==================== block 1
Block 1, the metal 3 layer:
Scale: 2 px per um.
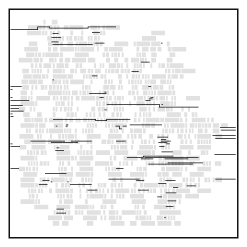

**config.mk**
```make
export PLATFORM = sky130hd
export DESIGN_NAME = tick_scheduler_flat
export DESIGN_NICKNAME = d
export VERILOG_FILES = /design/src/rtl/tick_scheduler_if.sv /design/src/rtl/tick_scheduler.sv /design/src/flat_wrapper.sv
export SDC_FILE = /design/constraint.sdc
export NUM_CORES = 1
export LEC_CHECK = 0
export ABC_AREA = 1
export CORE_MARGIN = 4
export CORE_UTILIZATION = 47
export CTS_BUF_LIST = sky130_fd_sc_hd__clkbuf_4 sky130_fd_sc_hd__clkbuf_8 sky130_fd_sc_hd__clkbuf_16
export DETAILED_ROUTE_END_ITERATION = 6
export PLACE_DENSITY = 0.72
export SYNTH_ARGS = -nofsm -noshare
export SYNTH_HDL_FRONTEND = slang
export SYNTH_SLANG_ARGS = --single-unit
```
**constraint.sdc**
```tcl
create_clock -name clk -period 4.8 [get_ports clk]
set_input_delay 0.96 -clock clk [delete_from_list [all_inputs] [get_ports clk]]
set_output_delay 0.96 -clock clk [all_outputs]
set_load 0.02 [all_outputs]
```
**src/rtl/tick_scheduler_if.sv**
```systemverilog
// Bundle of configuration, control and status signals for tick_scheduler.
// The master side (controller or testbench) drives configuration and control.
// The slave side (the scheduler) drives the status outputs.
interface tick_scheduler_if #(
    parameter int CNT_W = 16
);
    logic             cfg_we;
    logic [1:0]       cfg_idx;
    logic [CNT_W-1:0] cfg_div;
    logic             start;
    logic             stop;
    logic             busy;
    logic             tick;
    logic [1:0]       seg_idx;
    logic             done;
    logic             cfg_err;

    modport master (
        output cfg_we, cfg_idx, cfg_div, start, stop,
        input  busy, tick, seg_idx, done, cfg_err
    );

    modport slave (
        input  cfg_we, cfg_idx, cfg_div, start, stop,
        output busy, tick, seg_idx, done, cfg_err
    );
endinterface

```
**src/rtl/tick_scheduler.sv**
```systemverilog
// tick_scheduler: plays back four segments from a table of divide ratios.
// Each segment emits TICKS_PER_SEG one-cycle tick pulses, one every
// table[seg] cycles. A segment whose ratio is zero is skipped.
// The table can only be written while idle, so a running ratio never changes.
// Optional feature: define TICK_SCHEDULER_LOOP_EN to wrap from segment 3 back
// to segment 0 forever instead of finishing with a done pulse.
module tick_scheduler #(
    parameter int CNT_W         = 16,
    parameter int TICKS_PER_SEG = 8
) (
    input logic            clk,
    input logic            rst,
    tick_scheduler_if.slave bus
);

    typedef enum logic [1:0] {
        IDLE = 2'd0,
        LOAD = 2'd1,
        RUN  = 2'd2,
        DONE = 2'd3
    } state_t;

    localparam logic [CNT_W-1:0] CNT_ONE   = {{(CNT_W-1){1'b0}}, 1'b1};
    localparam logic [7:0]       LAST_TICK = 8'(TICKS_PER_SEG - 1);

    state_t           state_q, state_d;
    logic [CNT_W-1:0] cnt_q, cnt_d;
    logic [7:0]       tick_cnt_q, tick_cnt_d;
    logic [1:0]       seg_q, seg_d;
    logic             cfg_err_q, cfg_err_d;
    logic [CNT_W-1:0] table_q [4];
    logic [CNT_W-1:0] table_d [4];

    logic [CNT_W-1:0] cur_ratio;
    logic             last_cycle;
    state_t           adv_state;
    logic [1:0]       adv_seg;

    // The active ratio is read straight from the table; it is frozen while busy.
    assign cur_ratio  = table_q[seg_q];
    assign last_cycle = (state_q == RUN) && (cnt_q == (cur_ratio - CNT_ONE));

    // Status outputs come only from registered state.
    assign bus.busy    = (state_q != IDLE);
    assign bus.tick    = last_cycle;
    assign bus.done    = (state_q == DONE);
    assign bus.seg_idx = seg_q;
    assign bus.cfg_err = cfg_err_q;

    // Where to go when the current segment finishes or is skipped.
    always_comb begin
        adv_state = LOAD;
        adv_seg   = seg_q;
        if (seg_q != 2'd3) begin
            adv_state = LOAD;
            adv_seg   = seg_q + 2'd1;
        end else begin
`ifdef TICK_SCHEDULER_LOOP_EN
            adv_state = LOAD;
            adv_seg   = 2'd0;
`else
            adv_state = DONE;
            adv_seg   = seg_q;
`endif
        end
    end

    // Next-state, counters, table write and write-rejection logic.
    always_comb begin
        state_d    = state_q;
        cnt_d      = cnt_q;
        tick_cnt_d = tick_cnt_q;
        seg_d      = seg_q;
        table_d    = table_q;
        cfg_err_d  = 1'b0;

        if (bus.cfg_we) begin
            if (state_q == IDLE) begin
                table_d[bus.cfg_idx] = bus.cfg_div;
            end else begin
                cfg_err_d = 1'b1;
            end
        end

        case (state_q)
            IDLE: begin
                if (bus.start) begin
                    state_d = LOAD;
                    seg_d   = 2'd0;
                end
            end
            LOAD: begin
                cnt_d      = '0;
                tick_cnt_d = '0;
                if (cur_ratio != '0) begin
                    state_d = RUN;
                end else begin
                    state_d = adv_state;
                    seg_d   = adv_seg;
                end
            end
            RUN: begin
                if (last_cycle) begin
                    cnt_d = '0;
                    if (tick_cnt_q == LAST_TICK) begin
                        state_d = adv_state;
                        seg_d   = adv_seg;
                    end else begin
                        tick_cnt_d = tick_cnt_q + 8'd1;
                    end
                end else begin
                    cnt_d = cnt_q + CNT_ONE;
                end
            end
            DONE: begin
                state_d = IDLE;
            end
            default: begin
                state_d = IDLE;
            end
        endcase

        if (bus.stop) begin
            state_d    = IDLE;
            cnt_d      = '0;
            tick_cnt_d = '0;
            seg_d      = 2'd0;
        end
    end

    // State register; reset restores every table entry to ratio 1.
    always_ff @(posedge clk) begin
        if (rst) begin
            state_q    <= IDLE;
            cnt_q      <= '0;
            tick_cnt_q <= '0;
            seg_q      <= 2'd0;
            cfg_err_q  <= 1'b0;
            for (int i = 0; i < 4; i++) begin
                table_q[i] <= CNT_ONE;
            end
        end else begin
            state_q    <= state_d;
            cnt_q      <= cnt_d;
            tick_cnt_q <= tick_cnt_d;
            seg_q      <= seg_d;
            cfg_err_q  <= cfg_err_d;
            table_q    <= table_d;
        end
    end

endmodule

```
**src/flat_wrapper.sv**
```systemverilog
// flat-port wrapper written by rule: the top's interface ports become plain ports
module tick_scheduler_flat 
#(
    parameter int CNT_W         = 16,
    parameter int TICKS_PER_SEG = 8
)
  (clk, rst, bus_cfg_we, bus_cfg_idx, bus_cfg_div, bus_start, bus_stop, bus_busy, bus_tick, bus_seg_idx, bus_done, bus_cfg_err);
  tick_scheduler_if #(.CNT_W(CNT_W)) bus_i ();
  input logic clk;
  input logic rst;
  input wire logic [$bits(bus_i.cfg_we)-1:0] bus_cfg_we;
  input wire logic [$bits(bus_i.cfg_idx)-1:0] bus_cfg_idx;
  input wire logic [$bits(bus_i.cfg_div)-1:0] bus_cfg_div;
  input wire logic [$bits(bus_i.start)-1:0] bus_start;
  input wire logic [$bits(bus_i.stop)-1:0] bus_stop;
  output wire logic [$bits(bus_i.busy)-1:0] bus_busy;
  output wire logic [$bits(bus_i.tick)-1:0] bus_tick;
  output wire logic [$bits(bus_i.seg_idx)-1:0] bus_seg_idx;
  output wire logic [$bits(bus_i.done)-1:0] bus_done;
  output wire logic [$bits(bus_i.cfg_err)-1:0] bus_cfg_err;
  assign bus_i.cfg_we = bus_cfg_we;
  assign bus_i.cfg_idx = bus_cfg_idx;
  assign bus_i.cfg_div = bus_cfg_div;
  assign bus_i.start = bus_start;
  assign bus_i.stop = bus_stop;
  assign bus_busy = bus_i.busy;
  assign bus_tick = bus_i.tick;
  assign bus_seg_idx = bus_i.seg_idx;
  assign bus_done = bus_i.done;
  assign bus_cfg_err = bus_i.cfg_err;
  tick_scheduler #(.CNT_W(CNT_W), .TICKS_PER_SEG(TICKS_PER_SEG)) u_core (.clk(clk), .rst(rst), .bus(bus_i));
endmodule
```
==================== block 2
--- src/rtl/mips_pkg.sv ---
// Shared definitions for the MIPS pipeline.
//   fetch_state_t : fetch FSM states (BOOT, RUN, HALT)
//   INSTR_W       : instruction / address width
//   NOP_INSTR     : encoding that decode treats as a no-op
//   PC_INC        : sequential PC step, also used by decode for PC_4
//   WORD_MASK     : clears the byte-offset bits of an address
package mips_pkg;

    localparam int INSTR_W = 32;

    localparam logic [INSTR_W-1:0] NOP_INSTR = 32'h0000_0000;
    localparam logic [INSTR_W-1:0] PC_INC    = 32'd4;
    localparam logic [INSTR_W-1:0] WORD_MASK = 32'hFFFF_FFFC;

    typedef enum logic [1:0] {
        BOOT = 2'd0,
        RUN  = 2'd1,
        HALT = 2'd2
    } fetch_state_t;

endpackage

--- src/rtl/ifid_reg.sv ---
// IF/ID pipeline register.
//   clk, rst   : clock, async active-high reset
//   flush      : drop the held instruction (data kept, valid cleared)
//   load       : capture load_instr / load_pc_4 and mark valid
//   consume    : decode took the held word; clear valid
//   instr      : held instruction
//   pc_4       : address of instr + 4
//   valid      : instr is live
// Priority: flush > load > consume > hold.
module ifid_reg
    import mips_pkg::*;
(
    input  logic               clk,
    input  logic               rst,
    input  logic               flush,
    input  logic               load,
    input  logic               consume,
    input  logic [INSTR_W-1:0] load_instr,
    input  logic [INSTR_W-1:0] load_pc_4,
    output logic [INSTR_W-1:0] instr,
    output logic [INSTR_W-1:0] pc_4,
    output logic               valid
);

    // NOTE: sequential state uses non-blocking assignments so every register
    // samples pre-edge values regardless of process ordering.
    always_ff @(posedge clk or posedge rst) begin
        if (rst) begin
            instr <= NOP_INSTR;
            pc_4  <= '0;
            valid <= 1'b0;
        end else if (flush) begin
            valid <= 1'b0;
        end else if (load) begin
            instr <= load_instr;
            pc_4  <= load_pc_4;
            valid <= 1'b1;
        end else if (consume) begin
            valid <= 1'b0;
        end
    end

endmodule

--- src/rtl/instr_fetch.sv ---
// Instruction fetch stage: owns the PC, issues word reads, fills IF/ID.
//   clk, rst          : clock, async active-high reset
//   imem_req/addr     : read request and word-aligned byte address
//   imem_ready/rdata  : same-cycle accept and returned word
//   stall             : decode cannot take a new instruction
//   redirect/target   : taken branch/jump; flush IF/ID and refetch
//   instr, PC_4       : IF/ID contents to decode
//   instr_valid       : IF/ID holds a live instruction
//   halted            : fetch stopped on the halt word
//   fetch_count       : instructions loaded into IF/ID since reset
module instr_fetch
    import mips_pkg::*;
#(
    parameter logic [31:0] RESET_PC   = 32'h0000_0000,
    parameter logic [31:0] HALT_INSTR = 32'hFFFF_FFFF
) (
    input  logic        clk,
    input  logic        rst,
    output logic        imem_req,
    output logic [31:0] imem_addr,
    input  logic        imem_ready,
    input  logic [31:0] imem_rdata,
    input  logic        stall,
    input  logic        redirect,
    input  logic [31:0] redirect_target,
    output logic [31:0] instr,
    output logic [31:0] PC_4,
    output logic        instr_valid,
    output logic        halted,
    output logic [31:0] fetch_count
);

    fetch_state_t state;
    fetch_state_t state_next;
    logic [31:0]  pc;
    logic         can_load;
    logic         hit;

    // IF/ID can take a word when it is empty or decode is draining it.
    assign can_load  = !instr_valid || !stall;
    assign hit       = imem_req && imem_ready;
    assign imem_addr = pc;

    // ---------------- FSM: state register ----------------
    always_ff @(posedge clk or posedge rst) begin
        if (rst) state <= BOOT;
        else     state <= state_next;
    end

    // ---------------- FSM: next state ----------------
    // NOTE: the default assignment first keeps every path assigned, so no
    // latch is inferred.
    always_comb begin
        state_next = state;
        if (redirect) begin
            state_next = RUN;
        end else begin
            unique case (state)
                BOOT:    state_next = RUN;
                RUN:     if (hit && imem_rdata == HALT_INSTR) state_next = HALT;
                HALT:    state_next = HALT;
                default: state_next = BOOT;
            endcase
        end
    end

    // ---------------- FSM: outputs ----------------
    // A redirect suppresses the request so a stale response can never load.
    always_comb begin
        imem_req = (state == RUN) && can_load && !redirect;
        halted   = (state == HALT);
    end

    // ---------------- PC and counter ----------------
    always_ff @(posedge clk or posedge rst) begin
        if (rst) begin
            pc <= RESET_PC & WORD_MASK;
        end else if (redirect) begin
            pc <= redirect_target & WORD_MASK;
        end else if (hit) begin
            pc <= pc + PC_INC;
        end
    end

    always_ff @(posedge clk or posedge rst) begin
        if (rst)      fetch_count <= '0;
        else if (hit) fetch_count <= fetch_count + 32'd1;
    end

    ifid_reg u_ifid (
        .clk        (clk),
        .rst        (rst),
        .flush      (redirect),
        .load       (hit),
        .consume    (instr_valid && !stall),
        .load_instr (imem_rdata),
        .load_pc_4  (pc + PC_INC),
        .instr      (instr),
        .pc_4       (PC_4),
        .valid      (instr_valid)
    );

endmodule
--- config.mk ---
export PLATFORM = sky130hd
export DESIGN_NAME = instr_fetch
export DESIGN_NICKNAME = d
export VERILOG_FILES = /design/src/rtl/mips_pkg.sv /design/src/rtl/ifid_reg.sv /design/src/rtl/instr_fetch.sv
export SDC_FILE = /design/constraint.sdc
export NUM_CORES = 1
export LEC_CHECK = 0
export CAP_MARGIN = 40
export CORE_MARGIN = 2
export CORE_UTILIZATION = 35
export DETAILED_ROUTE_END_ITERATION = 12
export PLACE_DENSITY_LB_ADDON = 0.08
export REMOVE_ABC_BUFFERS = 1
export SLEW_MARGIN = 15
export SYNTH_ARGS = -nofsm -noshare
export SYNTH_HDL_FRONTEND = slang
export SYNTH_SLANG_ARGS = --single-unit
--- constraint.sdc ---
create_clock -name clk -period 4.7 [get_ports clk]
set_clock_uncertainty 0.2 [all_clocks]
set_input_delay 1.41 -clock clk [delete_from_list [all_inputs] [get_ports clk]]
set_output_delay 1.41 -clock clk [all_outputs]
set_load 0.005 [all_outputs]
Block 1, metal layers overlaid:
Scale: 2 px per um.
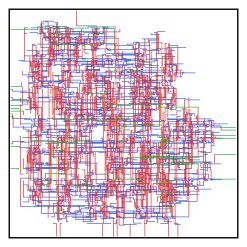
met1: drawn in blue, wire length 6390 um. met2: drawn in red, wire length 6490 um. met4: drawn in orange, wire length 314 um. met3: drawn in green, wire length 612 um.
aggregate global-route resource usage: 22.18%
via count: 5111
final WL: 13800 um
Routed wire per std cell: 14.44 um

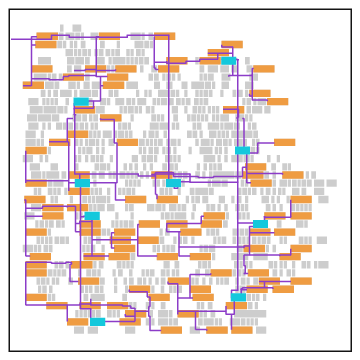
Block 1: clock wires, drivers and flops
Scale: 3 px per um.
clock wires: drawn in purple, length 1240 um. flip-flops: drawn in orange, count 93. cells driving clock nets: drawn in cyan, count 9.
Position of the flops: spread over the die.
P_clk: 0.576 mW
maximum clock skew at final layout: 0.01075 ns
clock network power share: 33.4%
clock latency (worst-skew pair): 0.38 ns

## Picture notes: 'the metal 3 layer' of block 1
The layer holds 4.4% of the routed length. 62 nets have wire on it. The layer carries 612 um of wire.

==> run_summary.xml, block 1 <==
<?xml version="1.0" encoding="UTF-8"?>
<metrics>
  <group name="cells_and_area">
    <metric name="max_flop_register" unit="">u_core.table_q</metric>
    <metric name="diodes" unit="">0</metric>
    <metric name="final_layout_top_logic_cell" unit="">sky130_fd_sc_hd__nand2_1</metric>
    <metric name="post-route-cell-area" unit="sq um">5783</metric>
    <metric name="finish.net_count" unit="">844</metric>
    <metric name="final-nonclk-buf-share" unit="%">5.885</metric>
    <metric name="finalNonFillerCells" unit="">956</metric>
    <metric name="area_delta_synth_final" unit="%">10.57</metric>
    <metric name="sequential_share_of_cell_area" unit="%">32.19</metric>
    <metric name="sequential_cell_area" unit="sq um">1862</metric>
  </group>
  <group name="logic_synthesis">
    <metric name="yosys.area_share.adder" unit="%">2.392</metric>
    <metric name="synth-cells-yosys" unit="">792</metric>
    <metric name="synth.cellmix.simpleShare" unit="%">41.94</metric>
    <metric name="post_synth_inst_count" unit="">792</metric>
    <metric name="leading_post_synthesis_cells_by_cell_area" unit="">sky130_fd_sc_hd__dfxtp_1 (36%), sky130_fd_sc_hd__nand2_1 (13%), sky130_fd_sc_hd__nor2_1 (12%)</metric>
    <metric name="postSynthSeqShare" unit="%">35.60</metric>
    <metric name="synth.distinct_cells" unit="">38</metric>
    <metric name="synth_flop_count" unit="">93</metric>
    <metric name="synth_xor_xnor_area_share" unit="%">3.349</metric>
  </group>
  <group name="outcome">
    <metric name="run_status" unit="">complete, no violations</metric>
  </group>
  <group name="min_path">
    <metric name="worst_hold_path_class" unit="">flip-flop to flip-flop</metric>
  </group>
  <group name="power">
    <metric name="pwr.group.combinational" unit="mW">0.333</metric>
    <metric name="seq_cell_power" unit="mW">0.817</metric>
    <metric name="share_comb_of_total_power" unit="%">19.3</metric>
  </group>
  <group name="global_route">
    <metric name="grt_start_max_net_pins" unit="">65</metric>
  </group>
  <group name="worst_setup_path">
    <metric name="cp.required" unit="ns">3.84</metric>
    <metric name="setup.worst_path.start" unit="">u_core.bus.seg_idx[0]</metric>
    <metric name="worst_r2r_path_depth" unit="">18</metric>
    <metric name="path_buffers" unit="">2</metric>
    <metric name="timing.critical_path.max_delay_family" unit="">simple AND/OR/NAND/NOR gates</metric>
  </group>
  <group name="final_timing">
    <metric name="worst-slew-pin-transition" unit="ns">0.6694</metric>
  </group>
  <group name="clock_network">
    <metric name="cts_num_sinks" unit="">93</metric>
  </group>
  <group name="routing">
    <metric name="first_pass_iters" unit="">6</metric>
  </group>
  <group name="die">
    <metric name="die_x" unit="um">113.5</metric>
  </group>
</metrics>
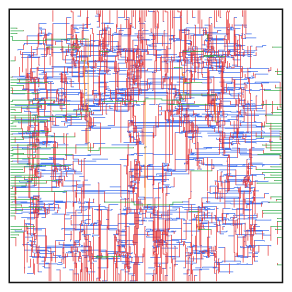
Block 2: metal layers overlaid
Scale: 2 px per um.
met3: drawn in green, wire length 1210 um. met4: drawn in orange, wire length 172 um. met2: drawn in red, wire length 8120 um. met1: drawn in blue, wire length 7500 um.
via count: 5296
Routed wire per std cell: 15.97 um
final WL: 17000 um
aggregate global-route resource usage: 19.13%

==> run_summary.xml, block 2 <==
<?xml version="1.0" encoding="UTF-8"?>
<metrics>
  <group name="outcome">
    <metric name="run_status" unit="">complete, no violations</metric>
  </group>
  <group name="clock_network">
    <metric name="cts_num_sinks" unit="">127</metric>
    <metric name="htree_levels" unit="">4</metric>
    <metric name="ctsRootBufferMaster" unit="">sky130_fd_sc_hd__clkbuf_16</metric>
    <metric name="cts-root-to-sink-buffers" unit="">2</metric>
    <metric name="worstSkewPairLatency" unit="ns">0.42</metric>
  </group>
  <group name="logic_synthesis">
    <metric name="netlist.area_leader.share" unit="%">52.20</metric>
    <metric name="aoi_share" unit="%">8.467</metric>
    <metric name="yosys.stat.chipArea" unit="sq um">6088</metric>
    <metric name="synth.yosys.warnings" unit="">0</metric>
    <metric name="netlist_area" unit="sq um">6088</metric>
    <metric name="synth_async_sr_flop_share" unit="%">100.0</metric>
    <metric name="synth-main-ff-cell" unit="">sky130_fd_sc_hd__dfrtp_1</metric>
    <metric name="logic_family" unit="">simple AND/OR/NAND/NOR gates</metric>
  </group>
  <group name="die">
    <metric name="placeableCoreArea" unit="sq um">17180</metric>
    <metric name="chip_area" unit="sq um">18470</metric>
    <metric name="pin_count" unit="">200</metric>
    <metric name="well_tap_count" unit="">225</metric>
  </group>
  <group name="worst_setup_path">
    <metric name="worst_path_most_repeated_cell" unit="">sky130_fd_sc_hd__clkdlybuf4s50_1</metric>
    <metric name="path_buffers" unit="">2</metric>
    <metric name="critical-path-max-stage-delay" unit="ns">0.53</metric>
    <metric name="worstSetupEndpointType" unit="">output port</metric>
    <metric name="worstSetupPathDepth" unit="">4</metric>
  </group>
  <group name="final_timing">
    <metric name="period_minus_slack" unit="ns">4.426</metric>
    <metric name="maxClockFrequency" unit="MHz">225.9</metric>
    <metric name="timing.final.ws_setup" unit="ns">0.2738</metric>
    <metric name="unrepaired_setup_endpoints_after_global_routing" unit="">false</metric>
  </group>
  <group name="global_route">
    <metric name="grt_antenna_before_repair" unit="">0</metric>
    <metric name="global_route.peak_usage_layer" unit="">met2</metric>
  </group>
  <group name="place">
    <metric name="portBuffers" unit="">193</metric>
    <metric name="place_worst_setup_slack" unit="ns">0.2624</metric>
  </group>
  <group name="cells_and_area">
    <metric name="inv_count" unit="">8</metric>
    <metric name="multi_input_comb_cells" unit="">470</metric>
    <metric name="comb_area_share" unit="%">30.80</metric>
    <metric name="finalNonFillerCells" unit="">1064</metric>
    <metric name="sequential_cell_area" unit="sq um">3178</metric>
    <metric name="post-route-cell-area" unit="sq um">8880</metric>
  </group>
  <group name="routing">
    <metric name="detailroute.wirelength.met2" unit="um">8116</metric>
    <metric name="top_layer_used" unit="">met4</metric>
    <metric name="drt_drc_violations_left" unit="">0</metric>
  </group>
  <group name="min_path">
    <metric name="min_delay_path_depth" unit="">1</metric>
  </group>
</metrics>

==> gallery <==
Track usage over the die.
shot_01.png
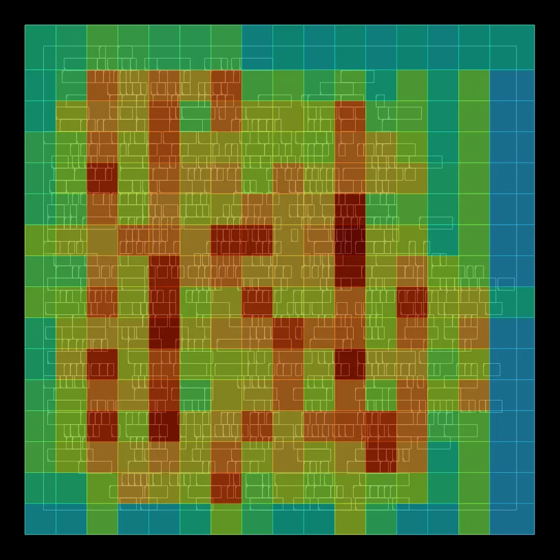
shot_02.png
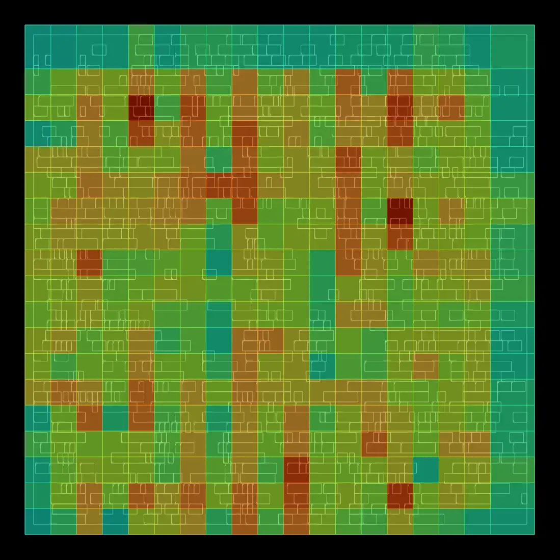
shot_01.png comes from block 1.
shot_02.png comes from block 2.


==================== block 3
Block 3, metal layers overlaid:
Scale: 2 px per um.
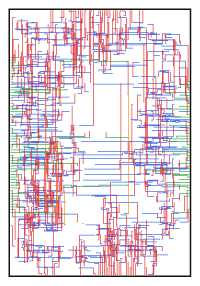

`src/rtl/mem_access_ctrl.sv`:
```
// mem_access_ctrl: memory-stage controller between the XM and MW pipeline
// registers. It turns an XM load/store into a level-held req/ready
// transaction on a variable-latency data memory and stalls the pipeline
// until the access completes.
//
// Handshake: req_dmem rises on the edge that enters WAIT. It stays high, with
// address/data/wren stable, until the first WAIT cycle in which dmem_ready=1
// is sampled on a rising edge. That edge is the transfer. dmem_ready is
// ignored in every other state.
//
// Optional build macro MEM_TIMEOUT_EN: a transaction is aborted after
// TIMEOUT_CYCLES WAIT cycles without ready. The abort returns q_mem=0 and
// raises mem_fault for the DONE cycle(s). Without the macro, WAIT can last
// indefinitely and mem_fault is tied low.
module mem_access_ctrl #(
   parameter int DATA_WIDTH     = 32,
   parameter int ADDR_WIDTH     = 12,
   parameter int TIMEOUT_CYCLES = 16
) (
   input  logic                  clock,
   input  logic                  reset,
   input  logic [DATA_WIDTH-1:0] aluOut_from_xm,
   input  logic [DATA_WIDTH-1:0] data_from_xm,
   input  logic                  MemRead_from_xm,
   input  logic                  MemWrite_from_xm,
   input  logic                  stall,
   output logic [ADDR_WIDTH-1:0] address_dmem,
   output logic [DATA_WIDTH-1:0] data_dmem,
   output logic                  wren_dmem,
   output logic                  req_dmem,
   input  logic                  dmem_ready,
   input  logic [DATA_WIDTH-1:0] q_dmem,
   output logic [DATA_WIDTH-1:0] q_mem,
   output logic                  stall_mem,
   output logic                  mem_fault,
   output logic [1:0]            dbg_state
);

   typedef enum logic [1:0] {
      S_IDLE = 2'd0,
      S_WAIT = 2'd1,
      S_DONE = 2'd2
   } state_t;

   state_t                  state_q, state_d;
   logic [ADDR_WIDTH-1:0]   addr_q, addr_d;
   logic [DATA_WIDTH-1:0]   data_q, data_d;
   logic                    wren_q, wren_d;
   logic                    req_q, req_d;
   logic [DATA_WIDTH-1:0]   q_mem_q, q_mem_d;
   logic                    mem_op;

   // The upper address bits select nothing in the word-addressed dmem.
   logic unused_addr_bits;
   assign unused_addr_bits = ^aluOut_from_xm[DATA_WIDTH-1:ADDR_WIDTH];

   assign mem_op = MemRead_from_xm | MemWrite_from_xm;

`ifdef MEM_TIMEOUT_EN
   localparam int CNT_W = (TIMEOUT_CYCLES > 1) ? $clog2(TIMEOUT_CYCLES) : 1;
   localparam logic [CNT_W-1:0] CNT_LAST = CNT_W'(TIMEOUT_CYCLES - 1);

   logic [CNT_W-1:0] wait_cnt_q, wait_cnt_d;
   logic             fault_q, fault_d;
`else
   localparam int TIMEOUT_UNUSED = TIMEOUT_CYCLES;
`endif

   // Next-state, registered-output and stall logic for the IDLE/WAIT/DONE FSM.
   always_comb begin
      state_d   = state_q;
      addr_d    = addr_q;
      data_d    = data_q;
      wren_d    = wren_q;
      req_d     = req_q;
      q_mem_d   = q_mem_q;
      stall_mem = 1'b0;
`ifdef MEM_TIMEOUT_EN
      wait_cnt_d = wait_cnt_q;
      fault_d    = fault_q;
`endif
      case (state_q)
         S_IDLE: begin
            if (mem_op) begin
               stall_mem = 1'b1;
               addr_d    = aluOut_from_xm[ADDR_WIDTH-1:0];
               data_d    = data_from_xm;
               // A load+store collision is treated as a store.
               wren_d    = MemWrite_from_xm;
               req_d     = 1'b1;
               state_d   = S_WAIT;
`ifdef MEM_TIMEOUT_EN
               wait_cnt_d = '0;
`endif
            end
         end
         S_WAIT: begin
            stall_mem = 1'b1;
            if (dmem_ready) begin
               if (!wren_q) begin
                  q_mem_d = q_dmem;
               end
               req_d   = 1'b0;
               wren_d  = 1'b0;
               state_d = S_DONE;
`ifdef MEM_TIMEOUT_EN
               fault_d = 1'b0;
            end else if (wait_cnt_q == CNT_LAST) begin
               q_mem_d = '0;
               req_d   = 1'b0;
               wren_d  = 1'b0;
               fault_d = 1'b1;
               state_d = S_DONE;
            end else begin
               wait_cnt_d = wait_cnt_q + 1'b1;
`endif
            end
         end
         S_DONE: begin
            // XM/MW advance on this edge unless the downstream freeze holds us.
            if (!stall) begin
               state_d = S_IDLE;
`ifdef MEM_TIMEOUT_EN
               fault_d = 1'b0;
`endif
            end
         end
         default: begin
            state_d = S_IDLE;
         end
      endcase
      // Nothing is stalled while reset is held, even with an op waiting in XM.
      if (reset) begin
         stall_mem = 1'b0;
      end
   end

   // State and output registers; reset abandons any transaction in flight.
   always_ff @(posedge clock) begin
      if (reset) begin
         state_q <= S_IDLE;
         addr_q  <= '0;
         data_q  <= '0;
         wren_q  <= 1'b0;
         req_q   <= 1'b0;
         q_mem_q <= '0;
      end else begin
         state_q <= state_d;
         addr_q  <= addr_d;
         data_q  <= data_d;
         wren_q  <= wren_d;
         req_q   <= req_d;
         q_mem_q <= q_mem_d;
      end
   end

`ifdef MEM_TIMEOUT_EN
   // WAIT-cycle counter and fault flag for the timeout abort.
   always_ff @(posedge clock) begin
      if (reset) begin
         wait_cnt_q <= '0;
         fault_q    <= 1'b0;
      end else begin
         wait_cnt_q <= wait_cnt_d;
         fault_q    <= fault_d;
      end
   end
   assign mem_fault = fault_q;
`else
   assign mem_fault = 1'b0;
`endif

   assign address_dmem = addr_q;
   assign data_dmem    = data_q;
   assign wren_dmem    = wren_q;
   assign req_dmem     = req_q;
   assign q_mem        = q_mem_q;
   assign dbg_state    = state_q;

endmodule

```
`config.mk`:
```
export PLATFORM = sky130hd
export DESIGN_NAME = mem_access_ctrl
export DESIGN_NICKNAME = d
export VERILOG_FILES = /design/src/rtl/mem_access_ctrl.sv
export SDC_FILE = /design/constraint.sdc
export NUM_CORES = 1
export LEC_CHECK = 0
export CAP_MARGIN = 5
export CORE_ASPECT_RATIO = 1.5
export CORE_MARGIN = 2
export CORE_UTILIZATION = 30
export CTS_CLUSTER_DIAMETER = 30
export CTS_CLUSTER_SIZE = 40
export DETAILED_ROUTE_END_ITERATION = 10
export MAX_ROUTING_LAYER = met4
export PLACE_DENSITY = 0.64
export SYNTH_ARGS = -nofsm -noshare
export SYNTH_HDL_FRONTEND = slang
export SYNTH_SLANG_ARGS = --single-unit
```
`constraint.sdc`:
```
create_clock -name clock -period 1.3 [get_ports clock]
set_clock_uncertainty 0.2 [all_clocks]
set_input_delay 0.13 -clock clock [delete_from_list [all_inputs] [get_ports clock]]
set_output_delay 0.13 -clock clock [all_outputs]
set_load 0.005 [all_outputs]
```
==================== block 4
$ cat config.mk
export PLATFORM = sky130hd
export DESIGN_NAME = seq_multiplier
export DESIGN_NICKNAME = d
export VERILOG_FILES = /design/src/rtl/seq_multiplier_pkg.sv /design/src/rtl/seq_multiplier.sv
export SDC_FILE = /design/constraint.sdc
export NUM_CORES = 1
export LEC_CHECK = 0
export CAP_MARGIN = 40
export CORE_ASPECT_RATIO = 1.25
export CORE_MARGIN = 2
export CORE_UTILIZATION = 49
export CTS_CLUSTER_DIAMETER = 150
export CTS_CLUSTER_SIZE = 14
export DETAILED_ROUTE_END_ITERATION = 10
export GPL_ROUTABILITY_DRIVEN = 0
export PLACE_DENSITY = 0.84
export SYNTH_ARGS = -nofsm -noshare
export SYNTH_HDL_FRONTEND = slang
export SYNTH_SLANG_ARGS = --single-unit
$ cat constraint.sdc
create_clock -name clk_i -period 2.5 [get_ports clk_i]
set_clock_uncertainty 0.05 [all_clocks]
set_input_delay 0.5 -clock clk_i [delete_from_list [all_inputs] [get_ports clk_i]]
set_output_delay 0.5 -clock clk_i [all_outputs]
set_load 0.05 [all_outputs]
$ cat src/rtl/seq_multiplier_pkg.sv
// seq_multiplier_pkg: shared state encoding and step-count helper for the iterative multiplier
package seq_multiplier_pkg;

  typedef enum logic [1:0] {
    IDLE,
    BUSY,
    DONE
  } state_e;

  // Number of BUSY cycles needed to retire every multiplier bit.
  function automatic int step_count(input int width, input int bits_per_cycle);
    return width / bits_per_cycle;
  endfunction

endpackage

$ cat src/rtl/seq_multiplier.sv
// seq_multiplier: iterative shift-add multiplier, signed or unsigned per operation, with valid/ready handshakes
module seq_multiplier
  import seq_multiplier_pkg::*;
#(
  parameter int Width        = 8,
  parameter int BitsPerCycle = 1
) (
  input  logic                 clk_i,
  input  logic                 rst_i,
  input  logic                 in_valid_i,
  output logic                 in_ready_o,
  input  logic [Width-1:0]     a_i,
  input  logic [Width-1:0]     b_i,
  input  logic                 signed_i,
  output logic                 out_valid_o,
  input  logic                 out_ready_i,
  output logic [2*Width-1:0]   result_o
);

  localparam int Steps = step_count(Width, BitsPerCycle);
  localparam int CntW  = $clog2(Steps + 1);
  localparam int SumW  = Width + BitsPerCycle;

  if (Width < 2 || !(BitsPerCycle == 1 || BitsPerCycle == 2 || BitsPerCycle == 4) ||
      (Width % BitsPerCycle) != 0) begin : g_bad_params
    $error("seq_multiplier: illegal Width/BitsPerCycle combination");
  end

  state_e                state_q, state_d;
  logic [CntW-1:0]       count_q, count_d;
  logic [Width-1:0]      acc_q, acc_d;
  logic [Width-1:0]      mplr_q, mplr_d;
  logic [Width-1:0]      mag_a_q, mag_a_d;
  logic                  neg_q, neg_d;
  logic [2*Width-1:0]    result_q, result_d;
  logic [SumW-1:0]       addend;
  logic [SumW-1:0]       sum;
  logic [2*Width-1:0]    product;

  // Two's-complement magnitude; the most negative value maps onto its unsigned twin.
  function automatic logic [Width-1:0] magnitude(input logic [Width-1:0] v, input logic s);
    return (s && v[Width-1]) ? -v : v;
  endfunction

  assign in_ready_o  = (state_q == IDLE) && !rst_i;
  assign out_valid_o = (state_q == DONE);
  assign result_o    = result_q;

  // Partial product of the low multiplier bits, then the {acc, multiplier} shift.
  always_comb begin
    addend  = {{BitsPerCycle{1'b0}}, mag_a_q} * {{Width{1'b0}}, mplr_q[BitsPerCycle-1:0]};
    sum     = {{BitsPerCycle{1'b0}}, acc_q} + addend;
    product = (2*Width)'({sum, mplr_q} >> BitsPerCycle);
  end

  // Next-state logic: capture in IDLE, one step per BUSY cycle, hold result in DONE.
  always_comb begin
    state_d  = state_q;
    count_d  = count_q;
    acc_d    = acc_q;
    mplr_d   = mplr_q;
    mag_a_d  = mag_a_q;
    neg_d    = neg_q;
    result_d = result_q;
    case (state_q)
      IDLE: begin
        if (in_valid_i && in_ready_o) begin
          state_d = BUSY;
          count_d = '0;
          acc_d   = '0;
          mag_a_d = magnitude(a_i, signed_i);
          mplr_d  = magnitude(b_i, signed_i);
          neg_d   = signed_i && (a_i[Width-1] ^ b_i[Width-1]);
        end
      end
      BUSY: begin
        acc_d   = product[2*Width-1:Width];
        mplr_d  = product[Width-1:0];
        count_d = count_q + CntW'(1);
        if (count_q == CntW'(Steps - 1)) begin
          state_d  = DONE;
          result_d = neg_q ? -product : product;
        end
      end
      DONE:    state_d = out_ready_i ? IDLE : DONE;
      default: state_d = IDLE;
    endcase
  end

  // State register with synchronous reset that also aborts any operation in flight.
  always_ff @(posedge clk_i) begin
    if (rst_i) begin
      state_q  <= IDLE;
      count_q  <= '0;
      acc_q    <= '0;
      mplr_q   <= '0;
      mag_a_q  <= '0;
      neg_q    <= 1'b0;
      result_q <= '0;
    end else begin
      state_q  <= state_d;
      count_q  <= count_d;
      acc_q    <= acc_d;
      mplr_q   <= mplr_d;
      mag_a_q  <= mag_a_d;
      neg_q    <= neg_d;
      result_q <= result_d;
    end
  end

endmodule

==================== block 5
===== config.mk =====
export PLATFORM = sky130hd
export DESIGN_NAME = ref_mem_ctrl_gen
export DESIGN_NICKNAME = d
export VERILOG_FILES = /design/src/rtl/ref_mem_ctrl_gen.sv
export SDC_FILE = /design/constraint.sdc
export NUM_CORES = 1
export LEC_CHECK = 0
export CAP_MARGIN = 5
export CORE_AREA = 5 5 191 193
export DETAILED_ROUTE_END_ITERATION = 7
export DIE_AREA = 0 0 196 198
export MAX_ROUTING_LAYER = met4
export PLACE_DENSITY_LB_ADDON = 0.3
export SLEW_MARGIN = 30
export SYNTH_ARGS = -nofsm -noshare
export SYNTH_HDL_FRONTEND = slang
export SYNTH_SLANG_ARGS = --single-unit
export TNS_END_PERCENT = 5

===== constraint.sdc =====
create_clock -name clk -period 1.65 [get_ports clk]
set_input_delay 0.165 -clock clk [delete_from_list [all_inputs] [get_ports clk]]
set_output_delay 0.165 -clock clk [all_outputs]
set_load 0.03 [all_outputs]

===== src/rtl/ref_mem_ctrl_gen.sv =====
// Reference-frame memory controller for the HEVC ME datapath.
// The controller works in three phases:
//   1. Preload: fills the banked reference RAM one group of banks at a time,
//      taking one line per accepted valid/ready write.
//   2. Prime: reads the first search point's rows into the PE read registers.
//   3. Search: streams the remaining rows whenever the PE array asks for one.
// Ports:
//   clk, rst_n         clock and asynchronous active-low reset
//   begin_prepare      start pulse, only sampled in IDLE
//   wr_valid/wr_ready  preload line handshake
//   row_adv            PE request for the next search row
//   Bank_sel           one-hot-group per-bank write enable
//   write_address_all  write address, replicated across all banks
//   rd_address_all     read address, replicated across all banks
//   rd8R_en            active-low read enable
//   rdR_sel            destination PE read register
//   busy, done         activity flag and end-of-sequence pulse
module ref_mem_ctrl_gen #(
  parameter int unsigned NUM_BANK    = 32,
  parameter int unsigned GROUP_BANKS = 4,
  parameter int unsigned LINES       = 96,
  parameter int unsigned ADDR_W      = 7,
  parameter int unsigned PRIME_ROWS  = 4,
  parameter int unsigned RD_REGS     = 8
) (
  input  logic                       clk,
  input  logic                       rst_n,
  input  logic                       begin_prepare,
  input  logic                       wr_valid,
  output logic                       wr_ready,
  input  logic                       row_adv,
  output logic [NUM_BANK-1:0]        Bank_sel,
  output logic [NUM_BANK*ADDR_W-1:0] write_address_all,
  output logic [NUM_BANK*ADDR_W-1:0] rd_address_all,
  output logic                       rd8R_en,
  output logic [3:0]                 rdR_sel,
  output logic                       busy,
  output logic                       done
);

  localparam int unsigned G  = NUM_BANK / GROUP_BANKS;
  localparam int unsigned GW = (G > 1) ? $clog2(G) : 1;
  localparam int unsigned CW = ADDR_W + 1;

  localparam logic [2:0] S_IDLE    = 3'd0;
  localparam logic [2:0] S_PRELOAD = 3'd1;
  localparam logic [2:0] S_PRIME   = 3'd2;
  localparam logic [2:0] S_SEARCH  = 3'd3;
  localparam logic [2:0] S_DONE    = 3'd4;

  localparam logic [GW-1:0]       LAST_G     = GW'(G - 1);
  localparam logic [CW-1:0]       LAST_LINE  = CW'(LINES - 1);
  localparam logic [CW-1:0]       LAST_PRIME = CW'(PRIME_ROWS - 1);
  localparam logic [CW-1:0]       LINES_C    = CW'(LINES);
  // The low GROUP_BANKS bits are set. This mask is shifted into place per group.
  localparam logic [NUM_BANK-1:0] GROUP_MASK = ~({NUM_BANK{1'b1}} << GROUP_BANKS);

  logic [2:0]                 state, state_nxt;
  logic [GW-1:0]              g, g_nxt;
  logic [CW-1:0]              l, l_nxt;
  logic [CW-1:0]              r, r_nxt;
  logic [NUM_BANK-1:0]        bank_nxt;
  logic [NUM_BANK*ADDR_W-1:0] waddr_nxt;
  logic [NUM_BANK*ADDR_W-1:0] raddr_nxt;
  logic                       rden_nxt;
  logic [3:0]                 sel_nxt;
  logic                       wrr_nxt;
  logic                       busy_nxt;
  logic                       done_nxt;

  // State, counters and all registered outputs.
  always_ff @(posedge clk or negedge rst_n) begin
    if (!rst_n) begin
      state             <= S_IDLE;
      g                 <= '0;
      l                 <= '0;
      r                 <= '0;
      Bank_sel          <= '0;
      write_address_all <= '0;
      rd_address_all    <= '0;
      rd8R_en           <= 1'b1;
      rdR_sel           <= '0;
      wr_ready          <= 1'b0;
      busy              <= 1'b0;
      done              <= 1'b0;
    end else begin
      state             <= state_nxt;
      g                 <= g_nxt;
      l                 <= l_nxt;
      r                 <= r_nxt;
      Bank_sel          <= bank_nxt;
      write_address_all <= waddr_nxt;
      rd_address_all    <= raddr_nxt;
      rd8R_en           <= rden_nxt;
      rdR_sel           <= sel_nxt;
      wr_ready          <= wrr_nxt;
      busy              <= busy_nxt;
      done              <= done_nxt;
    end
  end

  // Next-state and next-output logic. Addresses and select hold unless overwritten.
  always_comb begin
    state_nxt = state;
    g_nxt     = g;
    l_nxt     = l;
    r_nxt     = r;
    bank_nxt  = '0;
    waddr_nxt = write_address_all;
    raddr_nxt = rd_address_all;
    rden_nxt  = 1'b1;
    sel_nxt   = rdR_sel;
    wrr_nxt   = 1'b0;
    busy_nxt  = 1'b1;
    done_nxt  = 1'b0;

    case (state)
      S_IDLE: begin
        waddr_nxt = '0;
        raddr_nxt = '0;
        sel_nxt   = '0;
        g_nxt     = '0;
        l_nxt     = '0;
        r_nxt     = '0;
        busy_nxt  = begin_prepare;
        if (begin_prepare) begin
          state_nxt = S_PRELOAD;
          wrr_nxt   = 1'b1;
        end
      end

      S_PRELOAD: begin
        wrr_nxt = 1'b1;
        if (wr_valid && wr_ready) begin
          bank_nxt  = GROUP_MASK << (32'(g) * GROUP_BANKS);
          waddr_nxt = {NUM_BANK{l[ADDR_W-1:0]}};
          if (l == LAST_LINE) begin
            l_nxt = '0;
            g_nxt = g + GW'(1);
            if (g == LAST_G) begin
              state_nxt = S_PRIME;
              wrr_nxt   = 1'b0;
            end
          end else begin
            l_nxt = l + CW'(1);
          end
        end
      end

      // Unconditional reads of rows 0..PRIME_ROWS-1.
      S_PRIME: begin
        rden_nxt  = 1'b0;
        raddr_nxt = {NUM_BANK{r[ADDR_W-1:0]}};
        sel_nxt   = 4'(32'(r) % RD_REGS);
        r_nxt     = r + CW'(1);
        if (r == LAST_LINE) begin
          state_nxt = S_DONE;
        end else if (r == LAST_PRIME) begin
          state_nxt = S_SEARCH;
        end
      end

      // One read per row_adv; stalls keep address and select.
      S_SEARCH: begin
        if (row_adv && (r < LINES_C)) begin
          rden_nxt  = 1'b0;
          raddr_nxt = {NUM_BANK{r[ADDR_W-1:0]}};
          sel_nxt   = 4'(32'(r) % RD_REGS);
          r_nxt     = r + CW'(1);
          if (r == LAST_LINE) begin
            state_nxt = S_DONE;
          end
        end
      end

      S_DONE: begin
        done_nxt  = 1'b1;
        state_nxt = S_IDLE;
      end

      default: begin
        state_nxt = S_IDLE;
      end
    endcase
  end

endmodule


Block 4, the metal 3 layer:
Scale: 3 px per um.
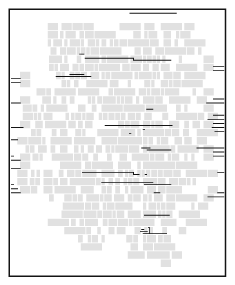
The layer carries 254 um of wire. The longest straight run is 22.3 um.
global routing usage on met3: 3.417%
via count: 2583

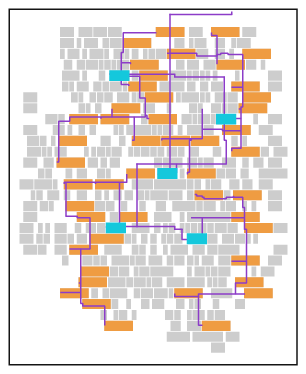
Block 4: clock wires, drivers and flops
Scale: 4 px per um.
cells driving clock nets: drawn in cyan, count 5. clock wires: drawn in purple, length 542 um. flip-flops: drawn in orange, count 47.
There are 6 routed clock nets.

==> run_summary.xml, block 4 <==
<?xml version="1.0" encoding="UTF-8"?>
<metrics>
  <group name="global_route">
    <metric name="grt_use_met2" unit="%">34.26</metric>
    <metric name="aggregate_global_route_resource_usage" unit="%">19.89</metric>
  </group>
  <group name="cells_and_area">
    <metric name="sequential_cell_area" unit="sq um">944.7</metric>
    <metric name="final_layout_top_logic_cell" unit="">sky130_fd_sc_hd__dfxtp_1</metric>
    <metric name="diodes" unit="">0</metric>
    <metric name="dominant_kind_of_cell" unit="">multi-input combinational cells</metric>
  </group>
  <group name="outcome">
    <metric name="run_status" unit="">complete, no violations</metric>
  </group>
  <group name="final_timing">
    <metric name="timing.final.ws_setup" unit="ns">0.1023</metric>
    <metric name="fin_tns_setup" unit="ns">0</metric>
    <metric name="number_of_endpoints_failing_setup_at_the_final_stage" unit="">0</metric>
  </group>
  <group name="logic_synthesis">
    <metric name="yosys.area_share.adder" unit="%">6.082</metric>
    <metric name="postSynthAreaPerCell" unit="sq um">7.881</metric>
    <metric name="synth.cellmix.simpleShare" unit="%">25.31</metric>
    <metric name="leading_post_synthesis_cells_by_cell_area" unit="">sky130_fd_sc_hd__dfxtp_1 (34%), sky130_fd_sc_hd__a21oi_1 (6.1%), sky130_fd_sc_hd__ha_1 (5.4%)</metric>
    <metric name="largest_area_contributor_in_the_netlist" unit="">sky130_fd_sc_hd__dfxtp_1</metric>
  </group>
  <group name="power">
    <metric name="seq_cell_power" unit="mW">0.805</metric>
  </group>
  <group name="clock_network">
    <metric name="clkSlewWorstSetupHoldPaths" unit="ns">0.08</metric>
    <metric name="post_cts_buffers" unit="">0</metric>
    <metric name="cts_hold_buf" unit="">0</metric>
    <metric name="tritoncts" unit="">yes</metric>
    <metric name="ctsRootBufferMaster" unit="">sky130_fd_sc_hd__clkbuf_8</metric>
    <metric name="cts-root-to-sink-buffers" unit="">2</metric>
    <metric name="cts-buffers-inserted" unit="">5</metric>
  </group>
  <group name="worst_setup_path">
    <metric name="worst_r2r_path_depth" unit="">9</metric>
    <metric name="worstSetupEndpointType" unit="">flip-flop</metric>
    <metric name="critical_register_to_register_path_endpoint" unit="">result_o[15]</metric>
  </group>
  <group name="place">
    <metric name="place_worst_setup_slack" unit="ns">0.002829</metric>
    <metric name="dpl.hpwl" unit="um">4595</metric>
  </group>
  <group name="die">
    <metric name="die_x" unit="um">71.59</metric>
  </group>
  <group name="routing">
    <metric name="wl_per_cell" unit="um">13.24</metric>
    <metric name="first_pass_iters" unit="">4</metric>
  </group>
</metrics>
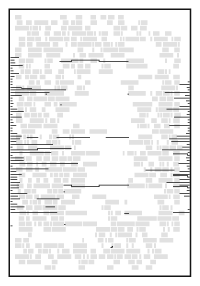
Block 3: the metal 3 layer
Scale: 2 px per um.
The layer carries 680 um of wire. The wires run mostly horizontal.
via count: 3040
final WL: 9618 um
global routing usage on met3: 5.068%

Notes on 'metal layers overlaid' of block 3 above:
met1: drawn in blue, wire length 4080 um. met3: drawn in green, wire length 680 um. met4: drawn in orange, wire length 192 um. met2: drawn in red, wire length 4660 um.

==> run_summary.xml, block 3 <==
<?xml version="1.0" encoding="UTF-8"?>
<metrics>
  <group name="cells_and_area">
    <metric name="multi_input_comb_cells" unit="">247</metric>
    <metric name="post-route-cell-area" unit="sq um">5731</metric>
    <metric name="layout.cells.most_common_list" unit="">sky130_fd_sc_hd__nand2_1 (122), sky130_fd_sc_hd__clkdlybuf4s50_1 (80), sky130_fd_sc_hd__dfxtp_1 (73)</metric>
    <metric name="final-nonclk-buf-share" unit="%">35.63</metric>
    <metric name="finalNonFillerCells" unit="">689</metric>
    <metric name="final_layout_top_logic_cell" unit="">sky130_fd_sc_hd__nand2_1</metric>
    <metric name="sequential_share_of_cell_area" unit="%">28.19</metric>
  </group>
  <group name="logic_synthesis">
    <metric name="yosys.area_share.adder" unit="%">0</metric>
    <metric name="postSynthAreaPerCell" unit="sq um">9.295</metric>
    <metric name="postSynthSeqShare" unit="%">48.27</metric>
    <metric name="ys_sh_mux" unit="%">13.27</metric>
    <metric name="post_synth_inst_count" unit="">357</metric>
    <metric name="synth-cells-yosys" unit="">357</metric>
  </group>
  <group name="clock_network">
    <metric name="post_cts_resized" unit="">121</metric>
  </group>
  <group name="routing">
    <metric name="met1Wirelength" unit="um">4082</metric>
    <metric name="top_layer_used" unit="">met4</metric>
    <metric name="first_pass_iters" unit="">4</metric>
  </group>
  <group name="final_timing">
    <metric name="fin_worst_hold_slack" unit="ns">-0.07156</metric>
    <metric name="number_of_endpoints_failing_setup_at_the_final_stage" unit="">80</metric>
    <metric name="timing.final.ws_setup" unit="ns">-0.2370</metric>
    <metric name="hold_viol_final" unit="">1</metric>
  </group>
  <group name="min_path">
    <metric name="min_to" unit="">dbg_state[0]</metric>
  </group>
  <group name="worst_setup_path">
    <metric name="critical_register_to_register_path_endpoint" unit="">wren_dmem</metric>
    <metric name="worstSetupEndpointType" unit="">flip-flop</metric>
    <metric name="worstSetupEndpoint" unit="">wren_dmem</metric>
    <metric name="timing.critical_path.max_delay_family" unit="">buffers and inverters</metric>
  </group>
  <group name="die">
    <metric name="well_tap_count" unit="">147</metric>
  </group>
  <group name="global_route">
    <metric name="vias_in_the_first_global_route" unit="">3117</metric>
    <metric name="grt_first_pass_wirelength" unit="um">15450</metric>
    <metric name="overflow" unit="">0</metric>
    <metric name="grt_start_max_net_pins" unit="">43</metric>
  </group>
  <group name="power">
    <metric name="power_per_cell_area" unit="nW/um^2">1197</metric>
    <metric name="power.switching_fraction" unit="%">24.67</metric>
  </group>
  <group name="outcome">
    <metric name="run_status" unit="">complete, but fails checks</metric>
    <metric name="violations_in_the_final_reports" unit="">hold timing, setup timing</metric>
  </group>
</metrics>
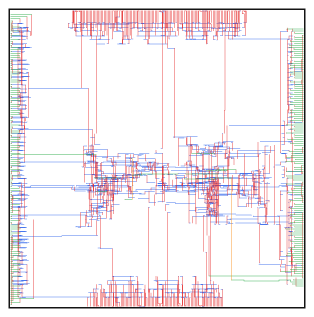
Block 5: metal layers overlaid
Scale: 1.5 px per um.
met1: drawn in blue, wire length 5230 um. met4: drawn in orange, wire length 95.2 um. met3: drawn in green, wire length 1720 um. met2: drawn in red, wire length 7420 um.

==> run_summary.xml, block 5 <==
<?xml version="1.0" encoding="UTF-8"?>
<metrics>
  <group name="cells_and_area">
    <metric name="final_core_util" unit="%">20.64</metric>
    <metric name="combined_area_of_the_multi_input_logic_cells" unit="sq um">947.2</metric>
    <metric name="ff_count" unit="">48</metric>
    <metric name="sequential_share_of_cell_area" unit="%">16.95</metric>
    <metric name="comb_area_share" unit="%">13.35</metric>
  </group>
  <group name="routing">
    <metric name="drt-total-wl" unit="um">14470</metric>
    <metric name="drt_drc_violations_left" unit="">0</metric>
    <metric name="met3_wirelength" unit="um">1722</metric>
  </group>
  <group name="worst_setup_path">
    <metric name="timing.rr.start" unit="">r[1]</metric>
    <metric name="worstSetupPathDepth" unit="">5</metric>
  </group>
  <group name="clock_network">
    <metric name="cts_num_sinks" unit="">48</metric>
    <metric name="ctsRootBufferMaster" unit="">sky130_fd_sc_hd__clkbuf_16</metric>
    <metric name="clkSlewWorstSetupHoldPaths" unit="ns">0.07</metric>
  </group>
  <group name="global_route">
    <metric name="gr-usage-met1" unit="%">7.118</metric>
    <metric name="grt_use_met2" unit="%">11.23</metric>
    <metric name="grt_start_max_net_pins" unit="">35</metric>
  </group>
  <group name="logic_synthesis">
    <metric name="logic_family" unit="">buffers and inverters</metric>
    <metric name="postSynthAreaPerCell" unit="sq um">8.668</metric>
    <metric name="enable_flop_cells" unit="">0</metric>
    <metric name="largest_area_contributor_in_the_netlist" unit="">sky130_fd_sc_hd__buf_4</metric>
    <metric name="yosys.cell_count.top_type" unit="">sky130_fd_sc_hd__buf_4</metric>
    <metric name="leading_post_synthesis_cells_by_cell_area" unit="">sky130_fd_sc_hd__buf_4 (61%), sky130_fd_sc_hd__dfrtp_1 (21%), sky130_fd_sc_hd__a22o_1 (2.3%)</metric>
  </group>
  <group name="run">
    <metric name="warnings" unit="">31</metric>
  </group>
  <group name="outcome">
    <metric name="run_status" unit="">complete, no violations</metric>
  </group>
  <group name="final_timing">
    <metric name="fin_tns_setup" unit="ns">0</metric>
    <metric name="fin_worst_hold_slack" unit="ns">0.2480</metric>
    <metric name="period_minus_slack" unit="ns">1.624</metric>
  </group>
  <group name="power">
    <metric name="power.switching_fraction" unit="%">55.07</metric>
    <metric name="power_top_consumer" unit="">combinational cells</metric>
    <metric name="seq_cell_power" unit="mW">1.39</metric>
    <metric name="p_clk" unit="mW">1.17</metric>
    <metric name="pwr.group.combinational" unit="mW">7.03</metric>
  </group>
</metrics>

==================== block 6
Block 6, track usage over the die:
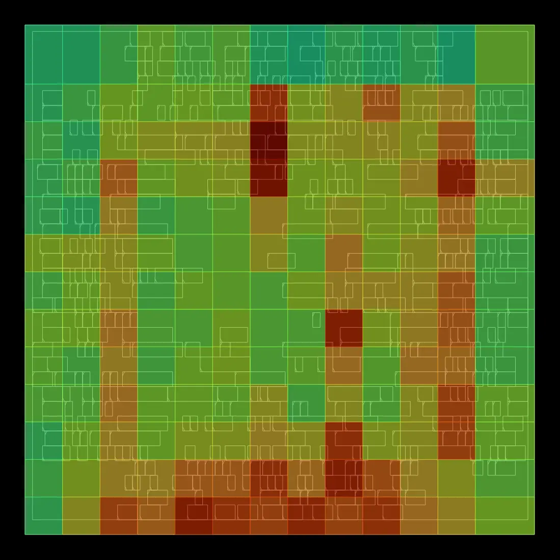

==> config.mk <==
export PLATFORM = sky130hd
export DESIGN_NAME = dmem_arbiter_flat
export DESIGN_NICKNAME = d
export VERILOG_FILES = /design/src/rtl/dmem_arbiter_if.sv /design/src/rtl/dmem_arbiter.sv /design/src/flat_wrapper.sv
export SDC_FILE = /design/constraint.sdc
export NUM_CORES = 1
export LEC_CHECK = 0
export ABC_AREA = 1
export CAP_MARGIN = 20
export CORE_UTILIZATION = 37
export DETAILED_ROUTE_END_ITERATION = 8
export PLACE_DENSITY_LB_ADDON = 0.2
export REMOVE_ABC_BUFFERS = 1
export SYNTH_ARGS = -nofsm -noshare
export SYNTH_HDL_FRONTEND = slang
export SYNTH_SLANG_ARGS = --single-unit
==> constraint.sdc <==
create_clock -name Clk -period 4.9 [get_ports Clk]
set_input_delay 0.98 -clock Clk [delete_from_list [all_inputs] [get_ports Clk]]
set_output_delay 0.98 -clock Clk [all_outputs]
set_load 0.02 [all_outputs]
==> src/rtl/dmem_arbiter_if.sv <==
// Bus bundle for the two-port data-memory arbiter.
// It carries two requester ports (CPU = port 0, DMA = port 1) and the
// single-port memory side. The slave modport is the arbiter's view.
// The master modport is the view of the environment (requesters plus memory).
interface dmem_arbiter_if #(
    parameter int ADDR_W = 10,
    parameter int DATA_W = 32
);
    logic              req0_valid;
    logic              req0_ready;
    logic              req0_wr;
    logic [ADDR_W-1:0] req0_addr;
    logic [DATA_W-1:0] req0_wdata;
    logic              req1_valid;
    logic              req1_ready;
    logic              req1_wr;
    logic [ADDR_W-1:0] req1_addr;
    logic [DATA_W-1:0] req1_wdata;
    logic              rsp0_valid;
    logic [DATA_W-1:0] rsp0_rdata;
    logic              rsp1_valid;
    logic [DATA_W-1:0] rsp1_rdata;
    logic              mem_rd_wr;
    logic [ADDR_W-1:0] mem_endereco;
    logic [DATA_W-1:0] mem_entrada;
    logic [DATA_W-1:0] mem_saida;

    modport slave (
        input  req0_valid, req0_wr, req0_addr, req0_wdata,
        input  req1_valid, req1_wr, req1_addr, req1_wdata,
        input  mem_saida,
        output req0_ready, req1_ready,
        output rsp0_valid, rsp0_rdata, rsp1_valid, rsp1_rdata,
        output mem_rd_wr, mem_endereco, mem_entrada
    );

    modport master (
        output req0_valid, req0_wr, req0_addr, req0_wdata,
        output req1_valid, req1_wr, req1_addr, req1_wdata,
        output mem_saida,
        input  req0_ready, req1_ready,
        input  rsp0_valid, rsp0_rdata, rsp1_valid, rsp1_rdata,
        input  mem_rd_wr, mem_endereco, mem_entrada
    );
endinterface

==> src/rtl/dmem_arbiter.sv <==
// Round-robin arbiter that merges two requesters onto one data memory.
// The memory has a registered read.
// Stage 1 registers the granted access and drives the memory pins.
// Stage 2 tracks which port gets the read data.
// The read data arrives on mem_saida in the same cycle as stage 2.
module dmem_arbiter #(
    parameter int ADDR_W = 10,
    parameter int DATA_W = 32
) (
    input  logic           Clk,
    input  logic           Rst,
    dmem_arbiter_if.slave  bus
);
    // Pointer to the port granted on the last transfer (1 => port 0 wins next tie).
    logic              last_grant_q, last_grant_d;
    // Stage 1: access currently presented to memory.
    logic              s1_wr_q, s1_wr_d;
    logic              s1_rd_q, s1_rd_d;
    logic              s1_tag_q, s1_tag_d;
    logic [ADDR_W-1:0] s1_addr_q, s1_addr_d;
    logic [DATA_W-1:0] s1_data_q, s1_data_d;
    // Stage 2: a read whose data is on mem_saida this cycle.
    logic              s2_valid_q, s2_valid_d;
    logic              s2_tag_q, s2_tag_d;

    logic              grant0, grant1, xfer;
    logic              sel_wr;
    logic [ADDR_W-1:0] sel_addr;
    logic [DATA_W-1:0] sel_data;

    // Grant: a lone valid wins at once; on a tie, the port not granted last wins.
    always_comb begin
        grant0 = 1'b0;
        grant1 = 1'b0;
        if (!Rst) begin
            if (bus.req0_valid && bus.req1_valid) begin
                grant0 = last_grant_q;
                grant1 = !last_grant_q;
            end else begin
                grant0 = bus.req0_valid;
                grant1 = bus.req1_valid;
            end
        end
    end

    assign bus.req0_ready = grant0;
    assign bus.req1_ready = grant1;
    // A grant always coincides with its valid, so any grant is a transfer.
    assign xfer     = grant0 | grant1;
    assign sel_wr   = grant1 ? bus.req1_wr    : bus.req0_wr;
    assign sel_addr = grant1 ? bus.req1_addr  : bus.req0_addr;
    assign sel_data = grant1 ? bus.req1_wdata : bus.req0_wdata;

    // Next state: load stage 1 on a transfer, advance stage 2 every cycle.
    always_comb begin
        last_grant_d = last_grant_q;
        s1_wr_d      = 1'b0;
        s1_rd_d      = 1'b0;
        s1_tag_d     = s1_tag_q;
        s1_addr_d    = s1_addr_q;
        s1_data_d    = s1_data_q;
        s2_valid_d   = s1_rd_q;
        s2_tag_d     = s1_tag_q;
        if (xfer) begin
            last_grant_d = grant1;
            s1_wr_d      = sel_wr;
            s1_rd_d      = !sel_wr;
            s1_tag_d     = grant1;
            s1_addr_d    = sel_addr;
            s1_data_d    = sel_data;
        end
    end

    // State registers.
    // Reset drops stage 1 and stage 2 at once, so in-flight accesses are discarded.
    always_ff @(posedge Clk or posedge Rst) begin
        if (Rst) begin
            last_grant_q <= 1'b1;
            s1_wr_q      <= 1'b0;
            s1_rd_q      <= 1'b0;
            s1_tag_q     <= 1'b0;
            s1_addr_q    <= '0;
            s1_data_q    <= '0;
            s2_valid_q   <= 1'b0;
            s2_tag_q     <= 1'b0;
        end else begin
            last_grant_q <= last_grant_d;
            s1_wr_q      <= s1_wr_d;
            s1_rd_q      <= s1_rd_d;
            s1_tag_q     <= s1_tag_d;
            s1_addr_q    <= s1_addr_d;
            s1_data_q    <= s1_data_d;
            s2_valid_q   <= s2_valid_d;
            s2_tag_q     <= s2_tag_d;
        end
    end

    assign bus.mem_rd_wr    = s1_wr_q;
    assign bus.mem_endereco = s1_addr_q;
    assign bus.mem_entrada  = s1_data_q;
    assign bus.rsp0_valid   = s2_valid_q && !s2_tag_q;
    assign bus.rsp1_valid   = s2_valid_q &&  s2_tag_q;
    assign bus.rsp0_rdata   = bus.mem_saida;
    assign bus.rsp1_rdata   = bus.mem_saida;
endmodule

==> src/flat_wrapper.sv <==
// flat-port wrapper written by rule: the top's interface ports become plain ports
module dmem_arbiter_flat 
#(
    parameter int ADDR_W = 10,
    parameter int DATA_W = 32
)
  (Clk, Rst, bus_req0_valid, bus_req0_wr, bus_req0_addr, bus_req0_wdata, bus_req1_valid, bus_req1_wr, bus_req1_addr, bus_req1_wdata, bus_mem_saida, bus_req0_ready, bus_req1_ready, bus_rsp0_valid, bus_rsp0_rdata, bus_rsp1_valid, bus_rsp1_rdata, bus_mem_rd_wr, bus_mem_endereco, bus_mem_entrada);
  dmem_arbiter_if #(.ADDR_W(ADDR_W), .DATA_W(DATA_W)) bus_i ();
  input  logic Clk;
  input  logic Rst;
  input wire logic [$bits(bus_i.req0_valid)-1:0] bus_req0_valid;
  input wire logic [$bits(bus_i.req0_wr)-1:0] bus_req0_wr;
  input wire logic [$bits(bus_i.req0_addr)-1:0] bus_req0_addr;
  input wire logic [$bits(bus_i.req0_wdata)-1:0] bus_req0_wdata;
  input wire logic [$bits(bus_i.req1_valid)-1:0] bus_req1_valid;
  input wire logic [$bits(bus_i.req1_wr)-1:0] bus_req1_wr;
  input wire logic [$bits(bus_i.req1_addr)-1:0] bus_req1_addr;
  input wire logic [$bits(bus_i.req1_wdata)-1:0] bus_req1_wdata;
  input wire logic [$bits(bus_i.mem_saida)-1:0] bus_mem_saida;
  output wire logic [$bits(bus_i.req0_ready)-1:0] bus_req0_ready;
  output wire logic [$bits(bus_i.req1_ready)-1:0] bus_req1_ready;
  output wire logic [$bits(bus_i.rsp0_valid)-1:0] bus_rsp0_valid;
  output wire logic [$bits(bus_i.rsp0_rdata)-1:0] bus_rsp0_rdata;
  output wire logic [$bits(bus_i.rsp1_valid)-1:0] bus_rsp1_valid;
  output wire logic [$bits(bus_i.rsp1_rdata)-1:0] bus_rsp1_rdata;
  output wire logic [$bits(bus_i.mem_rd_wr)-1:0] bus_mem_rd_wr;
  output wire logic [$bits(bus_i.mem_endereco)-1:0] bus_mem_endereco;
  output wire logic [$bits(bus_i.mem_entrada)-1:0] bus_mem_entrada;
  assign bus_i.req0_valid = bus_req0_valid;
  assign bus_i.req0_wr = bus_req0_wr;
  assign bus_i.req0_addr = bus_req0_addr;
  assign bus_i.req0_wdata = bus_req0_wdata;
  assign bus_i.req1_valid = bus_req1_valid;
  assign bus_i.req1_wr = bus_req1_wr;
  assign bus_i.req1_addr = bus_req1_addr;
  assign bus_i.req1_wdata = bus_req1_wdata;
  assign bus_i.mem_saida = bus_mem_saida;
  assign bus_req0_ready = bus_i.req0_ready;
  assign bus_req1_ready = bus_i.req1_ready;
  assign bus_rsp0_valid = bus_i.rsp0_valid;
  assign bus_rsp0_rdata = bus_i.rsp0_rdata;
  assign bus_rsp1_valid = bus_i.rsp1_valid;
  assign bus_rsp1_rdata = bus_i.rsp1_rdata;
  assign bus_mem_rd_wr = bus_i.mem_rd_wr;
  assign bus_mem_endereco = bus_i.mem_endereco;
  assign bus_mem_entrada = bus_i.mem_entrada;
  dmem_arbiter #(.ADDR_W(ADDR_W), .DATA_W(DATA_W)) u_core (.Clk(Clk), .Rst(Rst), .bus(bus_i));
endmodule
==================== block 7
[config.mk]
export PLATFORM = sky130hd
export DESIGN_NAME = ram_block_reader_flat
export DESIGN_NICKNAME = d
export VERILOG_FILES = /design/src/rtl/ram_block_reader_if.sv /design/src/rtl/ram_block_reader.sv /design/src/flat_wrapper.sv
export SDC_FILE = /design/constraint.sdc
export NUM_CORES = 1
export LEC_CHECK = 0
export CAP_MARGIN = 20
export CELL_PAD_IN_SITES_DETAIL_PLACEMENT = 2
export CELL_PAD_IN_SITES_GLOBAL_PLACEMENT = 2
export CORE_MARGIN = 2
export CORE_UTILIZATION = 29
export DETAILED_ROUTE_END_ITERATION = 10
export PLACE_DENSITY_LB_ADDON = 0.1
export SYNTH_ARGS = -nofsm -noshare
export SYNTH_HDL_FRONTEND = slang
export SYNTH_SLANG_ARGS = --single-unit
[constraint.sdc]
create_clock -name Clock -period 5 [get_ports Clock]
set_input_delay 1.5 -clock Clock [delete_from_list [all_inputs] [get_ports Clock]]
set_output_delay 1.5 -clock Clock [all_outputs]
set_load 0.05 [all_outputs]
[src/rtl/ram_block_reader_if.sv]
// Read-sequencer bus: block request, RAM read port, and the word stream to the consumer.
// Signals: Start/BaseAddr/Stride/Count (request), OutSel/RamData (RAM read port),
//          DataOut/DataValid/DataReady (consumer), Busy/Done (status), Checksum when
//          RAM_BLOCK_READER_CHECKSUM_EN is defined.
interface ram_block_reader_if #(
    parameter int ADDR_WIDTH = 8,
    parameter int DATA_WIDTH = 32,
    parameter int CNT_WIDTH  = 9
);
    logic                  Start;
    logic [ADDR_WIDTH-1:0] BaseAddr;
    logic [ADDR_WIDTH-1:0] Stride;
    logic [CNT_WIDTH-1:0]  Count;
    logic [ADDR_WIDTH-1:0] OutSel;
    logic [DATA_WIDTH-1:0] RamData;
    logic [DATA_WIDTH-1:0] DataOut;
    logic                  DataValid;
    logic                  DataReady;
    logic                  Busy;
    logic                  Done;
`ifdef RAM_BLOCK_READER_CHECKSUM_EN
    logic [DATA_WIDTH-1:0] Checksum;
`endif

    // Reader side.
    modport master (
        input  Start, BaseAddr, Stride, Count, RamData, DataReady,
`ifdef RAM_BLOCK_READER_CHECKSUM_EN
        output Checksum,
`endif
        output OutSel, DataOut, DataValid, Busy, Done
    );

    // Requester / RAM / consumer side.
    modport slave (
        output Start, BaseAddr, Stride, Count, RamData, DataReady,
`ifdef RAM_BLOCK_READER_CHECKSUM_EN
        input  Checksum,
`endif
        input  OutSel, DataOut, DataValid, Busy, Done
    );
endinterface

[src/rtl/ram_block_reader.sv]
// Purpose: walks RAM addresses Base, Base+Stride, ... for Count words and streams them out.
// Latency: word on DataOut one cycle after its FETCH; 2 cycles/word with DataReady high.
// Backpressure: holds the word in HOLD until DataValid&&DataReady; no further fetch until then.
// Ports: Clock, Reset (sync, active-high); bus (ram_block_reader_if.master) carries the
//        request, RAM read port, consumer handshake and Busy/Done status.
// Option: RAM_BLOCK_READER_CHECKSUM_EN adds Checksum = sum of words accepted in this block.
module ram_block_reader #(
    parameter int ADDR_WIDTH = 8,
    parameter int DATA_WIDTH = 32,
    parameter int CNT_WIDTH  = 9
) (
    input  logic               Clock,
    input  logic               Reset,
    ram_block_reader_if.master bus
);
    typedef enum logic [1:0] {S_IDLE, S_FETCH, S_HOLD, S_DONE} state_t;

    state_t                state_q, state_d;
    logic [ADDR_WIDTH-1:0] addr_q, addr_d;
    logic [ADDR_WIDTH-1:0] stride_q, stride_d;
    logic [ADDR_WIDTH-1:0] outsel_q, outsel_d;
    logic [CNT_WIDTH-1:0]  rem_q, rem_d;
    logic [DATA_WIDTH-1:0] dout_q, dout_d;
    logic                  dvld_q, dvld_d;
    logic                  handshake;

    assign handshake = dvld_q && bus.DataReady;

    always_comb begin
        state_d  = state_q;
        addr_d   = addr_q;
        stride_d = stride_q;
        outsel_d = outsel_q;
        rem_d    = rem_q;
        dout_d   = dout_q;
        dvld_d   = dvld_q;
        case (state_q)
            S_IDLE: begin
                if (bus.Start) begin
                    addr_d   = bus.BaseAddr;
                    stride_d = bus.Stride;
                    rem_d    = bus.Count;
                    state_d  = (bus.Count != '0) ? S_FETCH : S_DONE;
                end
            end
            S_FETCH: begin
                // RAM read is asynchronous: RamData is the word at addr_q this cycle.
                outsel_d = addr_q;
                dout_d   = bus.RamData;
                dvld_d   = 1'b1;
                addr_d   = addr_q + stride_q;
                rem_d    = rem_q - CNT_WIDTH'(1);
                state_d  = S_HOLD;
            end
            S_HOLD: begin
                if (handshake) begin
                    dvld_d  = 1'b0;
                    state_d = (rem_q != '0) ? S_FETCH : S_DONE;
                end
            end
            S_DONE: begin
                state_d = S_IDLE;
            end
            default: begin
                state_d = S_IDLE;
            end
        endcase
    end

    always_ff @(posedge Clock) begin
        if (Reset) begin
            state_q  <= S_IDLE;
            addr_q   <= '0;
            stride_q <= '0;
            outsel_q <= '0;
            rem_q    <= '0;
            dout_q   <= '0;
            dvld_q   <= 1'b0;
        end else begin
            state_q  <= state_d;
            addr_q   <= addr_d;
            stride_q <= stride_d;
            outsel_q <= outsel_d;
            rem_q    <= rem_d;
            dout_q   <= dout_d;
            dvld_q   <= dvld_d;
        end
    end

    // OutSel shows the live address while fetching and otherwise holds the last one read.
    assign bus.OutSel    = (state_q == S_FETCH) ? addr_q : outsel_q;
    assign bus.DataOut   = dout_q;
    assign bus.DataValid = dvld_q;
    assign bus.Busy      = (state_q == S_FETCH) || (state_q == S_HOLD);
    assign bus.Done      = (state_q == S_DONE);

`ifdef RAM_BLOCK_READER_CHECKSUM_EN
    logic [DATA_WIDTH-1:0] sum_q, sum_d;

    always_comb begin
        sum_d = sum_q;
        if (state_q == S_IDLE && bus.Start) begin
            sum_d = '0;
        end else if (state_q == S_HOLD && handshake) begin
            sum_d = sum_q + dout_q;
        end
    end

    always_ff @(posedge Clock) begin
        if (Reset) begin
            sum_q <= '0;
        end else begin
            sum_q <= sum_d;
        end
    end

    assign bus.Checksum = sum_q;
`endif
endmodule

[src/flat_wrapper.sv]
// flat-port wrapper written by rule: the top's interface ports become plain ports
module ram_block_reader_flat 
#(
    parameter int ADDR_WIDTH = 8,
    parameter int DATA_WIDTH = 32,
    parameter int CNT_WIDTH  = 9
)
  (Clock, Reset, bus_Start, bus_BaseAddr, bus_Stride, bus_Count, bus_RamData, bus_DataReady, bus_OutSel, bus_DataOut, bus_DataValid, bus_Busy, bus_Done);
  ram_block_reader_if #(.ADDR_WIDTH(ADDR_WIDTH), .DATA_WIDTH(DATA_WIDTH), .CNT_WIDTH(CNT_WIDTH)) bus_i ();
  input  logic Clock;
  input  logic Reset;
  input wire logic [$bits(bus_i.Start)-1:0] bus_Start;
  input wire logic [$bits(bus_i.BaseAddr)-1:0] bus_BaseAddr;
  input wire logic [$bits(bus_i.Stride)-1:0] bus_Stride;
  input wire logic [$bits(bus_i.Count)-1:0] bus_Count;
  input wire logic [$bits(bus_i.RamData)-1:0] bus_RamData;
  input wire logic [$bits(bus_i.DataReady)-1:0] bus_DataReady;
  output wire logic [$bits(bus_i.OutSel)-1:0] bus_OutSel;
  output wire logic [$bits(bus_i.DataOut)-1:0] bus_DataOut;
  output wire logic [$bits(bus_i.DataValid)-1:0] bus_DataValid;
  output wire logic [$bits(bus_i.Busy)-1:0] bus_Busy;
  output wire logic [$bits(bus_i.Done)-1:0] bus_Done;
  assign bus_i.Start = bus_Start;
  assign bus_i.BaseAddr = bus_BaseAddr;
  assign bus_i.Stride = bus_Stride;
  assign bus_i.Count = bus_Count;
  assign bus_i.RamData = bus_RamData;
  assign bus_i.DataReady = bus_DataReady;
  assign bus_OutSel = bus_i.OutSel;
  assign bus_DataOut = bus_i.DataOut;
  assign bus_DataValid = bus_i.DataValid;
  assign bus_Busy = bus_i.Busy;
  assign bus_Done = bus_i.Done;
  ram_block_reader #(.ADDR_WIDTH(ADDR_WIDTH), .DATA_WIDTH(DATA_WIDTH), .CNT_WIDTH(CNT_WIDTH)) u_core (.Clock(Clock), .Reset(Reset), .bus(bus_i));
endmodule

==> screenshots <==
Register map, names as in the netlist.
panel A
Scale: 2 px per um. Other sequential cells in the stronger grey, the rest of the logic in the fainter grey.
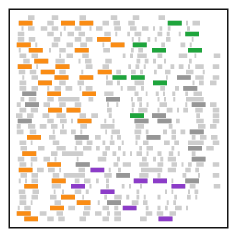
panel B
Scale: 3 px per um. Other sequential cells in the stronger grey, the rest of the logic in the fainter grey.
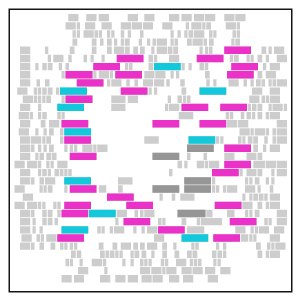
- largest die: panel A
- most sequential cells: panel A
- panel B = block 6
- panel A = block 7

Key to panel A:
`u_core.bus.DataOut`: drawn in orange, sequential cells 32. `u_core.stride_q`: drawn in purple, sequential cells 8. `u_core.rem_q`: drawn in green, sequential cells 9.
Another 19 sequential cells are not coloured.

Block 6, the metal 3 layer:
Scale: 3 px per um.
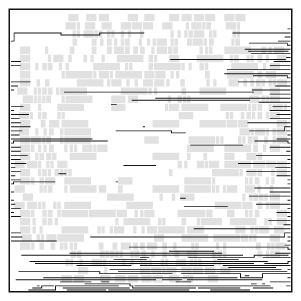
The layer holds 20% of the routed length. The wires run mostly horizontal. The longest straight run is 79.1 um.
final WL: 10290 um
global routing usage on met3: 20.63%
via count: 2805

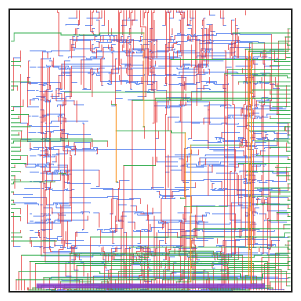
Block 6: metal layers overlaid
Scale: 3 px per um.
met2: drawn in red, wire length 4250 um. met3: drawn in green, wire length 2070 um. met1: drawn in blue, wire length 3610 um. met4: drawn in orange, wire length 277 um. met5: drawn in purple, wire length 74.5 um.

## Picture notes: 'track usage over the die' of block 6
end-of-flow core utilization: 50.95%
met2 routing resource usage after global routing: 34.38%
GR met1 Demand/Resource: 24.30%

==> run_summary.xml, block 6 <==
<?xml version="1.0" encoding="UTF-8"?>
<metrics>
  <group name="die">
    <metric name="fp-utilization" unit="%">38.03</metric>
    <metric name="die_x" unit="um">93.67</metric>
    <metric name="placeableCoreArea" unit="sq um">8175</metric>
  </group>
  <group name="clock_network">
    <metric name="worstSkewPairLatency" unit="ns">0.30</metric>
    <metric name="tritoncts" unit="">yes</metric>
    <metric name="ctsRootBufferMaster" unit="">sky130_fd_sc_hd__clkbuf_8</metric>
    <metric name="post_cts_buffers" unit="">0</metric>
    <metric name="post_cts_resized" unit="">0</metric>
  </group>
  <group name="cells_and_area">
    <metric name="largest_reg_flops" unit="">32</metric>
    <metric name="ff_count" unit="">48</metric>
    <metric name="multi_input_comb_cells" unit="">226</metric>
    <metric name="layout.non_clock_buffers" unit="">140</metric>
  </group>
  <group name="outcome">
    <metric name="run_status" unit="">complete, no violations</metric>
  </group>
  <group name="worst_setup_path">
    <metric name="timing.critical_path.cells" unit="">clkdlybuf4s50_1, inv_2, nand2_1, a21oi_1, clkdlybuf4s50_1</metric>
    <metric name="crit_fanout" unit="">24</metric>
    <metric name="worst_r2r_path_depth" unit="">6</metric>
    <metric name="worstSetupStartpointType" unit="">primary input</metric>
  </group>
  <group name="power">
    <metric name="pwr.group.combinational" unit="mW">0.385</metric>
    <metric name="switching_power" unit="mW">0.3463</metric>
    <metric name="share_comb_of_total_power" unit="%">35.0</metric>
    <metric name="seq_cell_power" unit="mW">0.479</metric>
    <metric name="peak_supply_drop" unit="mV">0.1035</metric>
  </group>
  <group name="logic_synthesis">
    <metric name="enable_flop_cells" unit="">0</metric>
    <metric name="synth_async_sr_flop_share" unit="%">100.0</metric>
    <metric name="logic_family" unit="">simple AND/OR/NAND/NOR gates</metric>
    <metric name="postSynthSeqShare" unit="%">38.67</metric>
    <metric name="post_synth_inst_count" unit="">450</metric>
  </group>
  <group name="routing">
    <metric name="detailroute.wirelength.met2" unit="um">4252</metric>
    <metric name="met3_wirelength" unit="um">2071</metric>
  </group>
  <group name="run">
    <metric name="warnings" unit="">25</metric>
  </group>
  <group name="min_path">
    <metric name="hp-start" unit="">u_core.s1_rd_q</metric>
  </group>
  <group name="final_timing">
    <metric name="worst_clock_skew" unit="ns">0.008442</metric>
  </group>
  <group name="place">
    <metric name="place_inst" unit="">611</metric>
  </group>
</metrics>
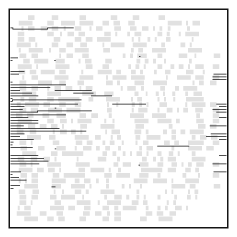
Block 7: the metal 3 layer
Scale: 2 px per um.
The layer holds 6.8% of the routed length. 57 nets have wire on it. The wires run mostly horizontal.
via count: 2889
global routing usage on met3: 5.425%
final WL: 9698 um

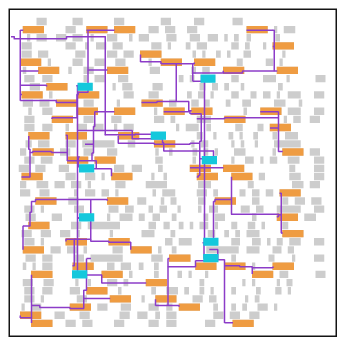
Block 7: clock wires, drivers and flops
Scale: 3 px per um.
flip-flops: drawn in orange, count 68. clock wires: drawn in purple, length 1070 um. cells driving clock nets: drawn in cyan, count 9.
Position of the flops: spread over the die. There are 10 routed clock nets.
P_clk: 0.626 mW
maximum clock skew at final layout: 0.009570 ns
clock network power share: 21.6%
clock latency (worst-skew pair): 0.36 ns

==> run_summary.xml, block 7 <==
<?xml version="1.0" encoding="UTF-8"?>
<metrics>
  <group name="outcome">
    <metric name="run_status" unit="">complete, no violations</metric>
  </group>
  <group name="die">
    <metric name="placeableCoreArea" unit="sq um">10750</metric>
    <metric name="well_tap_count" unit="">140</metric>
  </group>
  <group name="cells_and_area">
    <metric name="ff_count" unit="">68</metric>
    <metric name="num-fill-cells" unit="">1211</metric>
    <metric name="final_core_util" unit="%">42.70</metric>
    <metric name="final_layout_top_logic_cell" unit="">sky130_fd_sc_hd__clkdlybuf4s50_1</metric>
    <metric name="final-nonclk-buf-share" unit="%">22.85</metric>
    <metric name="combined_area_of_the_multi_input_logic_cells" unit="sq um">1679</metric>
  </group>
  <group name="logic_synthesis">
    <metric name="netlist_top_cells_count" unit="">sky130_fd_sc_hd__dfxtp_1 (68), sky130_fd_sc_hd__nor2_1 (54), sky130_fd_sc_hd__mux2i_1 (35)</metric>
    <metric name="enable_flop_cells" unit="">0</metric>
    <metric name="yosys.stat.chipArea" unit="sq um">3169</metric>
    <metric name="post_synth_inst_count" unit="">347</metric>
    <metric name="synth-cells-yosys" unit="">347</metric>
    <metric name="synth_xor_xnor_area_share" unit="%">0.8291</metric>
    <metric name="yosys.area_share.adder" unit="%">5.369</metric>
  </group>
  <group name="routing">
    <metric name="drt_drc_violations_left" unit="">0</metric>
    <metric name="first_pass_iters" unit="">4</metric>
  </group>
  <group name="min_path">
    <metric name="hp-start" unit="">u_core.stride_q[5]</metric>
    <metric name="worst_hold_path_class" unit="">flip-flop to flip-flop</metric>
  </group>
  <group name="power">
    <metric name="power.internal" unit="mW">1.661</metric>
    <metric name="power_per_cell_area" unit="nW/um^2">632.3</metric>
    <metric name="power.share.sequential" unit="%">27.8</metric>
    <metric name="peak_supply_drop" unit="mV">0.3437</metric>
  </group>
  <group name="final_timing">
    <metric name="number_of_endpoints_failing_setup_at_the_final_stage" unit="">0</metric>
    <metric name="fin_tns_setup" unit="ns">0</metric>
    <metric name="timing.final.max_slew_violations" unit="">0</metric>
    <metric name="slew_headroom" unit="%">58.05</metric>
  </group>
  <group name="clock_network">
    <metric name="cts_hold_buf" unit="">0</metric>
    <metric name="cts-buffers-inserted" unit="">9</metric>
    <metric name="ctsRootBufferMaster" unit="">sky130_fd_sc_hd__clkbuf_8</metric>
    <metric name="htree_levels" unit="">3</metric>
    <metric name="cts_num_sinks" unit="">68</metric>
  </group>
  <group name="place">
    <metric name="place.gp.congestion" unit="">0.7337</metric>
    <metric name="dpl.hpwl" unit="um">6999</metric>
  </group>
  <group name="global_route">
    <metric name="overflow" unit="">0</metric>
  </group>
  <group name="run">
    <metric name="max-cap-violations" unit="">0</metric>
  </group>
</metrics>

==================== block 8
**src/rtl/updown_counter_seq.sv**
```systemverilog
// Command sequencer for the up/down counter datapath.
// Accepts one GOTO / STEP_UP / STEP_DN / CLEAR command at a time over a
// valid/ready handshake, drives the counter's enable, direction and clear,
// and watches the counter value to decide when the command has finished.
module updown_counter_seq #(
    parameter int unsigned WIDTH    = 4,
    parameter bit          SHORTEST = 1'b1
) (
    input  logic             i_clk,
    input  logic             i_rst,
    input  logic             i_cmd_valid,
    output logic             o_cmd_ready,
    input  logic [1:0]       i_cmd_op,
    input  logic [WIDTH-1:0] i_cmd_arg,
    input  logic             i_abort,
    input  logic [WIDTH-1:0] i_count,
    output logic             o_cnt_en,
    output logic             o_up_down,
    output logic             o_cnt_clr,
    output logic             o_busy,
    output logic             o_done,
    output logic             o_error
);

    typedef enum logic [1:0] {
        OP_GOTO    = 2'b00,
        OP_STEP_UP = 2'b01,
        OP_STEP_DN = 2'b10,
        OP_CLEAR   = 2'b11
    } cmd_op_e;

    typedef enum logic [1:0] {
        S_IDLE,
        S_RUN,
        S_CLR,
        S_DONE
    } state_e;

    // Half the counter range: a GOTO distance equal to this is a tie and goes up.
    localparam logic [WIDTH-1:0] HALF        = {1'b1, {(WIDTH-1){1'b0}}};
    // GOTO step budget of one full lap of the counter.
    localparam logic [WIDTH:0]   BUDGET_FULL = {1'b1, {WIDTH{1'b0}}};

    state_e           state;
    logic             goto_q;
    logic             dir_q;
    logic             err_q;
    logic [WIDTH-1:0] target_q;
    logic [WIDTH-1:0] remaining;
    logic [WIDTH:0]   budget;

    logic [WIDTH-1:0] diff;
    logic             goto_up;
    logic             at_target;
    logic             cnt_en;

    // Direction decision for a GOTO, evaluated against the live count at accept.
    always_comb begin
        diff      = i_cmd_arg - i_count;
        goto_up   = 1'b0;
        if (SHORTEST) begin
            goto_up = (diff <= HALF);
        end else begin
            goto_up = (i_cmd_arg > i_count);
        end
        at_target = (i_count == target_q);
    end

    // Step enable: GOTO stops combinationally on the first matching count so it never overshoots.
    always_comb begin
        cnt_en = 1'b0;
        if (state == S_RUN && !i_abort) begin
            if (goto_q) begin
                cnt_en = !at_target && (budget != '0);
            end else begin
                cnt_en = (remaining != '0);
            end
        end
    end

    // Command sequencing state machine.
    always_ff @(posedge i_clk) begin
        if (i_rst) begin
            state     <= S_IDLE;
            goto_q    <= 1'b0;
            dir_q     <= 1'b0;
            err_q     <= 1'b0;
            target_q  <= '0;
            remaining <= '0;
            budget    <= '0;
        end else begin
            unique case (state)
                S_IDLE: begin
                    if (i_cmd_valid) begin
                        err_q     <= 1'b0;
                        target_q  <= i_cmd_arg;
                        remaining <= i_cmd_arg;
                        budget    <= BUDGET_FULL;
                        unique case (cmd_op_e'(i_cmd_op))
                            OP_GOTO: begin
                                goto_q <= 1'b1;
                                dir_q  <= goto_up;
                                state  <= (i_count == i_cmd_arg) ? S_DONE : S_RUN;
                            end
                            OP_STEP_UP: begin
                                goto_q <= 1'b0;
                                dir_q  <= 1'b1;
                                state  <= (i_cmd_arg == '0) ? S_DONE : S_RUN;
                            end
                            OP_STEP_DN: begin
                                goto_q <= 1'b0;
                                dir_q  <= 1'b0;
                                state  <= (i_cmd_arg == '0) ? S_DONE : S_RUN;
                            end
                            OP_CLEAR: begin
                                goto_q <= 1'b0;
                                state  <= S_CLR;
                            end
                        endcase
                    end
                end
                S_RUN: begin
                    if (i_abort) begin
                        state <= S_IDLE;
                    end else if (goto_q) begin
                        if (at_target) begin
                            state <= S_DONE;
                        end else if (budget == '0) begin
                            err_q <= 1'b1;
                            state <= S_DONE;
                        end else begin
                            budget <= budget - 1'b1;
                        end
                    end else begin
                        // Leave on the last enabled step so DONE lands right after it.
                        if (remaining != '0) begin
                            remaining <= remaining - 1'b1;
                        end
                        if (remaining <= WIDTH'(1)) begin
                            state <= S_DONE;
                        end
                    end
                end
                S_CLR: begin
                    state <= i_abort ? S_IDLE : S_DONE;
                end
                S_DONE: begin
                    state <= S_IDLE;
                end
            endcase
        end
    end

    assign o_cmd_ready = (state == S_IDLE);
    assign o_busy      = (state != S_IDLE);
    assign o_done      = (state == S_DONE);
    assign o_cnt_clr   = (state == S_CLR) && !i_abort;
    assign o_cnt_en    = cnt_en;
    assign o_up_down   = dir_q;
    assign o_error     = err_q;

    // Counter enable and clear must never be asserted together.
    assert property (@(posedge i_clk) !(o_cnt_en && o_cnt_clr));

endmodule

```
**config.mk**
```make
export PLATFORM = sky130hd
export DESIGN_NAME = updown_counter_seq
export DESIGN_NICKNAME = d
export VERILOG_FILES = /design/src/rtl/updown_counter_seq.sv
export SDC_FILE = /design/constraint.sdc
export NUM_CORES = 1
export LEC_CHECK = 0
export ABC_AREA = 1
export CORE_MARGIN = 2
export CORE_UTILIZATION = 51
export CTS_BUF_LIST = sky130_fd_sc_hd__clkbuf_4
export DETAILED_ROUTE_END_ITERATION = 6
export PLACE_DENSITY_LB_ADDON = 0.15
export REMOVE_ABC_BUFFERS = 1
export SLEW_MARGIN = 20
export SYNTH_ARGS = -nofsm -noshare
export SYNTH_HDL_FRONTEND = slang
export SYNTH_SLANG_ARGS = --single-unit
```
**constraint.sdc**
```tcl
create_clock -name i_clk -period 1.48 [get_ports i_clk]
set_input_delay 0.37 -clock i_clk [delete_from_list [all_inputs] [get_ports i_clk]]
set_output_delay 0.37 -clock i_clk [all_outputs]
set_load 0.02 [all_outputs]
```
==================== block 9
==> config.mk <==
export PLATFORM = sky130hd
export DESIGN_NAME = ps2_scan_receiver
export DESIGN_NICKNAME = d
export VERILOG_FILES = /design/src/rtl/ps2_scan_receiver.sv
export SDC_FILE = /design/constraint.sdc
export NUM_CORES = 1
export LEC_CHECK = 0
export CAP_MARGIN = 20
export CORE_MARGIN = 1
export CORE_UTILIZATION = 59
export DETAILED_ROUTE_END_ITERATION = 16
export PLACE_DENSITY = 0.78
export SLEW_MARGIN = 25
export SYNTH_ARGS = -nofsm -noshare
export SYNTH_HDL_FRONTEND = slang
export SYNTH_SLANG_ARGS = --single-unit
export TNS_END_PERCENT = 5
==> constraint.sdc <==
create_clock -name clk -period 8.51 [get_ports clk]
set_clock_uncertainty 0.15 [all_clocks]
set_input_delay 2.1275 -clock clk [delete_from_list [all_inputs] [get_ports clk]]
set_output_delay 2.1275 -clock clk [all_outputs]
set_load 0.005 [all_outputs]
==> src/rtl/ps2_scan_receiver.sv <==
// PS/2 keyboard receiver: synchronise and filter the pins, frame and check each
// 11-bit word, fold E0/F0 prefixes into flags and queue codes in a FWFT FIFO.
module ps2_scan_receiver #(
   parameter int FILTER_LEN     = 8,
   parameter int TIMEOUT_CYCLES = 50000,
   parameter int FIFO_DEPTH     = 8
) (
   input  logic                        clk,
   input  logic                        reset,
   input  logic                        ps2c,
   input  logic                        ps2d,
   output logic [7:0]                  code,
   output logic                        extended,
   output logic                        released,   // break flag; `release` is a reserved word
   output logic                        valid,
   input  logic                        ready,
   output logic [$clog2(FIFO_DEPTH):0] count,
   output logic                        overflow,
   input  logic                        clr_ovf,
   output logic                        parity_err,
   output logic                        frame_err
);

   localparam int AW = $clog2(FIFO_DEPTH);
   localparam int TW = $clog2(TIMEOUT_CYCLES + 1);
   localparam logic [7:0]    FILT_LAST = 8'(FILTER_LEN - 1);
   localparam logic [TW-1:0] TMO_LIMIT = TW'(TIMEOUT_CYCLES);
   localparam logic [AW:0]   FULL_CNT  = (AW + 1)'(FIFO_DEPTH);
   localparam logic [7:0]    PFX_EXT   = 8'hE0;
   localparam logic [7:0]    PFX_BRK   = 8'hF0;

   typedef enum logic [1:0] {IDLE, DATA, PARITY, STOP} state_t;

   // ---------------- input synchronisers and clock filter ----------------
   logic [1:0] c_sync, d_sync;
   logic [7:0] filt_cnt;
   logic       filt_clk, filt_prev;
   logic       fall, data_bit;

   // NOTE: sequential state always uses non-blocking assignments so every
   // register samples the pre-edge values of the others.
   always_ff @(posedge clk or negedge reset) begin
      if (!reset) begin
         c_sync    <= 2'b11;
         d_sync    <= 2'b11;
         filt_cnt  <= '0;
         filt_clk  <= 1'b1;
         filt_prev <= 1'b1;
      end else begin
         c_sync    <= {c_sync[0], ps2c};
         d_sync    <= {d_sync[0], ps2d};
         filt_prev <= filt_clk;
         if (c_sync[1] == filt_clk) begin
            filt_cnt <= '0;
         end else if (filt_cnt == FILT_LAST) begin
            filt_clk <= c_sync[1];
            filt_cnt <= '0;
         end else begin
            filt_cnt <= filt_cnt + 8'd1;
         end
      end
   end

   assign fall     = filt_prev & ~filt_clk;
   assign data_bit = d_sync[1];

   // ---------------- frame FSM ----------------
   state_t        state, state_nx;
   logic [2:0]    bit_idx;
   logic [7:0]    shreg, byte_r;
   logic          par_bit;
   logic [TW-1:0] tmo;
   logic          tmo_hit;
   logic          good_nx, perr_nx, ferr_nx, frame_ok;

   assign tmo_hit = (tmo == TMO_LIMIT);

   always_ff @(posedge clk or negedge reset) begin
      if (!reset) state <= IDLE;
      else        state <= state_nx;
   end

   // NOTE: every output of this block gets a default first, so no path
   // leaves a signal unassigned and no latch is inferred.
   always_comb begin
      state_nx = state;
      good_nx  = 1'b0;
      perr_nx  = 1'b0;
      ferr_nx  = 1'b0;
      if (state != IDLE && tmo_hit) begin
         state_nx = IDLE;
         ferr_nx  = 1'b1;
      end else if (fall) begin
         case (state)
            IDLE:    if (!data_bit) state_nx = DATA;
            DATA:    if (bit_idx == 3'd7) state_nx = PARITY;
            PARITY:  state_nx = STOP;
            STOP: begin
               state_nx = IDLE;
               if (!data_bit)                   ferr_nx = 1'b1;
               else if (^{shreg, par_bit} == 1'b0) perr_nx = 1'b1;
               else                             good_nx = 1'b1;
            end
            default: state_nx = IDLE;
         endcase
      end
   end

   always_ff @(posedge clk or negedge reset) begin
      if (!reset) begin
         bit_idx    <= '0;
         shreg      <= '0;
         par_bit    <= 1'b0;
         tmo        <= '0;
         byte_r     <= '0;
         frame_ok   <= 1'b0;
         parity_err <= 1'b0;
         frame_err  <= 1'b0;
      end else begin
         frame_ok   <= good_nx;
         parity_err <= perr_nx;
         frame_err  <= ferr_nx;
         if (good_nx) byte_r <= shreg;
         if (state == IDLE || fall) tmo <= '0;
         else                       tmo <= tmo + 1'b1;
         if (fall) begin
            case (state)
               IDLE:   bit_idx <= '0;
               DATA: begin
                  shreg   <= {data_bit, shreg[7:1]};
                  bit_idx <= bit_idx + 3'd1;
               end
               PARITY: par_bit <= data_bit;
               default: ;
            endcase
         end
      end
   end

   // ---------------- prefix folding ----------------
   logic ext_p, brk_p, push;

   assign push = frame_ok && (byte_r != PFX_EXT) && (byte_r != PFX_BRK);

   always_ff @(posedge clk or negedge reset) begin
      if (!reset) begin
         ext_p <= 1'b0;
         brk_p <= 1'b0;
      end else if (parity_err || frame_err || push) begin
         ext_p <= 1'b0;
         brk_p <= 1'b0;
      end else if (frame_ok) begin
         if (byte_r == PFX_EXT) ext_p <= 1'b1;
         else                   brk_p <= 1'b1;
      end
   end

   // ---------------- first-word-fall-through FIFO ----------------
   logic [9:0]  mem [FIFO_DEPTH];
   logic [AW:0] wr_ptr, rd_ptr;
   logic [9:0]  head;
   logic        full, pop, wr_en, ovf_evt;

   assign count   = wr_ptr - rd_ptr;
   assign full    = (count == FULL_CNT);
   assign valid   = (count != '0);
   assign pop     = valid & ready;
   assign wr_en   = push & (~full | pop);
   assign ovf_evt = push & full & ~pop;

   // NOTE: the storage array carries no reset; the pointers alone define
   // which entries are meaningful, and empty output is forced to zero below.
   always_ff @(posedge clk) begin
      if (wr_en) mem[wr_ptr[AW-1:0]] <= {ext_p, brk_p, byte_r};
   end

   always_ff @(posedge clk or negedge reset) begin
      if (!reset) begin
         wr_ptr   <= '0;
         rd_ptr   <= '0;
         overflow <= 1'b0;
      end else begin
         if (wr_en)        wr_ptr <= wr_ptr + 1'b1;
         if (pop)          rd_ptr <= rd_ptr + 1'b1;
         if (ovf_evt)      overflow <= 1'b1;
         else if (clr_ovf) overflow <= 1'b0;
      end
   end

   assign head     = valid ? mem[rd_ptr[AW-1:0]] : 10'd0;
   assign extended = head[9];
   assign released = head[8];
   assign code     = head[7:0];

endmodule


==> gallery <==
The metal 3 layer.
image #1
Scale: 4 px per um.
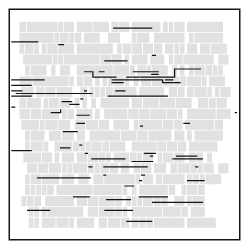
image #2
Scale: 3 px per um.
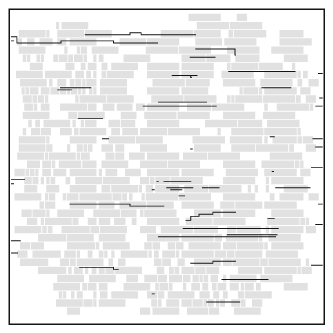
image #2 -> block 9
image #1 -> block 8

Block 8, track usage over the die:
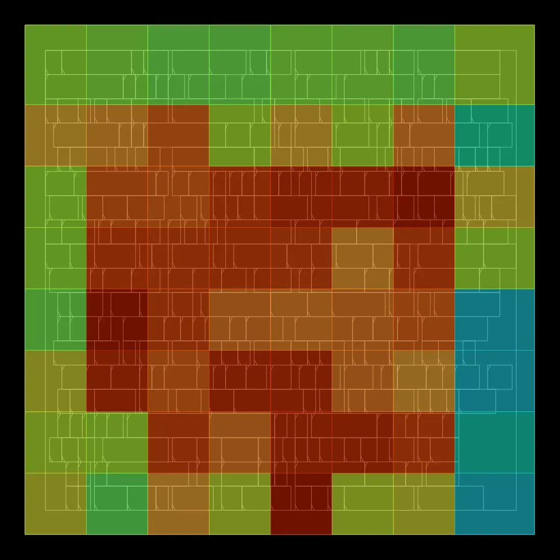
end-of-flow core utilization: 87.83%
most used routing layer in global routing: met2
GR met1 Demand/Resource: 30.98%

==> run_summary.xml, block 8 <==
<?xml version="1.0" encoding="UTF-8"?>
<metrics>
  <group name="final_timing">
    <metric name="timing.final.max_slew_violations" unit="">0</metric>
    <metric name="timing.final.ws_setup" unit="ns">-0.3191</metric>
    <metric name="fin_tns_setup" unit="ns">-2.684</metric>
    <metric name="number_of_endpoints_failing_setup_at_the_final_stage" unit="">18</metric>
    <metric name="min_period_over_period" unit="%">121.6</metric>
  </group>
  <group name="cells_and_area">
    <metric name="ff_count" unit="">18</metric>
    <metric name="area_delta_synth_final" unit="%">66.00</metric>
    <metric name="final-nonclk-buf-share" unit="%">29.13</metric>
    <metric name="layout.non_clock_buffers" unit="">80</metric>
    <metric name="largest_regs" unit="">budget x5, remaining x4, target_q x4</metric>
    <metric name="combined_area_of_the_multi_input_logic_cells" unit="sq um">1134</metric>
    <metric name="finalNonFillerCells" unit="">323</metric>
  </group>
  <group name="routing">
    <metric name="first_pass_iters" unit="">4</metric>
    <metric name="top_layer_used" unit="">met4</metric>
    <metric name="detailedRoute.firstIterationViolations" unit="">126</metric>
    <metric name="met3_wirelength" unit="um">275</metric>
  </group>
  <group name="worst_setup_path">
    <metric name="worstSetupEndpoint" unit="">o_cnt_en</metric>
    <metric name="worst_path_most_repeated_cell" unit="">sky130_fd_sc_hd__nand2_1</metric>
    <metric name="critical_register_to_register_path_endpoint" unit="">budget[0]</metric>
  </group>
  <group name="place">
    <metric name="place_area" unit="sq um">1971</metric>
    <metric name="place_worst_setup_slack" unit="ns">-0.9368</metric>
    <metric name="portBuffers" unit="">20</metric>
  </group>
  <group name="clock_network">
    <metric name="cts-buffers-inserted" unit="">3</metric>
  </group>
  <group name="die">
    <metric name="pin_count" unit="">21</metric>
    <metric name="floorplan.rows" unit="">19</metric>
  </group>
  <group name="power">
    <metric name="share_comb_of_total_power" unit="%">77.5</metric>
    <metric name="power_per_cell_area" unit="nW/um^2">1984</metric>
    <metric name="leakagePower" unit="nW">1.153</metric>
  </group>
  <group name="logic_synthesis">
    <metric name="synth_async_sr_flop_share" unit="%">0</metric>
  </group>
  <group name="outcome">
    <metric name="run_status" unit="">complete, but fails checks</metric>
    <metric name="violations_in_the_final_reports" unit="">setup timing</metric>
  </group>
  <group name="global_route">
    <metric name="gr-usage-met3" unit="%">3.401</metric>
  </group>
</metrics>
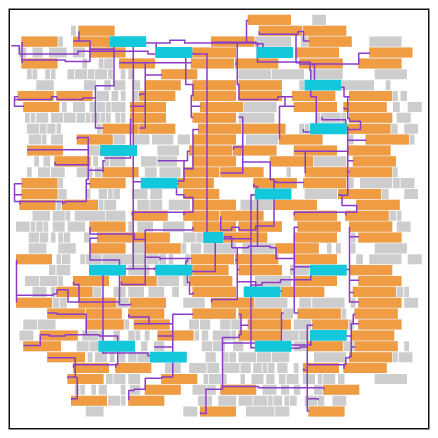
Block 9: clock wires, drivers and flops
Scale: 4 px per um.
clock wires: drawn in purple, length 1630 um. cells driving clock nets: drawn in cyan, count 17. flip-flops: drawn in orange, count 146.
Position of the flops: spread over the die. There are 18 routed clock nets.
clock latency (worst-skew pair): 0.52 ns
clock network power share: 33.2%
P_clk: 0.733 mW

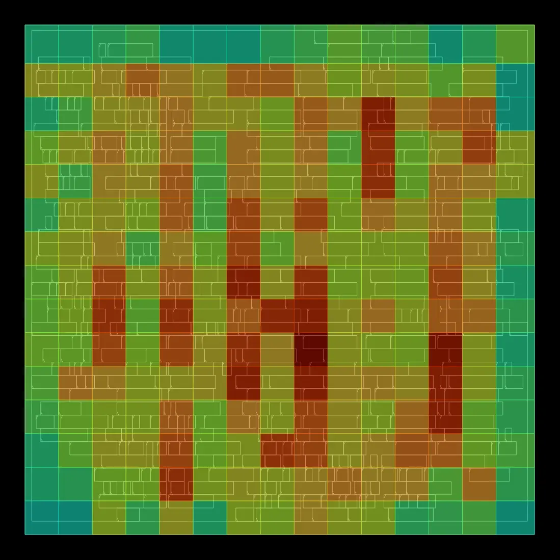
Block 9: track usage over the die
met2 routing resource usage after global routing: 36.94%
GR met1 Demand/Resource: 28.95%
aggregate global-route resource usage: 22.58%
Routed wire per std cell: 18.00 um

==> run_summary.xml, block 9 <==
<?xml version="1.0" encoding="UTF-8"?>
<metrics>
  <group name="outcome">
    <metric name="run_status" unit="">complete, no violations</metric>
  </group>
  <group name="worst_setup_path">
    <metric name="slowest_stage" unit="">sky130_fd_sc_hd__dfrtp_1</metric>
    <metric name="crit_fanout" unit="">24</metric>
    <metric name="worstSetupPathDepth" unit="">7</metric>
    <metric name="timing.rr.start" unit="">rd_ptr[1]</metric>
    <metric name="setup.worst_path.start" unit="">rd_ptr[1]</metric>
    <metric name="path_buffers" unit="">2</metric>
    <metric name="crit_path_arrival_time" unit="ns">3.89</metric>
    <metric name="timing_worst_setup_path_type" unit="">flip-flop to output port</metric>
  </group>
  <group name="logic_synthesis">
    <metric name="synth_async_sr_flop_share" unit="%">45.21</metric>
    <metric name="yosys.area_share.adder" unit="%">3.150</metric>
    <metric name="netlist_top_cells_count" unit="">sky130_fd_sc_hd__edfxtp_1 (80), sky130_fd_sc_hd__dfrtp_1 (60), sky130_fd_sc_hd__nand2_1 (39)</metric>
  </group>
  <group name="routing">
    <metric name="drt-total-wl" unit="um">10960</metric>
    <metric name="detailroute.via_count" unit="">3485</metric>
  </group>
  <group name="power">
    <metric name="seq_cell_power" unit="mW">0.895</metric>
    <metric name="power_top_consumer" unit="">registers</metric>
    <metric name="power.internal" unit="mW">1.580</metric>
    <metric name="leakagePower" unit="nW">2.801</metric>
    <metric name="power_per_cell_area" unit="nW/um^2">305.0</metric>
  </group>
  <group name="place">
    <metric name="dpl.hpwl" unit="um">6736</metric>
    <metric name="place.gp.congestion" unit="">0.7621</metric>
  </group>
  <group name="die">
    <metric name="floorplan.rows" unit="">37</metric>
    <metric name="die_x" unit="um">104.5</metric>
    <metric name="chip_area" unit="sq um">10920</metric>
  </group>
  <group name="clock_network">
    <metric name="tritoncts" unit="">yes</metric>
    <metric name="ctsRootBufferMaster" unit="">sky130_fd_sc_hd__clkbuf_8</metric>
    <metric name="post_cts_resized" unit="">0</metric>
  </group>
  <group name="run">
    <metric name="max-cap-violations" unit="">0</metric>
  </group>
  <group name="final_timing">
    <metric name="timing.final.max_slew_violations" unit="">0</metric>
    <metric name="fin_tns_setup" unit="ns">0</metric>
    <metric name="fin_worst_hold_slack" unit="ns">0.2056</metric>
    <metric name="maxClockFrequency" unit="MHz">162.2</metric>
  </group>
  <group name="cells_and_area">
    <metric name="finish.net_count" unit="">481</metric>
    <metric name="dominant_kind_of_cell" unit="">registers</metric>
    <metric name="ff_count" unit="">146</metric>
    <metric name="num-fill-cells" unit="">690</metric>
    <metric name="diodes" unit="">0</metric>
    <metric name="clockNetworkAreaShare" unit="%">8.326</metric>
    <metric name="combined_area_of_the_multi_input_logic_cells" unit="sq um">2034</metric>
  </group>
  <group name="min_path">
    <metric name="min_delay_path_depth" unit="">0</metric>
  </group>
</metrics>

==================== block 10
Block 10, the metal 3 layer:
Scale: 1 px per um.
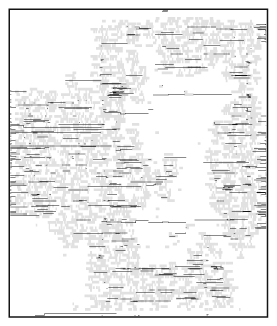

`config.mk`:
```
export PLATFORM = sky130hd
export DESIGN_NAME = lobster_fetch_flat
export DESIGN_NICKNAME = d
export VERILOG_FILES = /design/src/rtl/lobster_fetch_pkg.sv /design/src/rtl/lobster_fetch_if.sv /design/src/rtl/lobster_fetch_fifo.sv /design/src/rtl/lobster_fetch.sv /design/src/flat_wrapper.sv
export SDC_FILE = /design/constraint.sdc
export NUM_CORES = 1
export LEC_CHECK = 0
export ABC_AREA = 1
export CORE_ASPECT_RATIO = 1.2
export CORE_MARGIN = 5
export CORE_UTILIZATION = 30
export CTS_BUF_LIST = sky130_fd_sc_hd__clkbuf_16
export DETAILED_ROUTE_END_ITERATION = 12
export RECOVER_POWER = 25
export SLEW_MARGIN = 20
export SYNTH_ARGS = -nofsm -noshare
export SYNTH_HDL_FRONTEND = slang
export SYNTH_SLANG_ARGS = --single-unit
```
`constraint.sdc`:
```
create_clock -name clk -period 7.2 [get_ports clk]
set_input_delay 0.72 -clock clk [delete_from_list [all_inputs] [get_ports clk]]
set_output_delay 0.72 -clock clk [all_outputs]
set_load 0.005 [all_outputs]
```
`src/rtl/lobster_fetch_pkg.sv`:
```
// lobster_fetch_pkg
//   Shared types and constants for the lobster instruction fetch stage.
//   - fetch_state_e : fetch controller state (RUN / DRAIN)
//   - fetch_entry_t : one prefetch queue entry (64-bit bundle plus its PC)
//   - BUNDLE_BYTES  : size of one fetch bundle in bytes (fetch PC step)
package lobster_fetch_pkg;

  localparam int unsigned FETCH_ADDR_WIDTH = 36;
  localparam int unsigned BUNDLE_BITS      = 64;
  localparam int unsigned BUNDLE_BYTES     = 8;

  typedef enum logic [0:0] {
    RUN   = 1'b0,
    DRAIN = 1'b1
  } fetch_state_e;

  typedef struct packed {
    logic [BUNDLE_BITS-1:0]      data;
    logic [FETCH_ADDR_WIDTH-1:0] pc;
  } fetch_entry_t;

endpackage

```
`src/rtl/lobster_fetch_if.sv`:
```
// lobster_fetch_if
//   Bus bundle of the fetch stage: the instruction memory request/response
//   port and the bundle valid/ready output towards the executor.
//   - master : the fetch stage (drives mem_req/mem_addr and the bundle side)
//   - slave  : the environment (memory grants/returns data, consumer accepts)
interface lobster_fetch_if
  import lobster_fetch_pkg::*;
#(
  parameter int ADDR_WIDTH = FETCH_ADDR_WIDTH
);

  logic                   mem_req;
  logic [ADDR_WIDTH-1:0]  mem_addr;
  logic                   mem_gnt;
  logic                   mem_rvalid;
  logic [BUNDLE_BITS-1:0] mem_rdata;

  logic                   bundle_valid;
  logic [BUNDLE_BITS-1:0] bundle;
  logic [ADDR_WIDTH-1:0]  bundle_pc;
  logic                   bundle_ready;

  modport master (
    output mem_req, mem_addr,
    input  mem_gnt, mem_rvalid, mem_rdata,
    output bundle_valid, bundle, bundle_pc,
    input  bundle_ready
  );

  modport slave (
    input  mem_req, mem_addr,
    output mem_gnt, mem_rvalid, mem_rdata,
    input  bundle_valid, bundle, bundle_pc,
    output bundle_ready
  );

endinterface

```
`src/rtl/lobster_fetch_fifo.sv`:
```
// lobster_fetch_fifo
//   Synchronous FIFO with a registered head: dout is read straight out of the
//   storage flops, so a push becomes visible one cycle later.
//   Ports:
//     clk, rst        : clock, synchronous active-high reset
//     push, din       : write an entry (ignored when flush is high)
//     pop             : drop the head (ignored when empty)
//     flush           : discard all entries; wins over push and pop
//     dout            : current head entry
//     full, empty     : occupancy flags
//     count           : number of stored entries (0..DEPTH)
module lobster_fetch_fifo #(
  parameter int DEPTH = 4,
  parameter int WIDTH = 100
) (
  input  logic                     clk,
  input  logic                     rst,
  input  logic                     push,
  input  logic [WIDTH-1:0]         din,
  input  logic                     pop,
  input  logic                     flush,
  output logic [WIDTH-1:0]         dout,
  output logic                     full,
  output logic                     empty,
  output logic [$clog2(DEPTH):0]   count
);

  localparam int PW = $clog2(DEPTH);

  logic [WIDTH-1:0] mem_q [DEPTH];
  logic [WIDTH-1:0] mem_d [DEPTH];
  logic [PW-1:0]    rd_ptr_q, rd_ptr_d;
  logic [PW-1:0]    wr_ptr_q, wr_ptr_d;
  logic [PW:0]      count_q, count_d;
  logic             do_push, do_pop;

  assign empty = (count_q == '0);
  assign full  = (count_q == (PW+1)'(DEPTH));
  assign count = count_q;
  assign dout  = mem_q[rd_ptr_q];

  // A push into a full queue is only accepted together with a pop, in which
  // case it lands in the slot the head is leaving.
  always_comb begin
    do_pop   = pop && !empty;
    do_push  = push && (!full || do_pop);
    mem_d    = mem_q;
    rd_ptr_d = rd_ptr_q;
    wr_ptr_d = wr_ptr_q;
    count_d  = count_q;
    if (flush) begin
      rd_ptr_d = '0;
      wr_ptr_d = '0;
      count_d  = '0;
    end else begin
      if (do_push) begin
        mem_d[wr_ptr_q] = din;
        wr_ptr_d        = wr_ptr_q + 1'b1;
      end
      if (do_pop) begin
        rd_ptr_d = rd_ptr_q + 1'b1;
      end
      case ({do_push, do_pop})
        2'b10:   count_d = count_q + 1'b1;
        2'b01:   count_d = count_q - 1'b1;
        default: count_d = count_q;
      endcase
    end
  end

  // Storage is cleared on reset so the head reads as zero afterwards.
  always_ff @(posedge clk) begin
    if (rst) begin
      for (int i = 0; i < DEPTH; i++) begin
        mem_q[i] <= '0;
      end
      rd_ptr_q <= '0;
      wr_ptr_q <= '0;
      count_q  <= '0;
    end else begin
      mem_q    <= mem_d;
      rd_ptr_q <= rd_ptr_d;
      wr_ptr_q <= wr_ptr_d;
      count_q  <= count_d;
    end
  end

  // Upstream credit accounting must never overrun the queue.
  assert property (@(posedge clk) disable iff (rst) !(push && !flush && full && !pop));

endmodule

```
`src/rtl/lobster_fetch.sv`:
```
// lobster_fetch
//   Instruction fetch stage feeding lobster_execman. Issues aligned 64-bit
//   bundle reads, buffers returned bundles with their PC in a prefetch queue,
//   and flushes/discards stale responses on redirect.
//   Ports:
//     clk, rst     : clock, synchronous active-high reset
//     redirect     : flush and restart fetch at redirect_pc
//     redirect_pc  : new fetch address (low 3 bits ignored)
//     bus          : memory request/response port and bundle valid/ready
//                    output (lobster_fetch_if master side)
//   ADDR_WIDTH must match the package entry width (FETCH_ADDR_WIDTH).
module lobster_fetch
  import lobster_fetch_pkg::*;
#(
  parameter int                    ADDR_WIDTH  = FETCH_ADDR_WIDTH,
  parameter int                    QUEUE_DEPTH = 4,
  parameter logic [ADDR_WIDTH-1:0] RESET_PC    = 36'hF800
) (
  input  logic                  clk,
  input  logic                  rst,
  input  logic                  redirect,
  input  logic [ADDR_WIDTH-1:0] redirect_pc,
  lobster_fetch_if.master       bus
);

  localparam int                    CW          = $clog2(QUEUE_DEPTH) + 1;
  localparam logic [CW:0]           DEPTH_LIMIT = (CW+1)'(QUEUE_DEPTH);
  localparam logic [ADDR_WIDTH-1:0] PC_STEP     = ADDR_WIDTH'(BUNDLE_BYTES);

  fetch_state_e          state_q, state_d;
  logic [ADDR_WIDTH-1:0] fetch_pc_q, fetch_pc_d;
  logic [ADDR_WIDTH-1:0] resp_pc_q, resp_pc_d;
  logic [CW-1:0]         outstanding_q, outstanding_d;
  logic [CW-1:0]         discard_q, discard_d;

  logic [CW-1:0]         occupancy;
  logic                  queue_empty;
  logic                  queue_full_unused;
  logic                  unused_redirect_lsbs;
  fetch_entry_t          push_entry;
  fetch_entry_t          head_entry;
  logic                  mem_req_int;
  logic                  handshake;
  logic                  push;
  logic                  pop;
  logic [ADDR_WIDTH-1:0] redirect_target;

  assign redirect_target      = {redirect_pc[ADDR_WIDTH-1:3], 3'b000};
  assign unused_redirect_lsbs = ^redirect_pc[2:0];

  // Requests hold a credit from issue until their bundle leaves the queue,
  // so queued plus in-flight bundles can never exceed the queue depth.
  assign mem_req_int = !rst && (state_q == RUN) && !redirect &&
                       (({1'b0, occupancy} + {1'b0, outstanding_q}) < DEPTH_LIMIT);
  assign handshake   = mem_req_int && bus.mem_gnt;

  // Responses are only kept while running; a response in a redirect cycle
  // belongs to the old stream and is dropped.
  assign push        = bus.mem_rvalid && (state_q == RUN) && !redirect;
  assign pop         = !queue_empty && bus.bundle_ready;
  assign push_entry  = '{data: bus.mem_rdata, pc: resp_pc_q};

  // Fetch PC, response-PC, credit counters and RUN/DRAIN control.
  always_comb begin
    state_d       = state_q;
    fetch_pc_d    = fetch_pc_q;
    resp_pc_d     = resp_pc_q;
    outstanding_d = outstanding_q;
    discard_d     = discard_q;

    if (handshake) begin
      fetch_pc_d = fetch_pc_q + PC_STEP;
    end
    if (push) begin
      resp_pc_d = resp_pc_q + PC_STEP;
    end

    case ({handshake, bus.mem_rvalid})
      2'b10:   outstanding_d = outstanding_q + 1'b1;
      2'b01:   outstanding_d = outstanding_q - 1'b1;
      default: outstanding_d = outstanding_q;
    endcase

    case (state_q)
      RUN: begin
        // No request issues in a redirect cycle, so outstanding_d already
        // excludes any response that is arriving right now.
        if (redirect) begin
          fetch_pc_d = redirect_target;
          resp_pc_d  = redirect_target;
          discard_d  = outstanding_d;
          state_d    = (outstanding_d != '0) ? DRAIN : RUN;
        end
      end
      DRAIN: begin
        if (bus.mem_rvalid) begin
          discard_d = discard_q - 1'b1;
        end
        if (discard_d == '0) begin
          state_d = RUN;
        end
        // A further redirect only moves the restart point; stale responses
        // still in flight are counted out as before.
        if (redirect) begin
          fetch_pc_d = redirect_target;
          resp_pc_d  = redirect_target;
        end
      end
      default: state_d = RUN;
    endcase
  end

  // Control registers; reset drops all in-flight bookkeeping.
  always_ff @(posedge clk) begin
    if (rst) begin
      state_q       <= RUN;
      fetch_pc_q    <= RESET_PC;
      resp_pc_q     <= RESET_PC;
      outstanding_q <= '0;
      discard_q     <= '0;
    end else begin
      state_q       <= state_d;
      fetch_pc_q    <= fetch_pc_d;
      resp_pc_q     <= resp_pc_d;
      outstanding_q <= outstanding_d;
      discard_q     <= discard_d;
    end
  end

  lobster_fetch_fifo #(
    .DEPTH (QUEUE_DEPTH),
    .WIDTH ($bits(fetch_entry_t))
  ) u_queue (
    .clk   (clk),
    .rst   (rst),
    .push  (push),
    .din   (push_entry),
    .pop   (pop),
    .flush (redirect),
    .dout  (head_entry),
    .full  (queue_full_unused),
    .empty (queue_empty),
    .count (occupancy)
  );

  assign bus.mem_req      = mem_req_int;
  assign bus.mem_addr     = fetch_pc_q;
  assign bus.bundle_valid = !queue_empty;
  assign bus.bundle       = head_entry.data;
  assign bus.bundle_pc    = head_entry.pc;

endmodule
```
`src/flat_wrapper.sv`:
```
// flat-port wrapper written by rule: the top's interface ports become plain ports
module lobster_fetch_flat import lobster_fetch_pkg::*;
#(
  parameter int                    ADDR_WIDTH  = FETCH_ADDR_WIDTH,
  parameter int                    QUEUE_DEPTH = 4,
  parameter logic [ADDR_WIDTH-1:0] RESET_PC    = 36'hF800
)
  (clk, rst, redirect, redirect_pc, bus_mem_req, bus_mem_addr, bus_mem_gnt, bus_mem_rvalid, bus_mem_rdata, bus_bundle_valid, bus_bundle, bus_bundle_pc, bus_bundle_ready);
  lobster_fetch_if #(.ADDR_WIDTH(ADDR_WIDTH)) bus_i ();
  input  logic clk;
  input  logic rst;
  input  logic redirect;
  input  logic [ADDR_WIDTH-1:0] redirect_pc;
  output wire logic [$bits(bus_i.mem_req)-1:0] bus_mem_req;
  output wire logic [$bits(bus_i.mem_addr)-1:0] bus_mem_addr;
  input wire logic [$bits(bus_i.mem_gnt)-1:0] bus_mem_gnt;
  input wire logic [$bits(bus_i.mem_rvalid)-1:0] bus_mem_rvalid;
  input wire logic [$bits(bus_i.mem_rdata)-1:0] bus_mem_rdata;
  output wire logic [$bits(bus_i.bundle_valid)-1:0] bus_bundle_valid;
  output wire logic [$bits(bus_i.bundle)-1:0] bus_bundle;
  output wire logic [$bits(bus_i.bundle_pc)-1:0] bus_bundle_pc;
  input wire logic [$bits(bus_i.bundle_ready)-1:0] bus_bundle_ready;
  assign bus_mem_req = bus_i.mem_req;
  assign bus_mem_addr = bus_i.mem_addr;
  assign bus_i.mem_gnt = bus_mem_gnt;
  assign bus_i.mem_rvalid = bus_mem_rvalid;
  assign bus_i.mem_rdata = bus_mem_rdata;
  assign bus_bundle_valid = bus_i.bundle_valid;
  assign bus_bundle = bus_i.bundle;
  assign bus_bundle_pc = bus_i.bundle_pc;
  assign bus_i.bundle_ready = bus_bundle_ready;
  lobster_fetch #(.ADDR_WIDTH(ADDR_WIDTH), .QUEUE_DEPTH(QUEUE_DEPTH), .RESET_PC(RESET_PC)) u_core (.clk(clk), .rst(rst), .redirect(redirect), .redirect_pc(redirect_pc), .bus(bus_i));
endmodule
```
==================== block 11
File: config.mk
export PLATFORM = sky130hd
export DESIGN_NAME = dmem_sort_controller_flat
export DESIGN_NICKNAME = d
export VERILOG_FILES = /design/src/rtl/dmem_sort_controller_if.sv /design/src/rtl/dmem_sort_controller.sv /design/src/flat_wrapper.sv
export SDC_FILE = /design/constraint.sdc
export NUM_CORES = 1
export LEC_CHECK = 0
export CAP_MARGIN = 0
export CELL_PAD_IN_SITES_DETAIL_PLACEMENT = 2
export CELL_PAD_IN_SITES_GLOBAL_PLACEMENT = 2
export CORE_MARGIN = 2
export CORE_UTILIZATION = 25
export DETAILED_ROUTE_END_ITERATION = 8
export GPL_ROUTABILITY_DRIVEN = 1
export GPL_TIMING_DRIVEN = 0
export PLACE_DENSITY = 0.74
export SYNTH_ARGS = -nofsm -noshare
export SYNTH_HDL_FRONTEND = slang
export SYNTH_SLANG_ARGS = --single-unit
File: constraint.sdc
create_clock -name clk -period 2 [get_ports clk]
set_clock_uncertainty 0.1 [all_clocks]
set_input_delay 0.3 -clock clk [delete_from_list [all_inputs] [get_ports clk]]
set_output_delay 0.3 -clock clk [all_outputs]
set_load 0.01 [all_outputs]
File: src/rtl/dmem_sort_controller_if.sv
// Memory port and control/status bundle between the sort sequencer and its
// environment (data memory plus the core that kicks off a sort).
interface dmem_sort_controller_if;
  logic        start;
  logic        busy;
  logic        done;
  logic [63:0] mem_add;
  logic [63:0] write_data;
  logic        mem_read;
  logic        mem_write;
  logic [63:0] read_data;
  logic [15:0] swap_count;
  logic [7:0]  pass_count;

  // Sequencer side: owns the memory port while busy.
  modport master (
    input  start,
    input  read_data,
    output busy,
    output done,
    output mem_add,
    output write_data,
    output mem_read,
    output mem_write,
    output swap_count,
    output pass_count
  );

  // Environment side: data memory and the start/status consumer.
  modport slave (
    output start,
    output read_data,
    input  busy,
    input  done,
    input  mem_add,
    input  write_data,
    input  mem_read,
    input  mem_write,
    input  swap_count,
    input  pass_count
  );
endinterface

File: src/rtl/dmem_sort_controller.sv
// In-place bubble sort of N_ELEMS 64-bit unsigned words in data memory.
// Memory reads are combinational, so the address is decoded straight from
// the current state and the returned word is captured at the state's edge.
//
// state | meaning
// IDLE  | waiting for start, memory port released
// RD_A  | read element j into reg_a
// RD_B  | read element j+1 into reg_b
// CMP   | decide whether the pair is out of order
// WR_A  | write reg_b to element j
// WR_B  | write reg_a to element j+1, count the swap
// NEXT  | advance j, or close the pass and maybe start another
// DONE  | one-cycle completion pulse
module dmem_sort_controller #(
  parameter int unsigned N_ELEMS    = 5,
  parameter logic [63:0] BASE_ADDR  = 64'd0,
  parameter int unsigned ELEM_BYTES = 8
) (
  input logic                    clk,
  input logic                    reset,
  dmem_sort_controller_if.master bus
);

  typedef enum logic [2:0] {
    IDLE, RD_A, RD_B, CMP, WR_A, WR_B, NEXT, DONE
  } state_e;

  localparam int LAST_I   = int'(N_ELEMS) - 2;
  localparam bit CAN_SORT = (N_ELEMS >= 2);

  state_e      state_q, state_d;
  logic [3:0]  i_q, i_d;
  logic [3:0]  j_q, j_d;
  logic [63:0] reg_a_q, reg_a_d;
  logic [63:0] reg_b_q, reg_b_d;
  logic        swapped_q, swapped_d;
  logic [15:0] swap_count_q, swap_count_d;
  logic [7:0]  pass_count_q, pass_count_d;

  logic [63:0] addr_j, addr_j1;
  logic [63:0] mem_add_c, write_data_c;
  logic        mem_read_c, mem_write_c;

  assign addr_j  = BASE_ADDR + 64'(ELEM_BYTES) * {60'd0, j_q};
  assign addr_j1 = addr_j + 64'(ELEM_BYTES);

  // State and working registers; reset abandons a sort without a done pulse.
  always_ff @(posedge clk) begin
    if (reset) begin
      state_q      <= IDLE;
      i_q          <= '0;
      j_q          <= '0;
      reg_a_q      <= '0;
      reg_b_q      <= '0;
      swapped_q    <= 1'b0;
      swap_count_q <= '0;
      pass_count_q <= '0;
    end else begin
      state_q      <= state_d;
      i_q          <= i_d;
      j_q          <= j_d;
      reg_a_q      <= reg_a_d;
      reg_b_q      <= reg_b_d;
      swapped_q    <= swapped_d;
      swap_count_q <= swap_count_d;
      pass_count_q <= pass_count_d;
    end
  end

  // Next-state sequencing and memory port decode for the current state.
  always_comb begin
    state_d      = state_q;
    i_d          = i_q;
    j_d          = j_q;
    reg_a_d      = reg_a_q;
    reg_b_d      = reg_b_q;
    swapped_d    = swapped_q;
    swap_count_d = swap_count_q;
    pass_count_d = pass_count_q;
    mem_add_c    = '0;
    write_data_c = '0;
    mem_read_c   = 1'b0;
    mem_write_c  = 1'b0;

    unique case (state_q)
      IDLE: begin
        if (bus.start) begin
          if (CAN_SORT) begin
            i_d          = '0;
            j_d          = '0;
            swap_count_d = '0;
            pass_count_d = 8'd1;
            swapped_d    = 1'b0;
            state_d      = RD_A;
          end else begin
            state_d = DONE;
          end
        end
      end
      RD_A: begin
        mem_read_c = 1'b1;
        mem_add_c  = addr_j;
        reg_a_d    = bus.read_data;
        state_d    = RD_B;
      end
      RD_B: begin
        mem_read_c = 1'b1;
        mem_add_c  = addr_j1;
        reg_b_d    = bus.read_data;
        state_d    = CMP;
      end
      CMP: begin
        // Strict compare keeps equal keys in place.
        state_d = (reg_a_q > reg_b_q) ? WR_A : NEXT;
      end
      WR_A: begin
        mem_write_c  = 1'b1;
        mem_add_c    = addr_j;
        write_data_c = reg_b_q;
        state_d      = WR_B;
      end
      WR_B: begin
        mem_write_c  = 1'b1;
        mem_add_c    = addr_j1;
        write_data_c = reg_a_q;
        swapped_d    = 1'b1;
        if (swap_count_q != 16'hFFFF) begin
          swap_count_d = swap_count_q + 16'd1;
        end
        state_d = NEXT;
      end
      NEXT: begin
        if (int'(j_q) < LAST_I - int'(i_q)) begin
          j_d     = j_q + 4'd1;
          state_d = RD_A;
        end else if (!swapped_q || int'(i_q) == LAST_I) begin
          state_d = DONE;
        end else begin
          i_d          = i_q + 4'd1;
          j_d          = '0;
          swapped_d    = 1'b0;
          pass_count_d = pass_count_q + 8'd1;
          state_d      = RD_A;
        end
      end
      DONE: begin
        state_d = IDLE;
      end
      default: begin
        state_d = IDLE;
      end
    endcase
  end

  assign bus.mem_add    = mem_add_c;
  assign bus.write_data = write_data_c;
  assign bus.mem_read   = mem_read_c;
  assign bus.mem_write  = mem_write_c;
  assign bus.busy       = (state_q != IDLE) && (state_q != DONE);
  assign bus.done       = (state_q == DONE);
  assign bus.swap_count = swap_count_q;
  assign bus.pass_count = pass_count_q;

endmodule

File: src/flat_wrapper.sv
// flat-port wrapper written by rule: the top's interface ports become plain ports
module dmem_sort_controller_flat 
#(
  parameter int unsigned N_ELEMS    = 5,
  parameter logic [63:0] BASE_ADDR  = 64'd0,
  parameter int unsigned ELEM_BYTES = 8
)
  (clk, reset, bus_start, bus_read_data, bus_busy, bus_done, bus_mem_add, bus_write_data, bus_mem_read, bus_mem_write, bus_swap_count, bus_pass_count);
  dmem_sort_controller_if bus_i ();
  input logic clk;
  input logic reset;
  input wire logic [$bits(bus_i.start)-1:0] bus_start;
  input wire logic [$bits(bus_i.read_data)-1:0] bus_read_data;
  output wire logic [$bits(bus_i.busy)-1:0] bus_busy;
  output wire logic [$bits(bus_i.done)-1:0] bus_done;
  output wire logic [$bits(bus_i.mem_add)-1:0] bus_mem_add;
  output wire logic [$bits(bus_i.write_data)-1:0] bus_write_data;
  output wire logic [$bits(bus_i.mem_read)-1:0] bus_mem_read;
  output wire logic [$bits(bus_i.mem_write)-1:0] bus_mem_write;
  output wire logic [$bits(bus_i.swap_count)-1:0] bus_swap_count;
  output wire logic [$bits(bus_i.pass_count)-1:0] bus_pass_count;
  assign bus_i.start = bus_start;
  assign bus_i.read_data = bus_read_data;
  assign bus_busy = bus_i.busy;
  assign bus_done = bus_i.done;
  assign bus_mem_add = bus_i.mem_add;
  assign bus_write_data = bus_i.write_data;
  assign bus_mem_read = bus_i.mem_read;
  assign bus_mem_write = bus_i.mem_write;
  assign bus_swap_count = bus_i.swap_count;
  assign bus_pass_count = bus_i.pass_count;
  dmem_sort_controller #(.N_ELEMS(N_ELEMS), .BASE_ADDR(BASE_ADDR), .ELEM_BYTES(ELEM_BYTES)) u_core (.clk(clk), .reset(reset), .bus(bus_i));
endmodule

==> screenshots <==
Register map, names as in the netlist.
picture 1
Scale: 1.5 px per um. Other sequential cells in the stronger grey, the rest of the logic in the fainter grey.
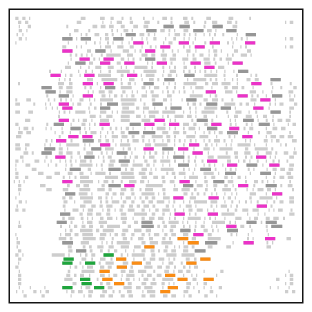
picture 2
Scale: 1 px per um. Other sequential cells in the stronger grey, the rest of the logic in the fainter grey.
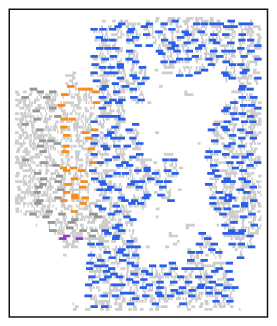
- most cells: picture 2
- most sequential cells: picture 2
Block 11 is picture 1.
Block 10 is picture 2.

Key to picture 2:
`u_core.u_queue.mem_q`: drawn in blue, sequential cells 388. `u_core.outstanding_q`: drawn in purple, sequential cells 3. `u_core.resp_pc_q`: drawn in orange, sequential cells 33, where west.
Another 44 sequential cells are not coloured.

Block 10, track usage over the die:
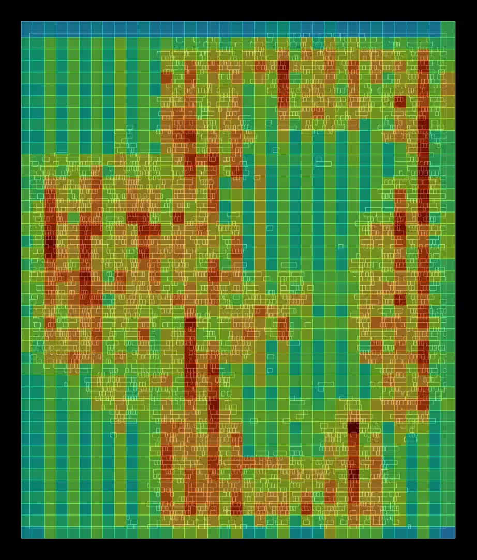
met2 routing resource usage after global routing: 30.14%
global routing usage on met3: 2.831%

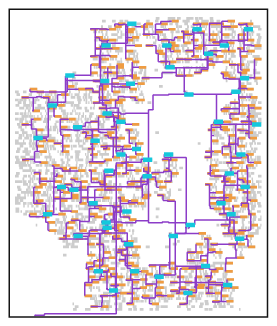
Block 10: clock wires, drivers and flops
Scale: 1 px per um.
cells driving clock nets: drawn in cyan, count 52. clock wires: drawn in purple, length 6740 um. flip-flops: drawn in orange, count 468.
There are 53 routed clock nets. Position of the flops: spread over the die.
maximum clock skew at final layout: 0.02084 ns
clock latency (worst-skew pair): 0.60 ns

Notes on 'the metal 3 layer' of block 10 above:
The layer carries 4710 um of wire. The layer holds 6.2% of the routed length. 264 nets have wire on it. The wires run mostly horizontal.
final WL: 76240 um
via count: 22070

==> run_summary.xml, block 10 <==
<?xml version="1.0" encoding="UTF-8"?>
<metrics>
  <group name="run">
    <metric name="max-cap-violations" unit="">4</metric>
  </group>
  <group name="clock_network">
    <metric name="cts_num_sinks" unit="">468</metric>
    <metric name="clkSlewWorstSetupHoldPaths" unit="ns">0.06</metric>
  </group>
  <group name="final_timing">
    <metric name="timing.final.max_slew_violations" unit="">312</metric>
  </group>
  <group name="min_path">
    <metric name="min_to" unit="">u_core.u_queue.mem_q[247]</metric>
  </group>
  <group name="routing">
    <metric name="drt_drc_violations_left" unit="">0</metric>
    <metric name="first_pass_iters" unit="">10</metric>
  </group>
  <group name="outcome">
    <metric name="run_status" unit="">complete, but fails checks</metric>
    <metric name="violations_in_the_final_reports" unit="">capacitance limit, slew limit</metric>
  </group>
  <group name="worst_setup_path">
    <metric name="critical-path-max-stage-delay" unit="ns">1.39</metric>
    <metric name="worst_r2r_path_depth" unit="">8</metric>
  </group>
  <group name="logic_synthesis">
    <metric name="synth_flop_count" unit="">468</metric>
    <metric name="synth_xor_xnor_area_share" unit="%">0.7985</metric>
  </group>
  <group name="place">
    <metric name="place_inst" unit="">4091</metric>
  </group>
  <group name="cells_and_area">
    <metric name="dominant_kind_of_cell" unit="">multi-input combinational cells</metric>
    <metric name="num-fill-cells" unit="">7647</metric>
  </group>
  <group name="global_route">
    <metric name="grt_antenna_before_repair" unit="">1</metric>
  </group>
  <group name="power">
    <metric name="p_total" unit="mW">6.202</metric>
  </group>
</metrics>
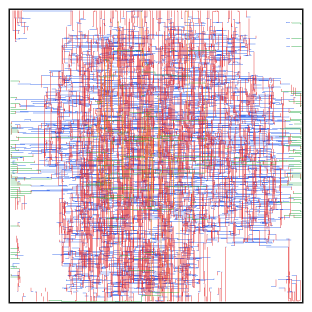
Block 11: metal layers overlaid
Scale: 1.5 px per um.
met4: drawn in orange, wire length 1690 um. met1: drawn in blue, wire length 20.1 mm. met3: drawn in green, wire length 1820 um. met2: drawn in red, wire length 23.7 mm.
aggregate global-route resource usage: 22.08%
via count: 9939
Routed wire per std cell: 24.08 um

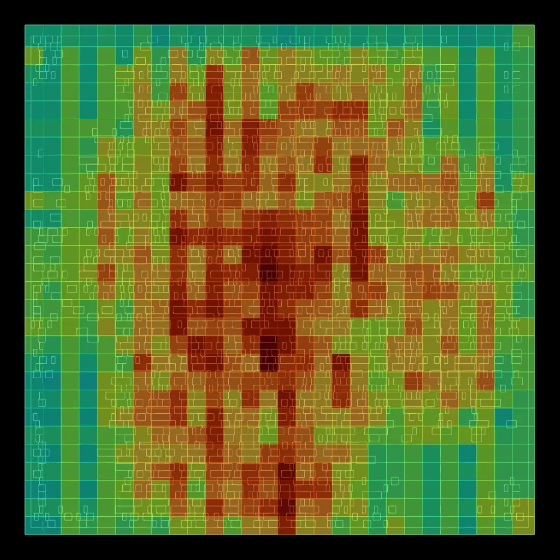
Block 11: track usage over the die
met2 routing resource usage after global routing: 38.95%
most used routing layer in global routing: met2
GR met1 Demand/Resource: 27.40%
end-of-flow core utilization: 39.08%

==> run_summary.xml, block 11 <==
<?xml version="1.0" encoding="UTF-8"?>
<metrics>
  <group name="outcome">
    <metric name="run_status" unit="">complete, but fails checks</metric>
    <metric name="violations_in_the_final_reports" unit="">setup timing</metric>
  </group>
  <group name="final_timing">
    <metric name="number_of_endpoints_failing_setup_at_the_final_stage" unit="">110</metric>
    <metric name="timing.final.ws_setup" unit="ns">-0.5576</metric>
  </group>
  <group name="min_path">
    <metric name="min_to" unit="">u_core.reg_b_q[32]</metric>
  </group>
  <group name="routing">
    <metric name="drt_drc_violations_left" unit="">0</metric>
    <metric name="met1Wirelength" unit="um">20150</metric>
    <metric name="routed_antenna_nets" unit="">0</metric>
  </group>
  <group name="power">
    <metric name="switching_power" unit="mW">5.902</metric>
  </group>
  <group name="worst_setup_path">
    <metric name="crit_fanout" unit="">3</metric>
    <metric name="crit_path_arrival_time" unit="ns">2.78</metric>
  </group>
  <group name="die">
    <metric name="floorplan.rows" unit="">69</metric>
  </group>
  <group name="clock_network">
    <metric name="cts-root-to-sink-buffers" unit="">2</metric>
    <metric name="worstSkewPairLatency" unit="ns">0.45</metric>
  </group>
  <group name="cells_and_area">
    <metric name="layout.clock_buffers" unit="">18</metric>
  </group>
  <group name="logic_synthesis">
    <metric name="logic_family" unit="">simple AND/OR/NAND/NOR gates</metric>
    <metric name="synth_flop_count" unit="">164</metric>
  </group>
</metrics>


==> notes/layouts.md <==
Pictures saved along the way, in no particular order.

Clock wires, drivers and flops.
(a)
Scale: 2 px per um.
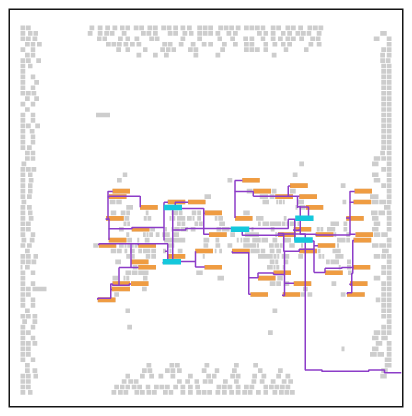
(b)
Scale: 3 px per um.
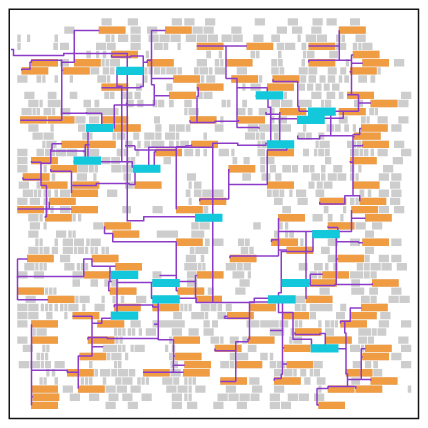
(c)
Scale: 2 px per um.
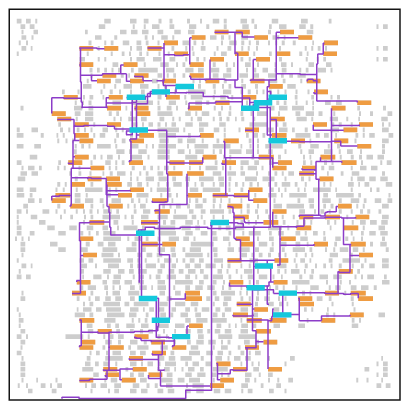
(d)
Scale: 6 px per um.
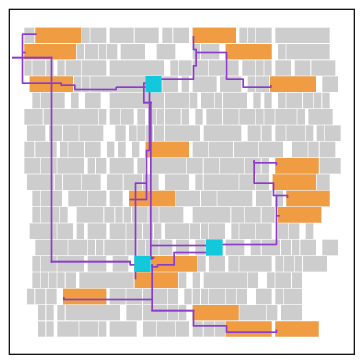
(e)
Scale: 3 px per um.
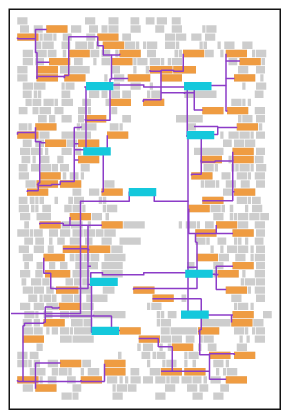
(f)
Scale: 4 px per um.
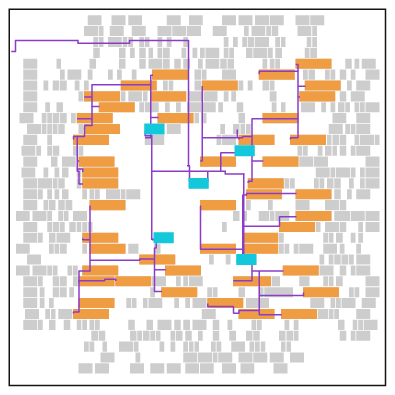
The one with the smallest die is (d).
- (a) = block 5
- (f) = block 6
- (d) = block 8
- (e) = block 3
- (b) = block 2
- (c) = block 11

Key to (a):
clock wires: drawn in purple, length 873 um. cells driving clock nets: drawn in cyan, count 5. flip-flops: drawn in orange, count 48.
There are 6 routed clock nets.


==> screenshots <==
Metal layers overlaid.
Plate I
Scale: 1 px per um.
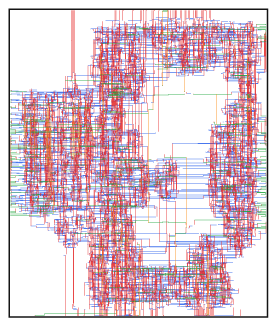
Plate II
Scale: 3 px per um.
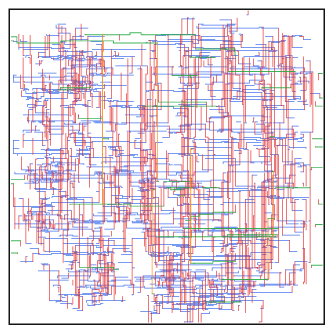
Plate III
Scale: 4 px per um.
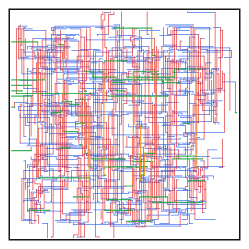
Plate IV
Scale: 3 px per um.
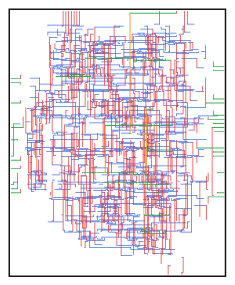
Plate V
Scale: 2 px per um.
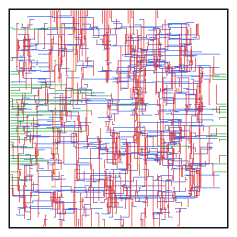
Plate IV -> block 4
Plate II -> block 9
Plate III -> block 8
Plate I -> block 10
Plate V -> block 7
- smallest die: Plate III
- most wire: Plate I

Power figures rest on the tool's default switching activity, not on a simulated workload.
